######## block 1 ########
Block 1, routed metal, one colour a layer:
Two of the layers only.
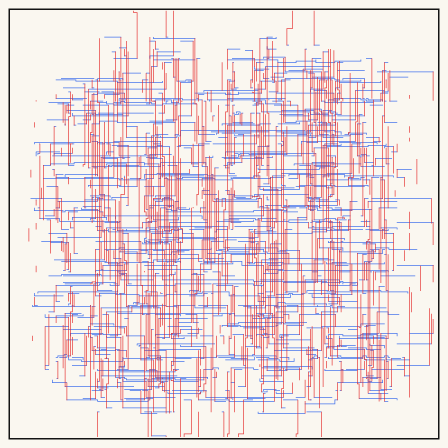

**src/rtl/ens_vote_argmax.sv**
```systemverilog
// Ensemble vote accumulator with sequential argmax scan and a valid/ready result port.
// Optional ENS_VOTE_SATURATE_EN makes accumulators clamp at full scale instead of wrapping.

module ens_vote_lane #(
   parameter int SCORE_W = 2,
   parameter int ACC_W   = 4
) (
   input  logic [ACC_W-1:0]   acc_i,
   input  logic [SCORE_W-1:0] score_i,
   output logic [ACC_W-1:0]   sum_o
);
   logic [ACC_W:0] wide;

   assign wide = {1'b0, acc_i} + (ACC_W+1)'(score_i);

`ifdef ENS_VOTE_SATURATE_EN
   assign sum_o = wide[ACC_W] ? {ACC_W{1'b1}} : wide[ACC_W-1:0];
`else
   assign sum_o = wide[ACC_W-1:0];
`endif
endmodule

module ens_vote_argmax #(
   parameter int NUM_CLASSES = 10,
   parameter int SCORE_W     = 2,
   parameter int ACC_W       = 4,
   parameter int IDX_W       = 4
) (
   input  logic                           clk_i,
   input  logic                           rst_i,
   input  logic                           s_valid_i,
   output logic                           s_ready_o,
   input  logic [NUM_CLASSES*SCORE_W-1:0] s_data_i,
   input  logic                           s_last_i,
   output logic                           m_valid_o,
   input  logic                           m_ready_i,
   output logic [IDX_W-1:0]               m_class_o,
   output logic [ACC_W-1:0]               m_score_o,
   output logic [7:0]                     m_members_o
);
   typedef enum logic [1:0] {S_ACCUM, S_SCAN, S_OUT} state_e;

   state_e                              state_q;
   logic [NUM_CLASSES-1:0][ACC_W-1:0]   acc_q, acc_d;
   logic [7:0]                          members_q, members_d;
   logic [IDX_W-1:0]                    scan_idx_q;
   logic [IDX_W-1:0]                    best_idx_q, best_idx_d;
   logic [ACC_W-1:0]                    best_score_q, best_score_d;
   logic                                s_ready_q, m_valid_q;
   logic [IDX_W-1:0]                    m_class_q;
   logic [ACC_W-1:0]                    m_score_q;
   logic [ACC_W-1:0]                    cur_score;
   logic                                take, last_scan, xfer;

   for (genvar k = 0; k < NUM_CLASSES; k++) begin : g_lane
      ens_vote_lane #(.SCORE_W(SCORE_W), .ACC_W(ACC_W)) u_lane (
         .acc_i   (acc_q[k]),
         .score_i (s_data_i[k*SCORE_W +: SCORE_W]),
         .sum_o   (acc_d[k])
      );
   end

   assign xfer      = s_valid_i && s_ready_q;
   assign members_d = (members_q == 8'hFF) ? members_q : members_q + 8'd1;

   // Index 0 seeds the running best; later classes win only on a strict increase.
   assign cur_score    = acc_q[scan_idx_q];
   assign take         = (scan_idx_q == '0) || (cur_score > best_score_q);
   assign best_idx_d   = take ? scan_idx_q : best_idx_q;
   assign best_score_d = take ? cur_score  : best_score_q;
   assign last_scan    = (scan_idx_q == IDX_W'(NUM_CLASSES-1));

   always_ff @(posedge clk_i) begin
      if (rst_i) begin
         state_q      <= S_ACCUM;
         acc_q        <= '0;
         members_q    <= '0;
         scan_idx_q   <= '0;
         best_idx_q   <= '0;
         best_score_q <= '0;
         s_ready_q    <= 1'b1;
         m_valid_q    <= 1'b0;
         m_class_q    <= '0;
         m_score_q    <= '0;
      end else begin
         case (state_q)
            S_ACCUM: begin
               if (xfer) begin
                  acc_q     <= acc_d;
                  members_q <= members_d;
                  if (s_last_i) begin
                     state_q    <= S_SCAN;
                     s_ready_q  <= 1'b0;
                     scan_idx_q <= '0;
                  end
               end
            end
            S_SCAN: begin
               best_idx_q   <= best_idx_d;
               best_score_q <= best_score_d;
               if (last_scan) begin
                  state_q   <= S_OUT;
                  m_valid_q <= 1'b1;
                  m_class_q <= best_idx_d;
                  m_score_q <= best_score_d;
               end else begin
                  scan_idx_q <= scan_idx_q + IDX_W'(1);
               end
            end
            S_OUT: begin
               if (m_ready_i) begin
                  state_q   <= S_ACCUM;
                  acc_q     <= '0;
                  members_q <= '0;
                  m_valid_q <= 1'b0;
                  s_ready_q <= 1'b1;
               end
            end
            default: begin
               state_q   <= S_ACCUM;
               s_ready_q <= 1'b1;
               m_valid_q <= 1'b0;
            end
         endcase
      end
   end

   assign s_ready_o   = s_ready_q;
   assign m_valid_o   = m_valid_q;
   assign m_class_o   = m_class_q;
   assign m_score_o   = m_score_q;
   assign m_members_o = members_q;
endmodule
```
**config.mk**
```make
export PLATFORM = sky130hd
export DESIGN_NAME = ens_vote_argmax
export DESIGN_NICKNAME = d
export VERILOG_FILES = /design/src/rtl/ens_vote_argmax.sv
export SDC_FILE = /design/constraint.sdc
export NUM_CORES = 1
export LEC_CHECK = 0
export ABC_AREA = 0
export CELL_PAD_IN_SITES_DETAIL_PLACEMENT = 2
export CELL_PAD_IN_SITES_GLOBAL_PLACEMENT = 2
export CORE_MARGIN = 4
export CORE_UTILIZATION = 38
export CTS_CLUSTER_SIZE = 14
export DETAILED_ROUTE_END_ITERATION = 8
export GPL_ROUTABILITY_DRIVEN = 0
export HOLD_SLACK_MARGIN = 0.15
export PLACE_DENSITY = 0.89
export SETUP_SLACK_MARGIN = 0.05
export SYNTH_ARGS = -nofsm -noshare
export SYNTH_HDL_FRONTEND = slang
export SYNTH_SLANG_ARGS = --single-unit
```
**constraint.sdc**
```tcl
create_clock -name clk_i -period 8.48 [get_ports clk_i]
set_clock_uncertainty 0.2 [all_clocks]
set_input_delay 2.12 -clock clk_i [delete_from_list [all_inputs] [get_ports clk_i]]
set_output_delay 2.12 -clock clk_i [all_outputs]
set_load 0.01 [all_outputs]
```
######## block 2 ########
$ cat src/rtl/sc_controlunit.sv
// Microprogrammed control unit for the 32-bit micro-datapath.
// Multiplies FIX0 by FIX1 through repeated addition, then loads the product into the shifter.
module sc_controlunit #(
  parameter int DATAWIDTH_DECODER_SELECTION    = 4,
  parameter int DATAWIDTH_MUX_SELECTION        = 3,
  parameter int DATAWIDTH_ALU_SELECTION        = 4,
  parameter int DATAWIDTH_REGSHIFTER_SELECTION = 2,
  parameter int MAX_ITER                       = 255
) (
  input  logic SC_CONTROLUNIT_CLOCK_50,
  input  logic SC_CONTROLUNIT_RESET_InHigh,
  input  logic SC_CONTROLUNIT_start_InLow,
  input  logic SC_CONTROLUNIT_overflow_InLow,
  input  logic SC_CONTROLUNIT_carry_InLow,
  input  logic SC_CONTROLUNIT_negative_InLow,
  input  logic SC_CONTROLUNIT_zero_InLow,
  output logic [DATAWIDTH_DECODER_SELECTION-1:0] SC_CONTROLUNIT_decoderclearselection_OutBUS,
  output logic [DATAWIDTH_DECODER_SELECTION-1:0] SC_CONTROLUNIT_decoderloadselection_OutBUS,
  output logic [DATAWIDTH_MUX_SELECTION-1:0] SC_CONTROLUNIT_muxselectionBUSA_OutBUS,
  output logic [DATAWIDTH_MUX_SELECTION-1:0] SC_CONTROLUNIT_muxselectionBUSB_OutBUS,
  output logic [DATAWIDTH_ALU_SELECTION-1:0] SC_CONTROLUNIT_aluselection_OutBUS,
  output logic SC_CONTROLUNIT_regSHIFTERclear_OutLow,
  output logic SC_CONTROLUNIT_regSHIFTERload_OutLow,
  output logic [DATAWIDTH_REGSHIFTER_SELECTION-1:0] SC_CONTROLUNIT_regSHIFTERshiftselection_OutLow,
  output logic SC_CONTROLUNIT_done_OutHigh,
  output logic SC_CONTROLUNIT_error_OutHigh
);

  typedef enum logic [3:0] {
    S_IDLE = 4'd0,
    S_CLR  = 4'd1,
    S_LDA  = 4'd2,
    S_LDB  = 4'd3,
    S_ADD  = 4'd4,
    S_DEC  = 4'd5,
    S_OUT  = 4'd6,
    S_DONE = 4'd7,
    S_ERR  = 4'd8
  } state_t;

  state_t state;
  state_t state_next;
  logic [1:0] clr_cnt;
  logic [7:0] iter;
  logic [7:0] iter_inc;
  logic unused_flags;

  assign unused_flags = SC_CONTROLUNIT_overflow_InLow
                      ^ SC_CONTROLUNIT_negative_InLow;
  assign iter_inc = iter + 8'd1;

  always_ff @(posedge SC_CONTROLUNIT_CLOCK_50 or posedge SC_CONTROLUNIT_RESET_InHigh) begin
    if (SC_CONTROLUNIT_RESET_InHigh) begin
      state   <= S_IDLE;
      clr_cnt <= 2'd0;
      iter    <= 8'd0;
    end else begin
      state   <= state_next;
      clr_cnt <= (state == S_CLR) ? clr_cnt + 2'd1 : 2'd0;
      if (state_next == S_CLR && state != S_CLR)
        iter <= 8'd0;
      else if (state == S_DEC)
        iter <= iter_inc;
    end
  end

  always_comb begin
    state_next = state;
    case (state)
      S_IDLE: if (!SC_CONTROLUNIT_start_InLow) state_next = S_CLR;
      S_CLR:  if (clr_cnt == 2'd3) state_next = S_LDA;
      S_LDA:  state_next = S_LDB;
      S_LDB:  state_next = !SC_CONTROLUNIT_zero_InLow ? S_OUT : S_ADD;
      S_ADD:  state_next = !SC_CONTROLUNIT_carry_InLow ? S_ERR : S_DEC;
      S_DEC: begin
        if (!SC_CONTROLUNIT_zero_InLow)
          state_next = S_OUT;
        else if (iter_inc == 8'(MAX_ITER))
          state_next = S_ERR;
        else
          state_next = S_ADD;
      end
      S_OUT:  state_next = S_DONE;
      S_DONE: if (!SC_CONTROLUNIT_start_InLow) state_next = S_CLR;
      S_ERR:  if (!SC_CONTROLUNIT_start_InLow) state_next = S_CLR;
      default: state_next = S_IDLE;
    endcase
  end

  always_comb begin
    SC_CONTROLUNIT_decoderclearselection_OutBUS    = '1;
    SC_CONTROLUNIT_decoderloadselection_OutBUS     = '1;
    SC_CONTROLUNIT_muxselectionBUSA_OutBUS         = '0;
    SC_CONTROLUNIT_muxselectionBUSB_OutBUS         = '0;
    SC_CONTROLUNIT_aluselection_OutBUS             = '0;
    SC_CONTROLUNIT_regSHIFTERclear_OutLow          = 1'b1;
    SC_CONTROLUNIT_regSHIFTERload_OutLow           = 1'b1;
    SC_CONTROLUNIT_regSHIFTERshiftselection_OutLow = '0;
    SC_CONTROLUNIT_done_OutHigh                    = 1'b0;
    SC_CONTROLUNIT_error_OutHigh                   = 1'b0;
    case (state)
      S_CLR: begin
        SC_CONTROLUNIT_decoderclearselection_OutBUS =
          DATAWIDTH_DECODER_SELECTION'(clr_cnt);
        SC_CONTROLUNIT_regSHIFTERclear_OutLow = (clr_cnt != 2'd0);
      end
      S_LDA: begin
        SC_CONTROLUNIT_muxselectionBUSA_OutBUS     = 3'b110;
        SC_CONTROLUNIT_decoderloadselection_OutBUS = 4'd0;
      end
      S_LDB: begin
        SC_CONTROLUNIT_muxselectionBUSA_OutBUS     = 3'b111;
        SC_CONTROLUNIT_decoderloadselection_OutBUS = 4'd1;
      end
      S_ADD: begin
        SC_CONTROLUNIT_muxselectionBUSA_OutBUS     = 3'd2;
        SC_CONTROLUNIT_muxselectionBUSB_OutBUS     = 3'd0;
        SC_CONTROLUNIT_aluselection_OutBUS         = 4'b0001;
        SC_CONTROLUNIT_decoderloadselection_OutBUS = 4'd2;
      end
      S_DEC: begin
        SC_CONTROLUNIT_muxselectionBUSA_OutBUS     = 3'd1;
        SC_CONTROLUNIT_aluselection_OutBUS         = 4'b0101;
        SC_CONTROLUNIT_decoderloadselection_OutBUS = 4'd1;
      end
      S_OUT: begin
        SC_CONTROLUNIT_muxselectionBUSA_OutBUS = 3'd2;
        SC_CONTROLUNIT_regSHIFTERload_OutLow   = 1'b0;
      end
      S_DONE: SC_CONTROLUNIT_done_OutHigh  = 1'b1;
      S_ERR:  SC_CONTROLUNIT_error_OutHigh = 1'b1;
      default: ;
    endcase
  end

endmodule

$ cat config.mk
export PLATFORM = sky130hd
export DESIGN_NAME = sc_controlunit
export DESIGN_NICKNAME = d
export VERILOG_FILES = /design/src/rtl/sc_controlunit.sv
export SDC_FILE = /design/constraint.sdc
export NUM_CORES = 1
export LEC_CHECK = 0
export CAP_MARGIN = 20
export CORE_UTILIZATION = 50
export DETAILED_ROUTE_END_ITERATION = 10
export PLACE_DENSITY = 0.83
export SYNTH_ARGS = -nofsm -noshare
export SYNTH_HDL_FRONTEND = slang
export SYNTH_SLANG_ARGS = --single-unit
$ cat constraint.sdc
create_clock -name SC_CONTROLUNIT_CLOCK_50 -period 4.4 [get_ports SC_CONTROLUNIT_CLOCK_50]
set_input_delay 0.66 -clock SC_CONTROLUNIT_CLOCK_50 [delete_from_list [all_inputs] [get_ports SC_CONTROLUNIT_CLOCK_50]]
set_output_delay 0.66 -clock SC_CONTROLUNIT_CLOCK_50 [all_outputs]
set_load 0.01 [all_outputs]
######## block 3 ########
File: config.mk
export PLATFORM = sky130hd
export DESIGN_NAME = rom_guess_ctrl
export DESIGN_NICKNAME = d
export VERILOG_FILES = /design/src/rtl/practice_pkg.sv /design/src/rtl/bcd_counter2.sv /design/src/rtl/rom_guess_ctrl.sv
export SDC_FILE = /design/constraint.sdc
export NUM_CORES = 1
export LEC_CHECK = 0
export CELL_PAD_IN_SITES_DETAIL_PLACEMENT = 0
export CELL_PAD_IN_SITES_GLOBAL_PLACEMENT = 1
export CORE_AREA = 2 2 79 81
export DETAILED_ROUTE_END_ITERATION = 7
export DIE_AREA = 0 0 81 83
export PLACE_DENSITY = 0.84
export SLEW_MARGIN = 10
export SYNTH_ARGS = -nofsm -noshare
export SYNTH_HDL_FRONTEND = slang
export SYNTH_SLANG_ARGS = --single-unit
File: constraint.sdc
create_clock -name iClk -period 2.3 [get_ports iClk]
set_input_delay 0.23 -clock iClk [delete_from_list [all_inputs] [get_ports iClk]]
set_output_delay 0.23 -clock iClk [all_outputs]
set_load 0.01 [all_outputs]
File: src/rtl/practice_pkg.sv
// Shared types and parameter defaults for the ROM guessing game controller.
// No logic and no latency; declarations only.
package practice_pkg;

  localparam int ADDR_W_DEF    = 4;
  localparam int MAX_TRIES_DEF = 3;
  localparam int SHOW_CYC_DEF  = 4;

  typedef enum logic [2:0] {
    ST_IDLE,
    ST_FETCH,
    ST_WAIT,
    ST_CMP,
    ST_SHOW,
    ST_DONE
  } state_e;

  typedef logic [3:0] bcd_t;

endpackage

File: src/rtl/bcd_counter2.sv
// Two-digit BCD score counter, saturating at 99, with synchronous clear.
// Registered outputs update one cycle after clr_i/inc_i; no backpressure.
module bcd_counter2
  import practice_pkg::*;
(
  input  logic clk_i,
  input  logic rst_i,
  input  logic clr_i,
  input  logic inc_i,
  output bcd_t units_o,
  output bcd_t tens_o
);

  bcd_t units_q, units_d;
  bcd_t tens_q, tens_d;

  always_comb begin
    units_d = units_q;
    tens_d  = tens_q;
    if (clr_i) begin
      units_d = '0;
      tens_d  = '0;
    end else if (inc_i && !(units_q == 4'd9 && tens_q == 4'd9)) begin
      if (units_q == 4'd9) begin
        units_d = '0;
        tens_d  = tens_q + 4'd1;
      end else begin
        units_d = units_q + 4'd1;
      end
    end
  end

  always_ff @(posedge clk_i) begin
    if (rst_i) begin
      units_q <= '0;
      tens_q  <= '0;
    end else begin
      units_q <= units_d;
      tens_q  <= tens_d;
    end
  end

  assign units_o = units_q;
  assign tens_o  = tens_q;

endmodule

File: src/rtl/rom_guess_ctrl.sv
// Guessing game: walks an external ROM, compares player guesses, keeps a BCD score.
// ROM data is taken on the 2nd FETCH cycle; go presses outside IDLE/WAIT/DONE are dropped.
module rom_guess_ctrl
  import practice_pkg::*;
#(
  parameter int ADDR_W    = ADDR_W_DEF,
  parameter int MAX_TRIES = MAX_TRIES_DEF,
  parameter int SHOW_CYC  = SHOW_CYC_DEF
) (
  input  logic              iClk,
  input  logic              iRst,
  input  logic [7:0]        iSW,
  input  logic              iGo,
  output logic [ADDR_W-1:0] oAddr,
  input  logic [7:0]        iData,
  output logic              oHit,
  output logic              oMiss,
  output logic              oHigh,
  output logic              oLow,
  output bcd_t              oRU,
  output bcd_t              oRD,
  output logic              oDone
);

  localparam int                SHOW_W    = (SHOW_CYC > 1) ? $clog2(SHOW_CYC) : 1;
  localparam logic [SHOW_W-1:0] SHOW_LAST = SHOW_W'(SHOW_CYC - 1);
  localparam logic [3:0]        MAX_T     = 4'(MAX_TRIES);
  localparam logic [ADDR_W-1:0] LAST_ADDR = '1;

  state_e              state_q, state_d;
  logic                go_prev_q;
  logic                fetch_q, fetch_d;
  logic [ADDR_W-1:0]   addr_q, addr_d;
  logic [7:0]          target_q, target_d;
  logic [7:0]          guess_q, guess_d;
  logic [3:0]          tries_q, tries_d;
  logic [SHOW_W-1:0]   show_q, show_d;
  logic                hit_q, hit_d;
  logic                miss_q, miss_d;
  logic                high_q, high_d;
  logic                low_q, low_d;
  logic                done_q, done_d;
  logic                score_clr, score_inc;
  logic                go_edge;
  logic [3:0]          tries_inc;

  assign go_edge   = iGo & ~go_prev_q;
  assign tries_inc = tries_q + 4'd1;

  always_comb begin
    state_d   = state_q;
    fetch_d   = fetch_q;
    addr_d    = addr_q;
    target_d  = target_q;
    guess_d   = guess_q;
    tries_d   = tries_q;
    show_d    = show_q;
    hit_d     = hit_q;
    miss_d    = miss_q;
    high_d    = high_q;
    low_d     = low_q;
    done_d    = done_q;
    score_clr = 1'b0;
    score_inc = 1'b0;
    unique case (state_q)
      ST_IDLE: begin
        addr_d = '0;
        if (go_edge) begin
          fetch_d = 1'b0;
          state_d = ST_FETCH;
        end
      end
      ST_FETCH: begin
        // ROM is one cycle behind oAddr, so the second cycle carries valid data
        if (fetch_q) begin
          target_d = iData;
          tries_d  = '0;
          fetch_d  = 1'b0;
          state_d  = ST_WAIT;
        end else begin
          fetch_d = 1'b1;
        end
      end
      ST_WAIT: begin
        if (go_edge) begin
          guess_d = iSW;
          state_d = ST_CMP;
        end
      end
      ST_CMP: begin
        if (guess_q == target_q) begin
          score_inc = 1'b1;
          high_d    = 1'b0;
          low_d     = 1'b0;
          hit_d     = 1'b1;
          show_d    = '0;
          state_d   = ST_SHOW;
        end else begin
          tries_d = tries_inc;
          high_d  = guess_q > target_q;
          low_d   = guess_q < target_q;
          if (tries_inc == MAX_T) begin
            miss_d  = 1'b1;
            show_d  = '0;
            state_d = ST_SHOW;
          end else begin
            state_d = ST_WAIT;
          end
        end
      end
      ST_SHOW: begin
        if (show_q == SHOW_LAST) begin
          hit_d  = 1'b0;
          miss_d = 1'b0;
          high_d = 1'b0;
          low_d  = 1'b0;
          if (addr_q == LAST_ADDR) begin
            done_d  = 1'b1;
            state_d = ST_DONE;
          end else begin
            addr_d  = addr_q + 1'b1;
            fetch_d = 1'b0;
            state_d = ST_FETCH;
          end
        end else begin
          show_d = show_q + 1'b1;
        end
      end
      ST_DONE: begin
        if (go_edge) begin
          score_clr = 1'b1;
          addr_d    = '0;
          high_d    = 1'b0;
          low_d     = 1'b0;
          done_d    = 1'b0;
          fetch_d   = 1'b0;
          state_d   = ST_FETCH;
        end
      end
      default: state_d = ST_IDLE;
    endcase
  end

  // go_prev resets high so a button held through reset is not seen as a press
  always_ff @(posedge iClk) begin
    if (iRst) begin
      state_q   <= ST_IDLE;
      go_prev_q <= 1'b1;
      fetch_q   <= 1'b0;
      addr_q    <= '0;
      target_q  <= '0;
      guess_q   <= '0;
      tries_q   <= '0;
      show_q    <= '0;
      hit_q     <= 1'b0;
      miss_q    <= 1'b0;
      high_q    <= 1'b0;
      low_q     <= 1'b0;
      done_q    <= 1'b0;
    end else begin
      state_q   <= state_d;
      go_prev_q <= iGo;
      fetch_q   <= fetch_d;
      addr_q    <= addr_d;
      target_q  <= target_d;
      guess_q   <= guess_d;
      tries_q   <= tries_d;
      show_q    <= show_d;
      hit_q     <= hit_d;
      miss_q    <= miss_d;
      high_q    <= high_d;
      low_q     <= low_d;
      done_q    <= done_d;
    end
  end

  bcd_counter2 u_score (
    .clk_i   (iClk),
    .rst_i   (iRst),
    .clr_i   (score_clr),
    .inc_i   (score_inc),
    .units_o (oRU),
    .tens_o  (oRD)
  );

  assign oAddr = addr_q;
  assign oHit  = hit_q;
  assign oMiss = miss_q;
  assign oHigh = high_q;
  assign oLow  = low_q;
  assign oDone = done_q;

endmodule

Block 2, register map, names as in the netlist:
Other cells in grey.
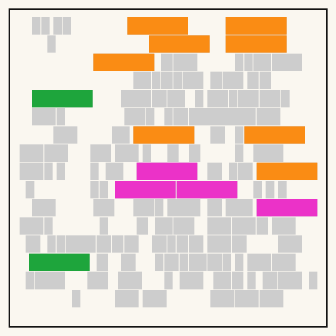
Key: state = magenta [placed flops 4, where centre]; clr_cnt = green [placed flops 2]; iter = orange [placed flops 8]
fraction of area in registers: 28.4%
Layout Utilization: 63.5%
Seq power: 225 uW
Flop area: 350 um^2

==> flow_metrics.env, block 2 <==
# yosys + openroad results
export IMPL_cp_slowest_cell="dfrtp_1"
export IMPL_slowest_delay_ps=570
export IMPL_critPathLaunchType="flop"
export IMPL_endpoint_kind="primary output"
export IMPL_outcome="finished clean"
export IMPL_pwr_share_seq_pct=31.0
export IMPL_criticalPathCategory="reg -> out"
export IMPL_fin_nets=150
export IMPL_use_met1_pct=28.1
export IMPL_synthesis_area_um2=1020
export IMPL_rr_worst_depth=5
export IMPL_avgSynthCellArea_um2=8.46
export IMPL_final_cells=165
export IMPL_cts_buffer_depth=2
export IMPL_wl_met3_um=80
export IMPL_synth_top_area_share_pct=34.2
export IMPL_hold_end="clr_cnt[0]$_DFF_PP0_"
export IMPL_seq_cells=14
export IMPL_yosys_area_um2=1020
export IMPL_root_buffer="clkbuf_4"
export IMPL_worst_skew_pair_late_latency_ps=290
export IMPL_num_clock_buffers=4
export IMPL_p_sw_share_pct=42.1
export IMPL_netlist_instances=121
export IMPL_worstPathMaxFanout=13
export IMPL_num_nonclk_inverters=11
export IMPL_post_drt_wl_per_cell_um=13.1
export IMPL_cap_violations=0
export IMPL_hp_start="clr_cnt[0]$_DFF_PP0_"
export IMPL_layout_top_cell="clkdlybuf4s50_1"
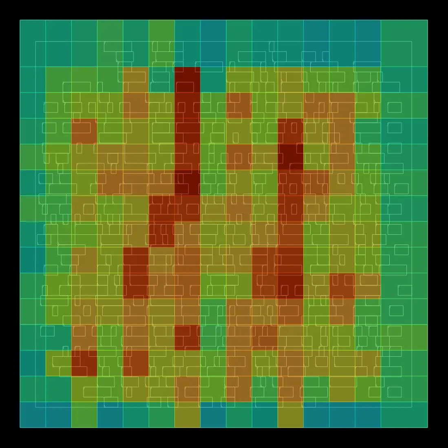
Block 1: routing congestion map
met1 usage: 24.4%
Global Route met3 Usage: 2.72%
global-route usage over all layers: 21.1%

## Picture notes: 'routed metal, one colour a layer' of block 1
Key: metal 1 = blue [wire length 4,970 um]; metal 2 = red [wire length 6,320 um]
WL/cell: 20.4 um
total number of vias: 3,176
routed wire length: 11.8 mm

==> flow_metrics.env, block 1 <==
# yosys + openroad results
export IMPL_cts_buffers=9
export IMPL_n_all_buffers=45
export IMPL_comb_power_share_pct=19.1
export IMPL_comb_share_pct=50.1
export IMPL_ys_ff=72
export IMPL_root_buffer="clkbuf_8"
export IMPL_top_cell="nor2_1"
export IMPL_hold_path_class="reg -> reg"
export IMPL_cp_startpoint="m_ready_i"
export IMPL_postPlaceCellArea_um2=4380
export IMPL_tritoncts="built"
export IMPL_multiInputGateArea_um2=2310
export IMPL_antenna_found_initial=0
export IMPL_outcome="finished clean"
export IMPL_dp_hpwl_mm=8.18
export IMPL_synthArstFlopShare_pct=0
export IMPL_fin_setup_tns_ps=0
export IMPL_ys_cells=403
export IMPL_regArea_um2=1440
export IMPL_path_depth=6
export IMPL_fp_util_pct=39.4
export IMPL_num_io_pins=43
export IMPL_whs_ps=266
export IMPL_log_warning_count=29
export IMPL_die_h_um=109
export IMPL_tapCellCount=133
export IMPL_pre_cts_slack_ps=4010
export IMPL_routed_top_layer="met4"
Block 3, routing congestion map:
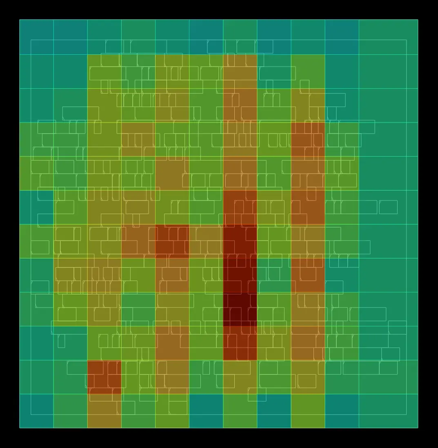
GR peak layer: met2
GR Util met2: 26.5%
met1 usage: 21.9%

Block 3, register map, names as in the netlist:
Other sequential cells in the stronger grey, the rest of the logic in the fainter grey.
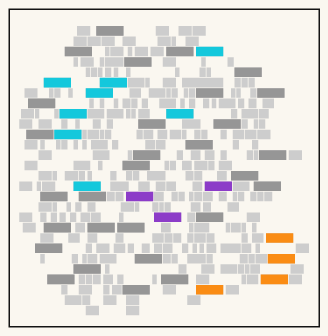
Key: state_q = purple [placed flops 3]; oAddr = orange [placed flops 4, where lower right]; target_q = cyan [placed flops 8]
Another 29 sequential cells are not coloured.
Flop area: 881 um^2
Layout Utilization: 49.1%
fraction of area in registers: 30.8%
Seq power: 769 uW

==> flow_metrics.env, block 3 <==
# yosys + openroad results
export IMPL_outcome="finished clean"
export IMPL_path_buffers=1
export IMPL_r2r_start="target_q[6]$_SDFFE_PP0P_"
export IMPL_drive_above_1_share_pct=6.03
export IMPL_num_clock_buffers=6
export IMPL_criticalPathCategory="reg -> reg"
export IMPL_dp_cells=382
export IMPL_finalHoldViolCount=0
export IMPL_reg2reg_to="u_score.tens_o[3]$_SDFFE_PP0P_"
export IMPL_ys_cells=275
export IMPL_stdcell_area_um2=2860
export IMPL_muxShareOfSynthArea_pct=4.36
export IMPL_yosys_warnings=0
export IMPL_postCtsHoldBufs=0
export IMPL_grt_pass1_wl_mm=8.92
export IMPL_setup_viol=0
export IMPL_whs_path_depth=2
export IMPL_n_fill_cell=611
export IMPL_synth_top_area_share_pct=38.4
export IMPL_flop_cell="dfxtp_1"

==> gallery <==
Supply network.
shot_01.png
The bar under the picture is 20 um long. Pins as bars on the die edge. Tap cells in grey.
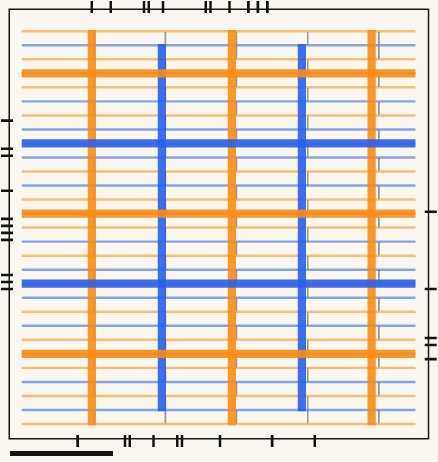
shot_02.png
The bar under the picture is 20 um long. Pins as bars on the die edge. Tap cells in grey.
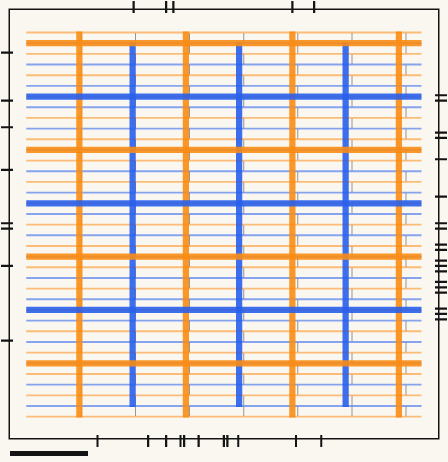
shot_03.png
The bar under the picture is 10 um long. Pins as bars on the die edge. Tap cells in grey.
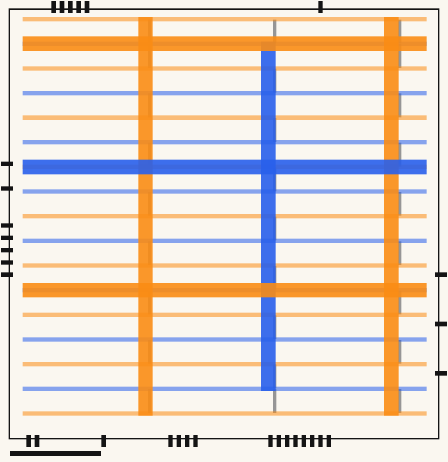
shot_01.png is block 3.
shot_03.png is block 2.
shot_02.png is block 1.

Key to shot_01.png:
Key: VDD = blue; VSS = orange
5 straps on met4. 75 tap cells. 29 met1 rails follow the rows. 36 signal pins sit on the boundary.


######## block 4 ########
Block 4, routing congestion map:
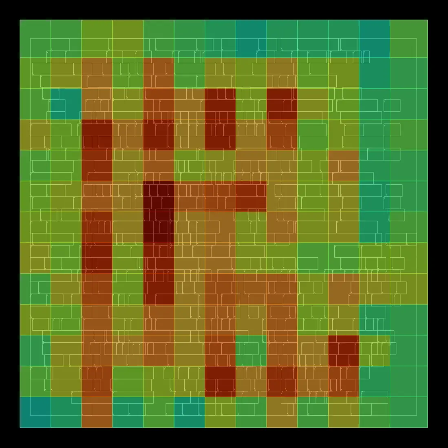

**src/rtl/seg_count_scheduler_if.sv**
```systemverilog
// Handshake and result bus between the segmentation front end (master) and
// seg_count_scheduler (slave). The seg_hi signal exists only when
// SEG_THRESH_EN is defined.
interface seg_count_scheduler_if #(
    parameter int NSEG = 6,
    parameter int CW   = 5
);
    logic [NSEG-1:0] seg_req;
    logic            frame_tick;
    logic [NSEG-1:0] seg_ack;
    logic            busy;
    logic [CW-1:0]   seg1countout;
    logic [CW-1:0]   seg2countout;
    logic [CW-1:0]   seg3countout;
    logic [CW-1:0]   seg4countout;
    logic [CW-1:0]   seg5countout;
    logic [CW-1:0]   seg6countout;
`ifdef SEG_THRESH_EN
    logic [NSEG-1:0] seg_hi;

    modport master (
        output seg_req, frame_tick,
        input  seg_ack, busy,
        input  seg1countout, seg2countout, seg3countout,
        input  seg4countout, seg5countout, seg6countout,
        input  seg_hi
    );

    modport slave (
        input  seg_req, frame_tick,
        output seg_ack, busy,
        output seg1countout, seg2countout, seg3countout,
        output seg4countout, seg5countout, seg6countout,
        output seg_hi
    );
`else
    modport master (
        output seg_req, frame_tick,
        input  seg_ack, busy,
        input  seg1countout, seg2countout, seg3countout,
        input  seg4countout, seg5countout, seg6countout
    );

    modport slave (
        input  seg_req, frame_tick,
        output seg_ack, busy,
        output seg1countout, seg2countout, seg3countout,
        output seg4countout, seg5countout, seg6countout
    );
`endif
endinterface

```
**src/rtl/seg_count_scheduler.sv**
```systemverilog
// seg_count_scheduler: round-robin arbitration of six segment-event requesters
// onto one saturating counter bank. Once per frame the bank is snapshotted to
// the segNcountout buses (inside vblank) and then cleared.
// Optional feature macro: SEG_THRESH_EN adds seg_hi (snapshot > THRESH).
module seg_count_scheduler #(
    parameter int NSEG   = 6,
    parameter int CW     = 5,
    parameter int MAXCNT = 31
`ifdef SEG_THRESH_EN
    ,
    parameter int THRESH = 6
`endif
) (
    input logic                  dclk,
    input logic                  clr_n,
    seg_count_scheduler_if.slave bus
);

    localparam int            PW    = $clog2(NSEG);
    localparam logic [CW-1:0] MAX_V = CW'(MAXCNT);

    typedef enum logic [1:0] {
        ST_RUN   = 2'd0,
        ST_SNAP  = 2'd1,
        ST_CLEAR = 2'd2
    } state_t;

    state_t          state;
    state_t          state_nxt;
    logic [CW-1:0]   bank [NSEG];
    logic [CW-1:0]   snap [NSEG];
    logic [PW-1:0]   rr_ptr;
    logic [PW-1:0]   grant_idx;
    logic [PW-1:0]   cand;
    logic [NSEG-1:0] eligible;
    logic [NSEG-1:0] ack_q;
    logic [NSEG-1:0] ack_nxt;
    logic            grant_vld;
    logic            do_grant;

    // Round-robin search starting one past the last winner; an acked segment
    // is masked so a held request is not counted twice.
    always_comb begin
        // NOTE: every always_comb output gets a default first so no path leaves it unassigned (no latch).
        eligible  = bus.seg_req & ~ack_q;
        grant_vld = 1'b0;
        grant_idx = rr_ptr;
        cand      = rr_ptr;
        for (int k = 1; k <= NSEG; k++) begin
            cand = PW'((int'(rr_ptr) + k) % NSEG);
            if (!grant_vld && eligible[cand]) begin
                grant_vld = 1'b1;
                grant_idx = cand;
            end
        end
    end

    // State register.
    always_ff @(posedge dclk or negedge clr_n) begin
        // NOTE: sequential state uses non-blocking assignments so all flops update together at the edge.
        if (!clr_n) state <= ST_RUN;
        else        state <= state_nxt;
    end

    // Next state and grant decision; grants only in RUN and never on a frame_tick cycle.
    always_comb begin
        state_nxt = state;
        ack_nxt   = '0;
        do_grant  = 1'b0;
        unique case (state)
            ST_RUN: begin
                if (bus.frame_tick) begin
                    state_nxt = ST_SNAP;
                end else if (grant_vld) begin
                    do_grant = 1'b1;
                    ack_nxt  = NSEG'(1) << grant_idx;
                end
            end
            ST_SNAP:  state_nxt = ST_CLEAR;
            ST_CLEAR: state_nxt = ST_RUN;
            default:  state_nxt = ST_RUN;
        endcase
    end

    // Counter bank, grant register, round-robin pointer and snapshot registers.
    always_ff @(posedge dclk or negedge clr_n) begin
        if (!clr_n) begin
            // NOTE: the bank and snapshot arrays are reset explicitly because an abandoned frame must not leak counts.
            for (int i = 0; i < NSEG; i++) begin
                bank[i] <= '0;
                snap[i] <= '0;
            end
            ack_q  <= '0;
            rr_ptr <= PW'(NSEG - 1);
        end else begin
            ack_q <= ack_nxt;
            if (do_grant) begin
                rr_ptr <= grant_idx;
                if (bank[grant_idx] != MAX_V)
                    bank[grant_idx] <= bank[grant_idx] + 1'b1;
            end
            if (state == ST_SNAP) begin
                for (int i = 0; i < NSEG; i++) snap[i] <= bank[i];
            end
            if (state == ST_CLEAR) begin
                for (int i = 0; i < NSEG; i++) bank[i] <= '0;
            end
        end
    end

`ifdef SEG_THRESH_EN
    logic [NSEG-1:0] hi_q;

    // Threshold flags captured on the same SNAP edge as the counts.
    always_ff @(posedge dclk or negedge clr_n) begin
        if (!clr_n) begin
            hi_q <= '0;
        end else if (state == ST_SNAP) begin
            for (int i = 0; i < NSEG; i++) hi_q[i] <= (bank[i] > CW'(THRESH));
        end
    end

    assign bus.seg_hi = hi_q;
`endif

    assign bus.seg_ack      = ack_q;
    assign bus.busy         = (state != ST_RUN);
    assign bus.seg1countout = snap[0];
    assign bus.seg2countout = snap[1];
    assign bus.seg3countout = snap[2];
    assign bus.seg4countout = snap[3];
    assign bus.seg5countout = snap[4];
    assign bus.seg6countout = snap[5];

endmodule
```
**src/flat_wrapper.sv**
```systemverilog
// flat-port wrapper written by rule: the top's interface ports become plain ports
module seg_count_scheduler_flat 
#(
    parameter int NSEG   = 6,
    parameter int CW     = 5,
    parameter int MAXCNT = 31

)
  (dclk, clr_n, bus_seg_req, bus_frame_tick, bus_seg_ack, bus_busy, bus_seg1countout, bus_seg2countout, bus_seg3countout, bus_seg4countout, bus_seg5countout, bus_seg6countout);
  seg_count_scheduler_if #(.NSEG(NSEG), .CW(CW)) bus_i ();
  input logic dclk;
  input logic clr_n;
  input wire logic [$bits(bus_i.seg_req)-1:0] bus_seg_req;
  input wire logic [$bits(bus_i.frame_tick)-1:0] bus_frame_tick;
  output wire logic [$bits(bus_i.seg_ack)-1:0] bus_seg_ack;
  output wire logic [$bits(bus_i.busy)-1:0] bus_busy;
  output wire logic [$bits(bus_i.seg1countout)-1:0] bus_seg1countout;
  output wire logic [$bits(bus_i.seg2countout)-1:0] bus_seg2countout;
  output wire logic [$bits(bus_i.seg3countout)-1:0] bus_seg3countout;
  output wire logic [$bits(bus_i.seg4countout)-1:0] bus_seg4countout;
  output wire logic [$bits(bus_i.seg5countout)-1:0] bus_seg5countout;
  output wire logic [$bits(bus_i.seg6countout)-1:0] bus_seg6countout;
  assign bus_i.seg_req = bus_seg_req;
  assign bus_i.frame_tick = bus_frame_tick;
  assign bus_seg_ack = bus_i.seg_ack;
  assign bus_busy = bus_i.busy;
  assign bus_seg1countout = bus_i.seg1countout;
  assign bus_seg2countout = bus_i.seg2countout;
  assign bus_seg3countout = bus_i.seg3countout;
  assign bus_seg4countout = bus_i.seg4countout;
  assign bus_seg5countout = bus_i.seg5countout;
  assign bus_seg6countout = bus_i.seg6countout;
  seg_count_scheduler #(.NSEG(NSEG), .CW(CW), .MAXCNT(MAXCNT)) u_core (.dclk(dclk), .clr_n(clr_n), .bus(bus_i));
endmodule
```
**config.mk**
```make
export PLATFORM = sky130hd
export DESIGN_NAME = seg_count_scheduler_flat
export DESIGN_NICKNAME = d
export VERILOG_FILES = /design/src/rtl/seg_count_scheduler_if.sv /design/src/rtl/seg_count_scheduler.sv /design/src/flat_wrapper.sv
export SDC_FILE = /design/constraint.sdc
export NUM_CORES = 1
export LEC_CHECK = 0
export CAP_MARGIN = 40
export CORE_MARGIN = 2
export CORE_UTILIZATION = 57
export CTS_CLUSTER_SIZE = 8
export DETAILED_ROUTE_END_ITERATION = 10
export GPL_TIMING_DRIVEN = 1
export PLACE_DENSITY = 0.82
export RECOVER_POWER = 25
export SYNTH_ARGS = -nofsm -noshare
export SYNTH_HDL_FRONTEND = slang
export SYNTH_SLANG_ARGS = --single-unit
```
**constraint.sdc**
```tcl
create_clock -name dclk -period 6.6 [get_ports dclk]
set_input_delay 0.99 -clock dclk [delete_from_list [all_inputs] [get_ports dclk]]
set_output_delay 0.99 -clock dclk [all_outputs]
set_load 0.005 [all_outputs]
```
######## block 5 ########
### src/rtl/icache_assoc_if.sv
// rtl/icache_assoc_if.sv - fetch and instruction-memory handshake bundle for icache_assoc
interface icache_assoc_if #(
    parameter int ADDR_W = 16,
    parameter int DATA_W = 16
);
    logic              req_valid;
    logic [ADDR_W-1:0] req_addr;
    logic              req_ready;
    logic              resp_valid;
    logic [DATA_W-1:0] resp_data;
    logic              mem_ren;
    logic [ADDR_W-1:0] mem_raddr;
    logic              mem_ready;
    logic [DATA_W-1:0] mem_rdata;

    modport slave (
        input  req_valid, req_addr, mem_ready, mem_rdata,
        output req_ready, resp_valid, resp_data, mem_ren, mem_raddr
    );

    modport master (
        output req_valid, req_addr, mem_ready, mem_rdata,
        input  req_ready, resp_valid, resp_data, mem_ren, mem_raddr
    );
endinterface

### src/rtl/icache_assoc.sv
// rtl/icache_assoc.sv - fully-associative instruction cache with true-LRU replacement
module icache_assoc #(
    parameter int ENTRIES = 4,
    parameter int ADDR_W  = 16,
    parameter int DATA_W  = 16,
    parameter int CNT_W   = 16
) (
    input  logic             clk,
    input  logic             rst_n,
    icache_assoc_if.slave    bus,
    input  logic             flush,
    output logic [CNT_W-1:0] hit_count,
    output logic [CNT_W-1:0] miss_count
);
    localparam int IDX_W = (ENTRIES > 1) ? $clog2(ENTRIES) : 1;

    typedef enum logic [1:0] {IDLE, MREQ, MWAIT} state_t;

    state_t              state_q;
    logic [ENTRIES-1:0]  valid_q;
    logic [ADDR_W-1:0]   tag_q  [ENTRIES];
    logic [DATA_W-1:0]   data_q [ENTRIES];
    logic [IDX_W-1:0]    age_q  [ENTRIES];
    logic [ADDR_W-1:0]   addr_q;
    logic [IDX_W-1:0]    victim_q;
    logic                flush_pend_q;
    logic                resp_valid_q;
    logic [DATA_W-1:0]   resp_data_q;
    logic                mem_ren_q;
    logic [ADDR_W-1:0]   mem_raddr_q;
    logic [CNT_W-1:0]    hit_q;
    logic [CNT_W-1:0]    miss_q;

    logic                req_ready_w;
    logic                accept;
    logic                hit;
    logic [IDX_W-1:0]    hit_idx;
    logic [IDX_W-1:0]    victim_d;
    logic                fill;
    logic                touch_en;
    logic [IDX_W-1:0]    touch_idx;

    assign req_ready_w = (state_q == IDLE) && !flush;
    assign accept      = bus.req_valid && req_ready_w;
    assign fill        = (state_q == MWAIT) && bus.mem_ready;
    assign touch_en    = (accept && hit) || fill;
    assign touch_idx   = fill ? victim_q : hit_idx;

    always_comb begin
        hit     = 1'b0;
        hit_idx = '0;
        for (int i = 0; i < ENTRIES; i++) begin
            if (valid_q[i] && (tag_q[i] == bus.req_addr)) begin
                hit     = 1'b1;
                hit_idx = IDX_W'(i);
            end
        end
    end

    // Oldest line by default; a free line (lowest index) overrides it.
    always_comb begin
        victim_d = '0;
        for (int i = 0; i < ENTRIES; i++) begin
            if (age_q[i] == IDX_W'(ENTRIES - 1)) victim_d = IDX_W'(i);
        end
        for (int i = ENTRIES - 1; i >= 0; i--) begin
            if (!valid_q[i]) victim_d = IDX_W'(i);
        end
    end

    always_ff @(posedge clk or negedge rst_n) begin
        if (!rst_n) begin
            state_q      <= IDLE;
            valid_q      <= '0;
            addr_q       <= '0;
            victim_q     <= '0;
            flush_pend_q <= 1'b0;
            resp_valid_q <= 1'b0;
            resp_data_q  <= '0;
            mem_ren_q    <= 1'b0;
            mem_raddr_q  <= '0;
            hit_q        <= '0;
            miss_q       <= '0;
            for (int i = 0; i < ENTRIES; i++) begin
                tag_q[i]  <= '0;
                data_q[i] <= '0;
                age_q[i]  <= IDX_W'(i);
            end
        end else begin
            resp_valid_q <= 1'b0;
            mem_ren_q    <= 1'b0;

            // Touched line becomes youngest; only lines younger than it age by one.
            if (touch_en) begin
                for (int j = 0; j < ENTRIES; j++) begin
                    if (IDX_W'(j) == touch_idx)         age_q[j] <= '0;
                    else if (age_q[j] < age_q[touch_idx]) age_q[j] <= age_q[j] + 1'b1;
                end
            end

            case (state_q)
                IDLE: begin
                    if (flush) begin
                        valid_q <= '0;
                    end else if (accept) begin
                        if (hit) begin
                            resp_valid_q <= 1'b1;
                            resp_data_q  <= data_q[hit_idx];
                            if (hit_q != '1) hit_q <= hit_q + 1'b1;
                        end else begin
                            addr_q      <= bus.req_addr;
                            victim_q    <= victim_d;
                            mem_ren_q   <= 1'b1;
                            mem_raddr_q <= bus.req_addr;
                            if (miss_q != '1) miss_q <= miss_q + 1'b1;
                            state_q     <= MREQ;
                        end
                    end
                end
                MREQ: begin
                    if (flush) flush_pend_q <= 1'b1;
                    state_q <= MWAIT;
                end
                MWAIT: begin
                    if (bus.mem_ready) begin
                        tag_q[victim_q]  <= addr_q;
                        data_q[victim_q] <= bus.mem_rdata;
                        resp_valid_q     <= 1'b1;
                        resp_data_q      <= bus.mem_rdata;
                        if (flush_pend_q || flush) valid_q <= '0;
                        else                       valid_q[victim_q] <= 1'b1;
                        flush_pend_q     <= 1'b0;
                        state_q          <= IDLE;
                    end else if (flush) begin
                        flush_pend_q <= 1'b1;
                    end
                end
                default: state_q <= IDLE;
            endcase
        end
    end

    assign bus.req_ready  = req_ready_w;
    assign bus.resp_valid = resp_valid_q;
    assign bus.resp_data  = resp_data_q;
    assign bus.mem_ren    = mem_ren_q;
    assign bus.mem_raddr  = mem_raddr_q;
    assign hit_count      = hit_q;
    assign miss_count     = miss_q;
endmodule

### src/flat_wrapper.sv
// flat-port wrapper written by rule: the top's interface ports become plain ports
module icache_assoc_flat 
#(
    parameter int ENTRIES = 4,
    parameter int ADDR_W  = 16,
    parameter int DATA_W  = 16,
    parameter int CNT_W   = 16
)
  (clk, rst_n, flush, hit_count, miss_count, bus_req_valid, bus_req_addr, bus_mem_ready, bus_mem_rdata, bus_req_ready, bus_resp_valid, bus_resp_data, bus_mem_ren, bus_mem_raddr);
  icache_assoc_if #(.ADDR_W(ADDR_W), .DATA_W(DATA_W)) bus_i ();
  input  logic clk;
  input  logic rst_n;
  input  logic flush;
  output logic [CNT_W-1:0] hit_count;
  output logic [CNT_W-1:0] miss_count;
  input wire logic [$bits(bus_i.req_valid)-1:0] bus_req_valid;
  input wire logic [$bits(bus_i.req_addr)-1:0] bus_req_addr;
  input wire logic [$bits(bus_i.mem_ready)-1:0] bus_mem_ready;
  input wire logic [$bits(bus_i.mem_rdata)-1:0] bus_mem_rdata;
  output wire logic [$bits(bus_i.req_ready)-1:0] bus_req_ready;
  output wire logic [$bits(bus_i.resp_valid)-1:0] bus_resp_valid;
  output wire logic [$bits(bus_i.resp_data)-1:0] bus_resp_data;
  output wire logic [$bits(bus_i.mem_ren)-1:0] bus_mem_ren;
  output wire logic [$bits(bus_i.mem_raddr)-1:0] bus_mem_raddr;
  assign bus_i.req_valid = bus_req_valid;
  assign bus_i.req_addr = bus_req_addr;
  assign bus_i.mem_ready = bus_mem_ready;
  assign bus_i.mem_rdata = bus_mem_rdata;
  assign bus_req_ready = bus_i.req_ready;
  assign bus_resp_valid = bus_i.resp_valid;
  assign bus_resp_data = bus_i.resp_data;
  assign bus_mem_ren = bus_i.mem_ren;
  assign bus_mem_raddr = bus_i.mem_raddr;
  icache_assoc #(.ENTRIES(ENTRIES), .ADDR_W(ADDR_W), .DATA_W(DATA_W), .CNT_W(CNT_W)) u_core (.clk(clk), .rst_n(rst_n), .bus(bus_i), .flush(flush), .hit_count(hit_count), .miss_count(miss_count));
endmodule
### config.mk
export PLATFORM = sky130hd
export DESIGN_NAME = icache_assoc_flat
export DESIGN_NICKNAME = d
export VERILOG_FILES = /design/src/rtl/icache_assoc_if.sv /design/src/rtl/icache_assoc.sv /design/src/flat_wrapper.sv
export SDC_FILE = /design/constraint.sdc
export NUM_CORES = 1
export LEC_CHECK = 0
export CORE_UTILIZATION = 50
export CTS_BUF_LIST = sky130_fd_sc_hd__clkbuf_16
export CTS_CLUSTER_DIAMETER = 200
export DETAILED_ROUTE_END_ITERATION = 12
export GPL_TIMING_DRIVEN = 1
export PLACE_DENSITY = 0.72
export SLEW_MARGIN = 20
export SYNTH_ARGS = -nofsm -noshare
export SYNTH_HDL_FRONTEND = slang
export SYNTH_SLANG_ARGS = --single-unit
### constraint.sdc
create_clock -name clk -period 3 [get_ports clk]
set_input_delay 0.6 -clock clk [delete_from_list [all_inputs] [get_ports clk]]
set_output_delay 0.6 -clock clk [all_outputs]
set_load 0.01 [all_outputs]
######## block 6 ########
$ cat config.mk
export PLATFORM = sky130hd
export DESIGN_NAME = cpu_mem_arbiter
export DESIGN_NICKNAME = d
export VERILOG_FILES = /design/src/rtl/cpu_mem_arb_pkg.sv /design/src/rtl/rr_arb2.sv /design/src/rtl/cpu_mem_arbiter.sv
export SDC_FILE = /design/constraint.sdc
export NUM_CORES = 1
export LEC_CHECK = 0
export ABC_CLOCK_PERIOD_IN_PS = 2900
export CORE_ASPECT_RATIO = 0.9
export CORE_MARGIN = 10
export CORE_UTILIZATION = 34
export CTS_CLUSTER_DIAMETER = 80
export DETAILED_ROUTE_END_ITERATION = 16
export GPL_TIMING_DRIVEN = 0
export HOLD_SLACK_MARGIN = 0.06
export MAX_ROUTING_LAYER = met4
export PLACE_DENSITY = 0.82
export SLEW_MARGIN = 20
export SYNTH_ARGS = -nofsm -noshare
export SYNTH_HDL_FRONTEND = slang
export SYNTH_HIERARCHICAL = 1
export SYNTH_SLANG_ARGS = --single-unit
export TNS_END_PERCENT = 30
$ cat constraint.sdc
create_clock -name clk -period 2.9 [get_ports clk]
set_input_delay 0.58 -clock clk [delete_from_list [all_inputs] [get_ports clk]]
set_output_delay 0.58 -clock clk [all_outputs]
set_load 0.01 [all_outputs]
$ cat src/rtl/cpu_mem_arb_pkg.sv
// cpu_mem_arb_pkg
//   Shared constants for the CPU memory arbiter:
//   - one-hot FSM state encodings and the matching state enum
//   - grant identifiers used by the two-way round-robin arbiter
package cpu_mem_arb_pkg;

  localparam logic [4:0] ST_IDLE = 5'b00001;
  localparam logic [4:0] ST_IREQ = 5'b00010;
  localparam logic [4:0] ST_IRSP = 5'b00100;
  localparam logic [4:0] ST_DREQ = 5'b01000;
  localparam logic [4:0] ST_DRSP = 5'b10000;

  typedef enum logic [4:0] {
    S_IDLE = ST_IDLE,
    S_IREQ = ST_IREQ,
    S_IRSP = ST_IRSP,
    S_DREQ = ST_DREQ,
    S_DRSP = ST_DRSP
  } state_e;

  localparam logic GRANT_INST = 1'b0;
  localparam logic GRANT_DATA = 1'b1;

endpackage

$ cat src/rtl/rr_arb2.sv
// rr_arb2
//   Two-requester arbiter (instruction vs data) with a last_grant register.
//   Ports:
//     clk_i, rst_i      clock, synchronous active-high reset
//     req_inst_i        instruction side requesting
//     req_data_i        data side requesting
//     take_i            grant is consumed this cycle (updates last_grant)
//     gnt_o             selected side: GRANT_INST or GRANT_DATA
import cpu_mem_arb_pkg::*;

module rr_arb2 #(
  parameter bit RR_EN = 1'b1
) (
  input  logic clk_i,
  input  logic rst_i,
  input  logic req_inst_i,
  input  logic req_data_i,
  input  logic take_i,
  output logic gnt_o
);

  logic last_grant_q;
  logic last_grant_d;

  // Data wins when it is alone, when ties are fixed-priority, or when
  // instruction had the previous grant.
  always_comb begin
    gnt_o = GRANT_INST;
    if (req_data_i && (!req_inst_i || !RR_EN || last_grant_q == GRANT_INST)) begin
      gnt_o = GRANT_DATA;
    end
  end

  assign last_grant_d = take_i ? gnt_o : last_grant_q;

  // Reset to DATA so that the first tie goes to the instruction side.
  always_ff @(posedge clk_i) begin
    if (rst_i) begin
      last_grant_q <= GRANT_DATA;
    end else begin
      last_grant_q <= last_grant_d;
    end
  end

endmodule

$ cat src/rtl/cpu_mem_arbiter.sv
// cpu_mem_arbiter
//   Arbitrates an instruction-fetch port and a load/store port onto one
//   memory port, one transaction outstanding at a time.
//   Ports:
//     clk, rst                       clock, synchronous active-high reset
//     inst_req_valid/inst_addr       fetch request in, inst_req_ready out
//     inst_rdata/inst_rvalid         fetch response out, inst_rready in
//     d_read/d_write/d_addr/...      load/store request in, d_req_ready out
//     d_rdata/d_rvalid               load response out, d_rready in
//     m_req_valid/m_we/m_addr/...    memory request out, m_req_ready in
//     m_rdata/m_rvalid               memory response in, m_rready out
//     cnt_inst/cnt_data              accepted-request counters (wrap)
//
//   state | meaning
//   IDLE  | no transaction, arbitrate pending requests
//   IREQ  | fetch request presented on memory port
//   IRSP  | waiting for fetch read data
//   DREQ  | load/store request presented on memory port
//   DRSP  | waiting for load read data
import cpu_mem_arb_pkg::*;

module cpu_mem_arbiter #(
  parameter bit RR_EN = 1'b1
) (
  input  logic        clk,
  input  logic        rst,
  input  logic        inst_req_valid,
  input  logic [31:0] inst_addr,
  output logic        inst_req_ready,
  output logic [31:0] inst_rdata,
  output logic        inst_rvalid,
  input  logic        inst_rready,
  input  logic        d_read,
  input  logic        d_write,
  input  logic [31:0] d_addr,
  input  logic [31:0] d_wdata,
  input  logic [3:0]  d_wstrb,
  output logic        d_req_ready,
  output logic [31:0] d_rdata,
  output logic        d_rvalid,
  input  logic        d_rready,
  output logic        m_req_valid,
  output logic        m_we,
  output logic [31:0] m_addr,
  output logic [31:0] m_wdata,
  output logic [3:0]  m_wstrb,
  input  logic        m_req_ready,
  input  logic [31:0] m_rdata,
  input  logic        m_rvalid,
  output logic        m_rready,
  output logic [31:0] cnt_inst,
  output logic [31:0] cnt_data
);

  state_e      state_q;
  logic [31:0] cnt_inst_q;
  logic [31:0] cnt_data_q;
  logic        d_req;
  logic        take;
  logic        gnt;
  logic        in_ireq, in_irsp, in_dreq, in_drsp;

  assign d_req = d_read | d_write;
  assign take  = (state_q == S_IDLE) && (inst_req_valid || d_req);

  rr_arb2 #(.RR_EN(RR_EN)) u_arb (
    .clk_i      (clk),
    .rst_i      (rst),
    .req_inst_i (inst_req_valid),
    .req_data_i (d_req),
    .take_i     (take),
    .gnt_o      (gnt)
  );

  always_ff @(posedge clk) begin
    if (rst) begin
      state_q    <= S_IDLE;
      cnt_inst_q <= 32'd0;
      cnt_data_q <= 32'd0;
    end else begin
      case (state_q)
        S_IDLE: if (take) state_q <= (gnt == GRANT_DATA) ? S_DREQ : S_IREQ;
        S_IREQ: if (m_req_ready) begin
          state_q    <= S_IRSP;
          cnt_inst_q <= cnt_inst_q + 32'd1;
        end
        // d_write set means a store, even if d_read is also set.
        S_DREQ: if (m_req_ready) begin
          state_q    <= d_write ? S_IDLE : S_DRSP;
          cnt_data_q <= cnt_data_q + 32'd1;
        end
        S_IRSP: if (m_rvalid && inst_rready) state_q <= S_IDLE;
        S_DRSP: if (m_rvalid && d_rready) state_q <= S_IDLE;
        default: state_q <= S_IDLE;
      endcase
    end
  end

  assign in_ireq = (state_q == S_IREQ);
  assign in_irsp = (state_q == S_IRSP);
  assign in_dreq = (state_q == S_DREQ);
  assign in_drsp = (state_q == S_DRSP);

  assign m_req_valid    = in_ireq | in_dreq;
  assign m_we           = in_dreq & d_write;
  assign m_addr         = in_ireq ? inst_addr : (in_dreq ? d_addr : 32'd0);
  assign m_wdata        = m_we ? d_wdata : 32'd0;
  assign m_wstrb        = m_we ? d_wstrb : 4'd0;
  assign inst_req_ready = in_ireq & m_req_ready;
  assign d_req_ready    = in_dreq & m_req_ready;

  assign inst_rvalid = in_irsp & m_rvalid;
  assign d_rvalid    = in_drsp & m_rvalid;
  assign inst_rdata  = m_rdata;
  assign d_rdata     = m_rdata;
  assign m_rready    = (in_irsp & inst_rready) | (in_drsp & d_rready);

  assign cnt_inst = cnt_inst_q;
  assign cnt_data = cnt_data_q;

endmodule

######## block 7 ########
--- config.mk ---
export PLATFORM = sky130hd
export DESIGN_NAME = chrono_run_controller
export DESIGN_NICKNAME = d
export VERILOG_FILES = /design/src/rtl/chrono_run_controller_pkg.sv /design/src/rtl/chrono_run_controller_debouncer.sv /design/src/rtl/chrono_run_controller.sv
export SDC_FILE = /design/constraint.sdc
export NUM_CORES = 1
export LEC_CHECK = 0
export ABC_AREA = 1
export CAP_MARGIN = 30
export CORE_UTILIZATION = 33
export DETAILED_ROUTE_END_ITERATION = 8
export DONT_BUFFER_PORTS = 1
export GPL_TIMING_DRIVEN = 0
export PLACE_DENSITY_LB_ADDON = 0.05
export SLEW_MARGIN = 20
export SYNTH_ARGS = -nofsm -noshare
export SYNTH_HDL_FRONTEND = slang
export SYNTH_HIERARCHICAL = 1
export SYNTH_SLANG_ARGS = --single-unit
--- constraint.sdc ---
create_clock -name qzt_clk -period 1.43 [get_ports qzt_clk]
set_clock_uncertainty 0.1 [all_clocks]
set_input_delay 0.143 -clock qzt_clk [delete_from_list [all_inputs] [get_ports qzt_clk]]
set_output_delay 0.143 -clock qzt_clk [all_outputs]
set_load 0.02 [all_outputs]
--- src/rtl/chrono_run_controller_pkg.sv ---
// Shared constants for the chronometer run controller: FSM state codes and timing defaults.
package chrono_run_controller_pkg;

    localparam logic [2:0] ST_IDLE       = 3'd0;
    localparam logic [2:0] ST_RUNNING    = 3'd1;
    localparam logic [2:0] ST_PAUSED     = 3'd2;
    localparam logic [2:0] ST_LAP_RUN    = 3'd3;
    localparam logic [2:0] ST_LAP_PAUSED = 3'd4;

    // 10 ms at 50 MHz, both for button settling and the 100 Hz centisecond tick
    localparam int DEBOUNCE_CYCLES_DEFAULT = 500000;
    localparam int TICK_100HZ_PERIOD       = 500000;

    function automatic logic is_counting(input logic [2:0] st);
        return (st == ST_RUNNING) || (st == ST_LAP_RUN);
    endfunction

    function automatic logic is_frozen(input logic [2:0] st);
        return (st == ST_LAP_RUN) || (st == ST_LAP_PAUSED);
    endfunction

endpackage

--- src/rtl/chrono_run_controller_debouncer.sv ---
// One pushbutton: 2-FF synchronizer, stability counter and single-cycle press pulse.
module button_debouncer
    import chrono_run_controller_pkg::*;
#(
    parameter int DEBOUNCE_CYCLES = DEBOUNCE_CYCLES_DEFAULT,
    parameter int DEB_CNT_W       = 20
) (
    input  logic qzt_clk,
    input  logic reset,
    input  logic btn,
    output logic press
);

    localparam logic [DEB_CNT_W-1:0] CNT_LAST = DEB_CNT_W'(DEBOUNCE_CYCLES - 1);

    logic                 sync_p0;
    logic                 sync_p1;
    logic                 level;
    logic                 level_d;
    logic [DEB_CNT_W-1:0] cnt;

    always_ff @(posedge qzt_clk or posedge reset) begin
        if (reset) begin
            sync_p0 <= 1'b0;
            sync_p1 <= 1'b0;
            level   <= 1'b0;
            level_d <= 1'b0;
            cnt     <= '0;
            press   <= 1'b0;
        end else begin
            sync_p0 <= btn;
            sync_p1 <= sync_p0;
            // Count only while the synchronized input disagrees with the accepted level
            if (sync_p1 == level) begin
                cnt <= '0;
            end else if (cnt == CNT_LAST) begin
                level <= sync_p1;
                cnt   <= '0;
            end else begin
                cnt <= cnt + 1'b1;
            end
            level_d <= level;
            press   <= level & ~level_d;
        end
    end

endmodule

--- src/rtl/chrono_run_controller.sv ---
// Run/stop/lap controller for the 4-digit BCD chronometer: debounces buttons, sequences
// the counter chain and holds the lap-freeze value shown on the display.
module chrono_run_controller
    import chrono_run_controller_pkg::*;
#(
    parameter int DEBOUNCE_CYCLES = DEBOUNCE_CYCLES_DEFAULT,
    parameter int DEB_CNT_W       = 20
) (
    input  logic        qzt_clk,
    input  logic        reset,
    input  logic        btn_start_stop,
    input  logic        btn_lap,
    input  logic        btn_reset,
    input  logic [15:0] live_time,
    output logic        count_run,
    output logic        count_clear,
    output logic [15:0] disp_time,
    output logic        lap_frozen,
    output logic [2:0]  state_code
);

    logic        ss_press;
    logic        lap_press;
    logic        rst_press;
    logic [2:0]  state;
    logic [2:0]  state_nxt;
    logic        lap_capture;
    logic [15:0] lap_reg;

    button_debouncer #(
        .DEBOUNCE_CYCLES (DEBOUNCE_CYCLES),
        .DEB_CNT_W       (DEB_CNT_W)
    ) u_deb_start_stop (
        .qzt_clk (qzt_clk),
        .reset   (reset),
        .btn     (btn_start_stop),
        .press   (ss_press)
    );

    button_debouncer #(
        .DEBOUNCE_CYCLES (DEBOUNCE_CYCLES),
        .DEB_CNT_W       (DEB_CNT_W)
    ) u_deb_lap (
        .qzt_clk (qzt_clk),
        .reset   (reset),
        .btn     (btn_lap),
        .press   (lap_press)
    );

    button_debouncer #(
        .DEBOUNCE_CYCLES (DEBOUNCE_CYCLES),
        .DEB_CNT_W       (DEB_CNT_W)
    ) u_deb_reset (
        .qzt_clk (qzt_clk),
        .reset   (reset),
        .btn     (btn_reset),
        .press   (rst_press)
    );

    // Reset beats start/stop beats lap; lower-priority presses in the same cycle are dropped
    always_comb begin
        state_nxt   = state;
        lap_capture = 1'b0;
        case (state)
            ST_IDLE: begin
                if (rst_press)     state_nxt = ST_IDLE;
                else if (ss_press) state_nxt = ST_RUNNING;
            end
            ST_RUNNING: begin
                if (rst_press)      state_nxt = ST_IDLE;
                else if (ss_press)  state_nxt = ST_PAUSED;
                else if (lap_press) begin
                    state_nxt   = ST_LAP_RUN;
                    lap_capture = 1'b1;
                end
            end
            ST_PAUSED: begin
                if (rst_press)     state_nxt = ST_IDLE;
                else if (ss_press) state_nxt = ST_RUNNING;
            end
            ST_LAP_RUN: begin
                if (rst_press)      state_nxt = ST_IDLE;
                else if (ss_press)  state_nxt = ST_LAP_PAUSED;
                else if (lap_press) state_nxt = ST_RUNNING;
            end
            ST_LAP_PAUSED: begin
                if (rst_press)      state_nxt = ST_IDLE;
                else if (ss_press)  state_nxt = ST_LAP_RUN;
                else if (lap_press) state_nxt = ST_PAUSED;
            end
            default: state_nxt = ST_IDLE;
        endcase
    end

    always_ff @(posedge qzt_clk or posedge reset) begin
        if (reset) begin
            state       <= ST_IDLE;
            count_run   <= 1'b0;
            count_clear <= 1'b0;
            lap_frozen  <= 1'b0;
            lap_reg     <= '0;
            disp_time   <= '0;
        end else begin
            state       <= state_nxt;
            count_run   <= is_counting(state_nxt);
            lap_frozen  <= is_frozen(state_nxt);
            count_clear <= rst_press;
            if (rst_press) begin
                lap_reg <= '0;
            end else if (lap_capture) begin
                lap_reg <= live_time;
            end
            // Display follows the registered freeze flag, so it lags a freeze change by one cycle
            disp_time <= lap_frozen ? lap_reg : live_time;
        end
    end

    assign state_code = state;

endmodule


==> notes/layouts.md <==
Pictures saved along the way, in no particular order.

Supply network.
Plate I
The bar under the picture is 50 um long. Pins as bars on the die edge. Tap cells in grey.
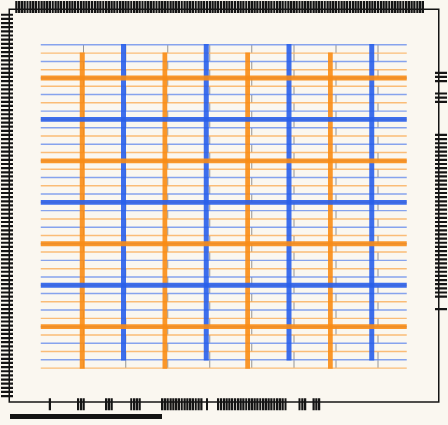
Plate II
The bar under the picture is 50 um long. Pins as bars on the die edge. Tap cells in grey.
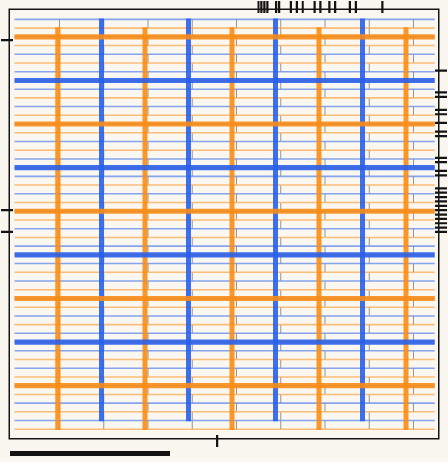
Plate III
The bar under the picture is 50 um long. Pins as bars on the die edge. Tap cells in grey.
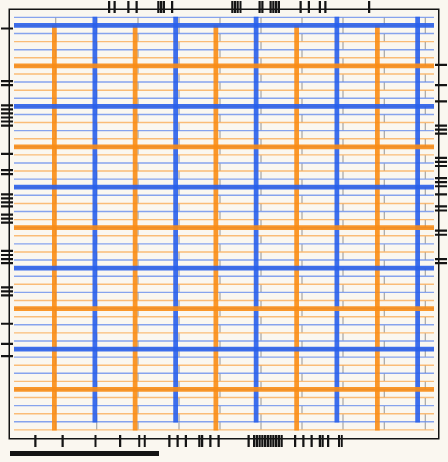
Plate IV
The bar under the picture is 20 um long. Pins as bars on the die edge. Tap cells in grey.
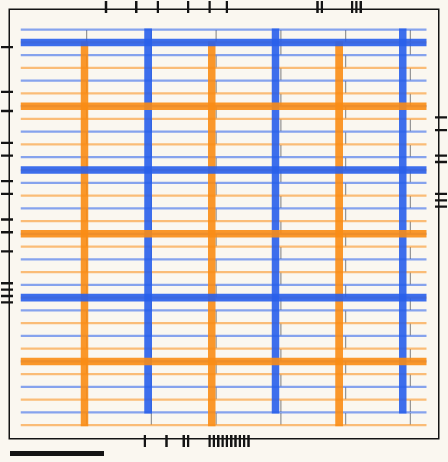
- Plate IV = block 4
- Plate I = block 6
- Plate III = block 5
- Plate II = block 7

Key to Plate III:
Key: VSS = orange; VDD = blue
104 signal pins sit on the boundary. 265 tap cells.

Block 6, routing congestion map:
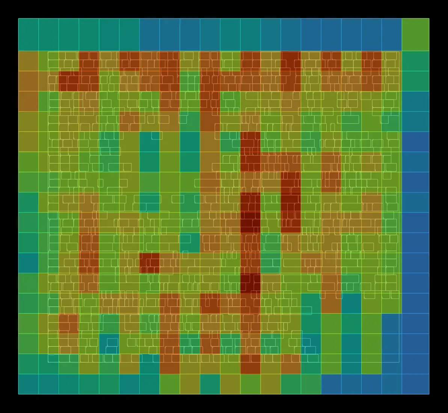
GR Util met2: 35.3%
Layout Utilization: 63.2%

==> flow_metrics.env, block 6 <==
# yosys + openroad results
export IMPL_outcome="finished clean"
export IMPL_adder_share_pct=0.564
export IMPL_flop_cell="dfxtp_1"
export IMPL_buffer_area_share_pct=45.9
export IMPL_avgSynthCellArea_um2=8.22
export IMPL_fin_setup_tns_ps=0
export IMPL_post_cts_resized=123
export IMPL_comb_share_pct=29.9
export IMPL_critPathLaunchType="flop"
export IMPL_ys_sh_simple_pct=31.2
export IMPL_post_cts_buffers=1
export IMPL_die_width_um=140
export IMPL_yosys_area_um2=4440
export IMPL_finalCritPeriodShare_pct=98.0
export IMPL_synthArstFlopShare_pct=0
export IMPL_gr_usage_met3_pct=6.88
export IMPL_endpoint_kind="primary output"
export IMPL_fp_util_pct=34.8
export IMPL_clockNetworkAreaShare_pct=3.70
export IMPL_io_buffers=311
export IMPL_synth_net_count=683
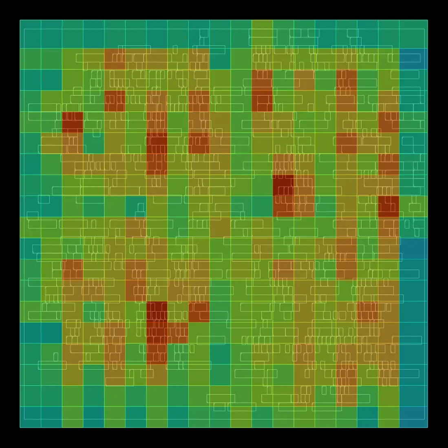
Block 7: routing congestion map
global-route usage over all layers: 15.9%
WL/cell: 13.3 um
Layout Utilization: 44.4%

Block 7, layout detail:
Region (88, 21) to (113, 46) um. Cells in grey, sequential cells in the stronger grey; small squares are vias.
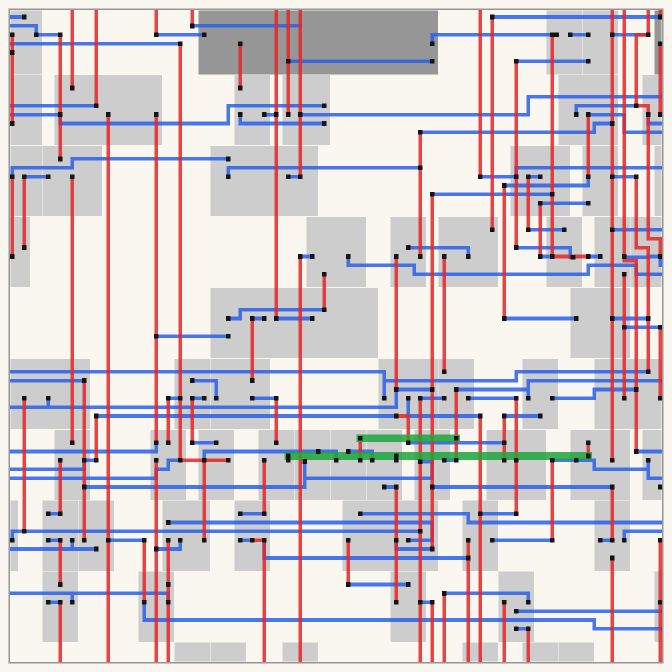
Key: metal 3 = green; metal 1 = blue; metal 2 = red
Netlist names of flops here include u_deb_lap/cnt (1). 49 logic cells have their middle in the window. Sequential cells in the window: 1. Most frequent: nand2_1 (15), nor2_1 (12), nor2_2 (6).

==> flow_metrics.env, block 7 <==
# yosys + openroad results
export IMPL_outcome="finished clean"
export IMPL_n_fill_cell=1656
export IMPL_wl_met3_um=514
export IMPL_drc=0
export IMPL_cts_buffer_depth=2
export IMPL_grt_max_degree=23
export IMPL_crit_arrival_ps=1630
export IMPL_cts_buffers=17
export IMPL_finalCritPeriodShare_pct=97.6
export IMPL_grt_pass1_vias=4437
export IMPL_postSynthSeqShare_pct=49.6
export IMPL_log_warning_count=27
export IMPL_synthTopLogicFamily="simple AND/OR/NAND/NOR gates"
export IMPL_flop_cell="dfrtp_1"
export IMPL_ys_sh_simple_pct=35.2
export IMPL_num_vias=4595
export IMPL_reg2reg_to="lap_reg[13]$_DFFE_PP0P_"
export IMPL_drive_above_1_share_pct=29.0
export IMPL_crit_top_cell="nor2_4"
export IMPL_num_rows=47
export IMPL_root_buffer="clkbuf_16"
export IMPL_area_leaders="dfrtp_1 (50%), nor2_1 (10%), nand2_1 (9.4%), inv_1 (4.6%), nor2_4 (4.5%)"
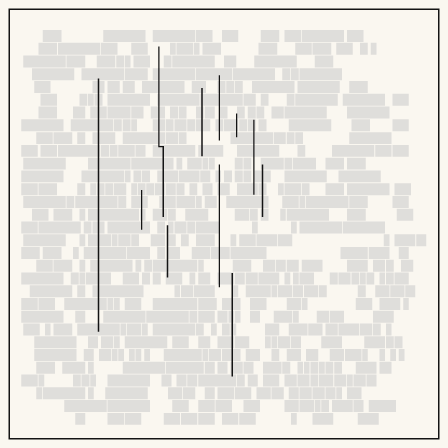
Block 4: metal 4
Cells faint in the background.
10 nets have wire on it. The wires run mostly vertical.
routed wire length: 10.7 mm
total number of vias: 3,747

Block 4, routed metal, one colour a layer:
Two of the layers only.
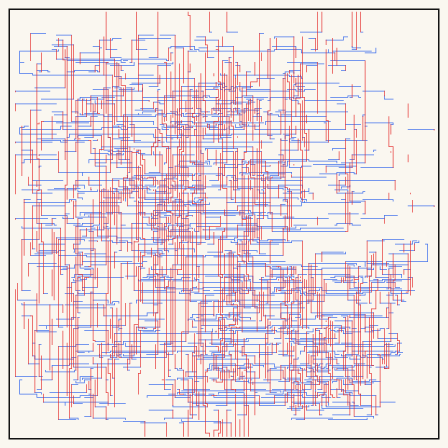
Key: metal 1 = blue [wire length 4,790 um]; metal 2 = red [wire length 4,900 um]
global-route usage over all layers: 26.6%
WL/cell: 18.3 um

## Picture notes: 'routing congestion map' of block 4
met1 usage: 38.2%
Global Route met3 Usage: 5.31%
GR Util met2: 40.5%
GR peak layer: met2
Layout Utilization: 69.9%

==> flow_metrics.env, block 4 <==
# yosys + openroad results
export IMPL_outcome="finished with violations"
export IMPL_violations="capacitance limit, slew limit"
export IMPL_cp_startpoint="u_core.rr_ptr[1]$_DFFE_PN0P_"
export IMPL_routed_via_density=6.37
export IMPL_routed_top_layer="met4"
export IMPL_tightestPinTransition_ps=3650
export IMPL_yosys_area_um2=4340
export IMPL_grt_pass1_wl_mm=17.7
export IMPL_layout_top_cells="dfrtp_1 (69), clkdlybuf4s50_1 (43), nand3_1 (38)"
export IMPL_grt_max_degree=72
export IMPL_ys_types=77
export IMPL_top_register="u_core.bank"
export IMPL_m1WireLength_mm=4.79
export IMPL_finalMaxSlewViolations=105
export IMPL_comb_cells=323
export IMPL_synth_top_area_share_pct=39.8
export IMPL_cp_top_family="AND-OR/OR-AND gates"
export IMPL_root_buffer="clkbuf_8"
export IMPL_cap_violations=2
export IMPL_drive_above_1_share_pct=18.8
export IMPL_edf_count=0
Block 5, layout detail:
Region (95, 23) to (120, 48) um. Cells in grey, sequential cells in the stronger grey; small squares are vias.
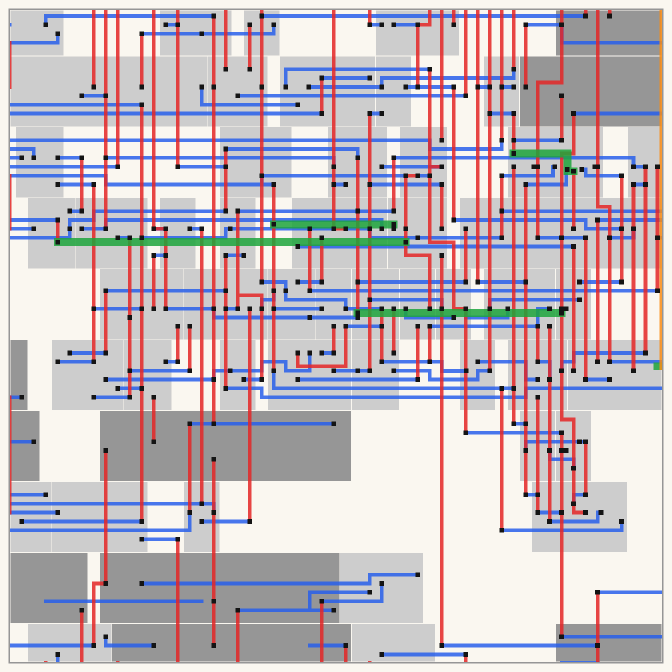
Key: metal 2 = red; metal 1 = blue; metal 3 = green; metal 4 = orange
Most frequent: nor2_1 (8), inv_1 (4). 51 logic cells have their middle in the window. Netlist names of flops here include u_core.age_q (2), u_core.hit_count (2). Sequential cells in the window: 4.

Block 5, routing congestion map:
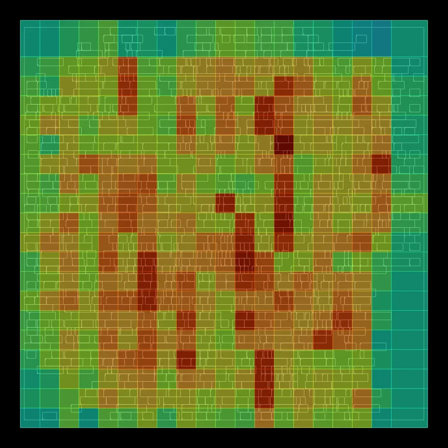
met1 usage: 32.1%
GR peak layer: met2
global-route usage over all layers: 23.5%
Layout Utilization: 65.8%
Global Route met3 Usage: 3.33%

==> flow_metrics.env, block 5 <==
# yosys + openroad results
export IMPL_outcome="finished with violations"
export IMPL_violations="setup timing"
export IMPL_core_area_um2=19600
export IMPL_post_cts_resized=32
export IMPL_tightestPinTransition_ps=562
export IMPL_pre_cts_slack_ps=-929
export IMPL_synth_xor_area_share_pct=8.34
export IMPL_postCtsHoldBufs=0
export IMPL_finalCriticalPeriod_ps=3040
export IMPL_worstPathCellList="xnor2_1, buf_4, nand4_1, or4_4, or2_4, buf_6, a31o_4, mux4_2, and2_4, a222oi_1"
export IMPL_setup_viol=2
export IMPL_grt_pass1_vias=7373
export IMPL_worst_slack_ps=-36.6
export IMPL_finalMaxSlewViolations=0
export IMPL_grt_pass1_wl_mm=38.0
export IMPL_top_cell="dfrtp_1"


==> gallery <==
Routed metal, one colour a layer.
Two of the layers only.
image #1
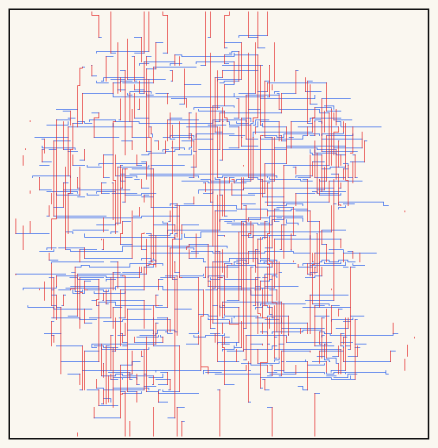
image #2
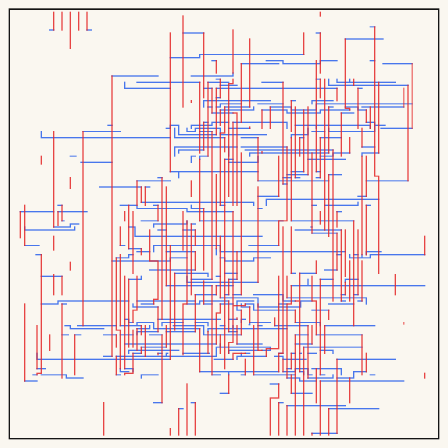
image #3
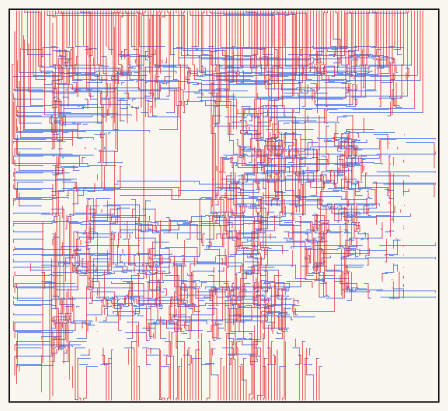
image #4
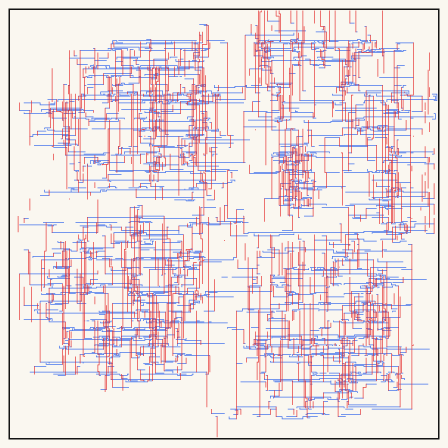
image #5
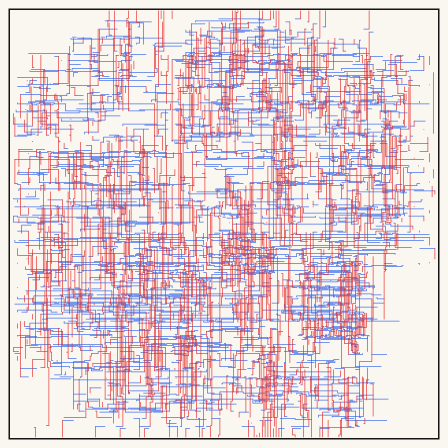
image #1: block 3
image #3: block 6
image #2: block 2
image #4: block 7
image #5: block 5
The one with the least wire is image #2.

Key to image #2:
Key: metal 2 = red [wire length 1,110 um]; metal 1 = blue [wire length 926 um]


==> layout pictures side by side <==
Layout detail.
(a)
Region (69, 15) to (94, 40) um. Cells in grey, sequential cells in the stronger grey; small squares are vias.
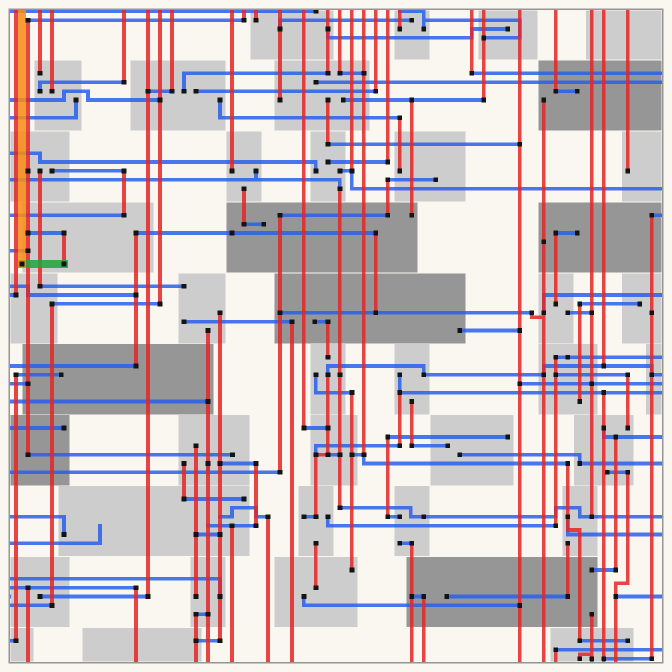
(b)
Region (22, 0) to (47, 25) um. Cells in grey, sequential cells in the stronger grey; small squares are vias.
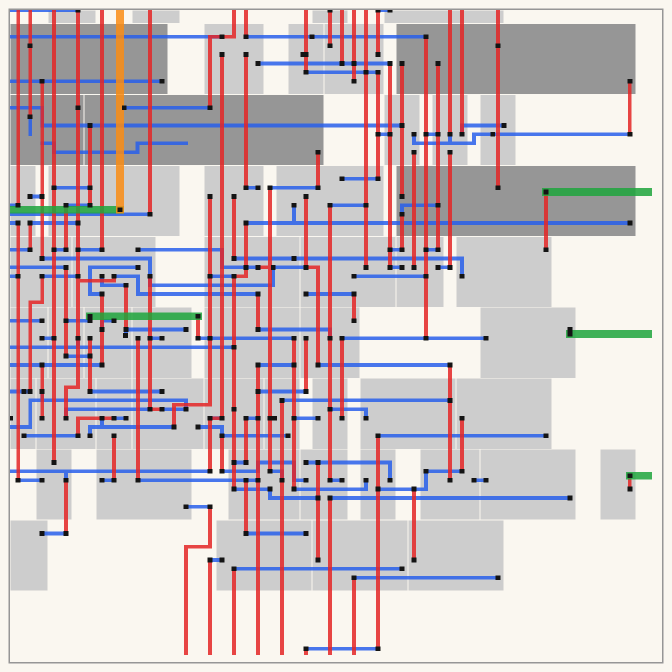
(c)
Region (48, 8) to (73, 33) um. Cells in grey, sequential cells in the stronger grey; small squares are vias.
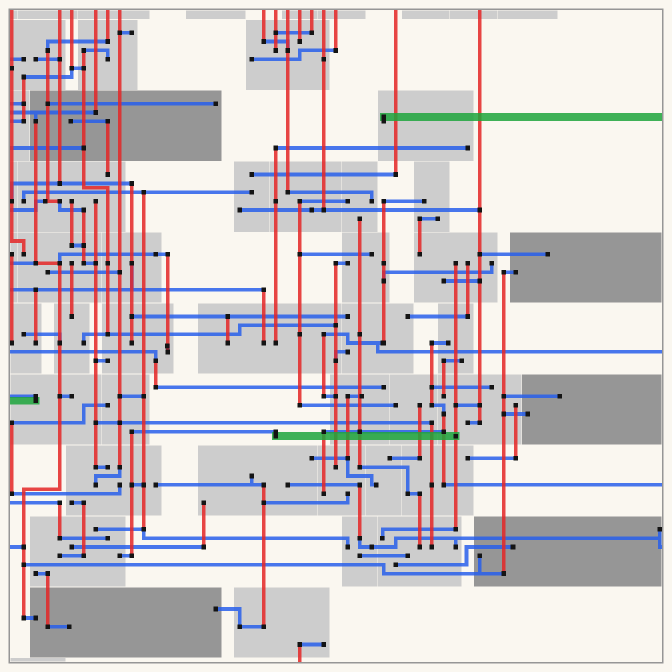
(d)
Region (56, 10) to (81, 35) um. Cells in grey, sequential cells in the stronger grey; small squares are vias.
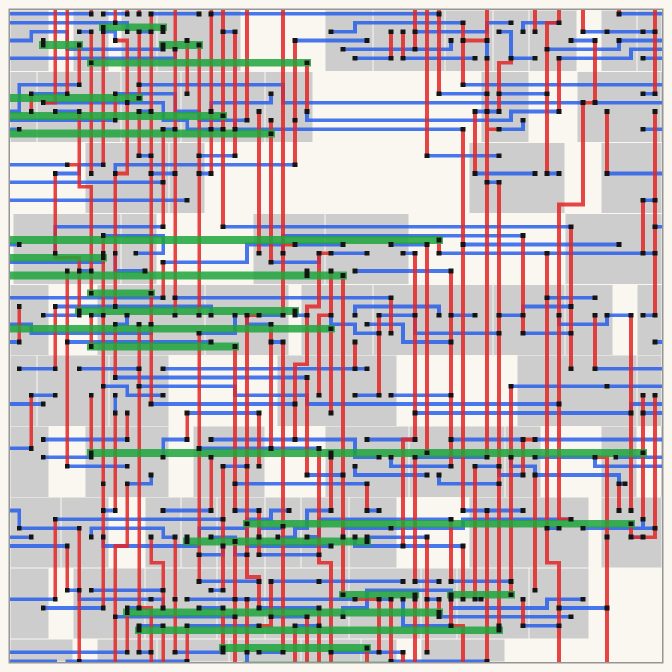
(e)
Region (93, 20) to (118, 45) um. Cells in grey, sequential cells in the stronger grey; small squares are vias.
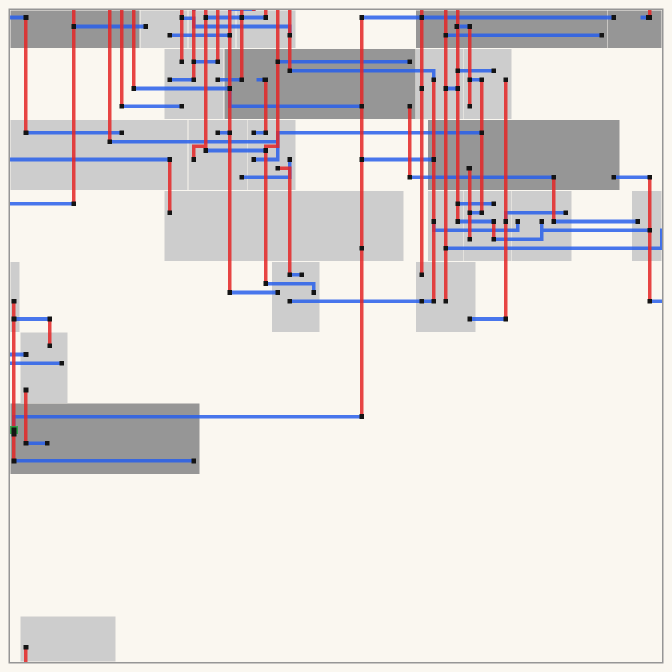
(b) comes from block 2.
(c) comes from block 3.
(d) comes from block 4.
(a) comes from block 1.
(e) comes from block 6.

Power is estimated from default activity; no workload was simulated.
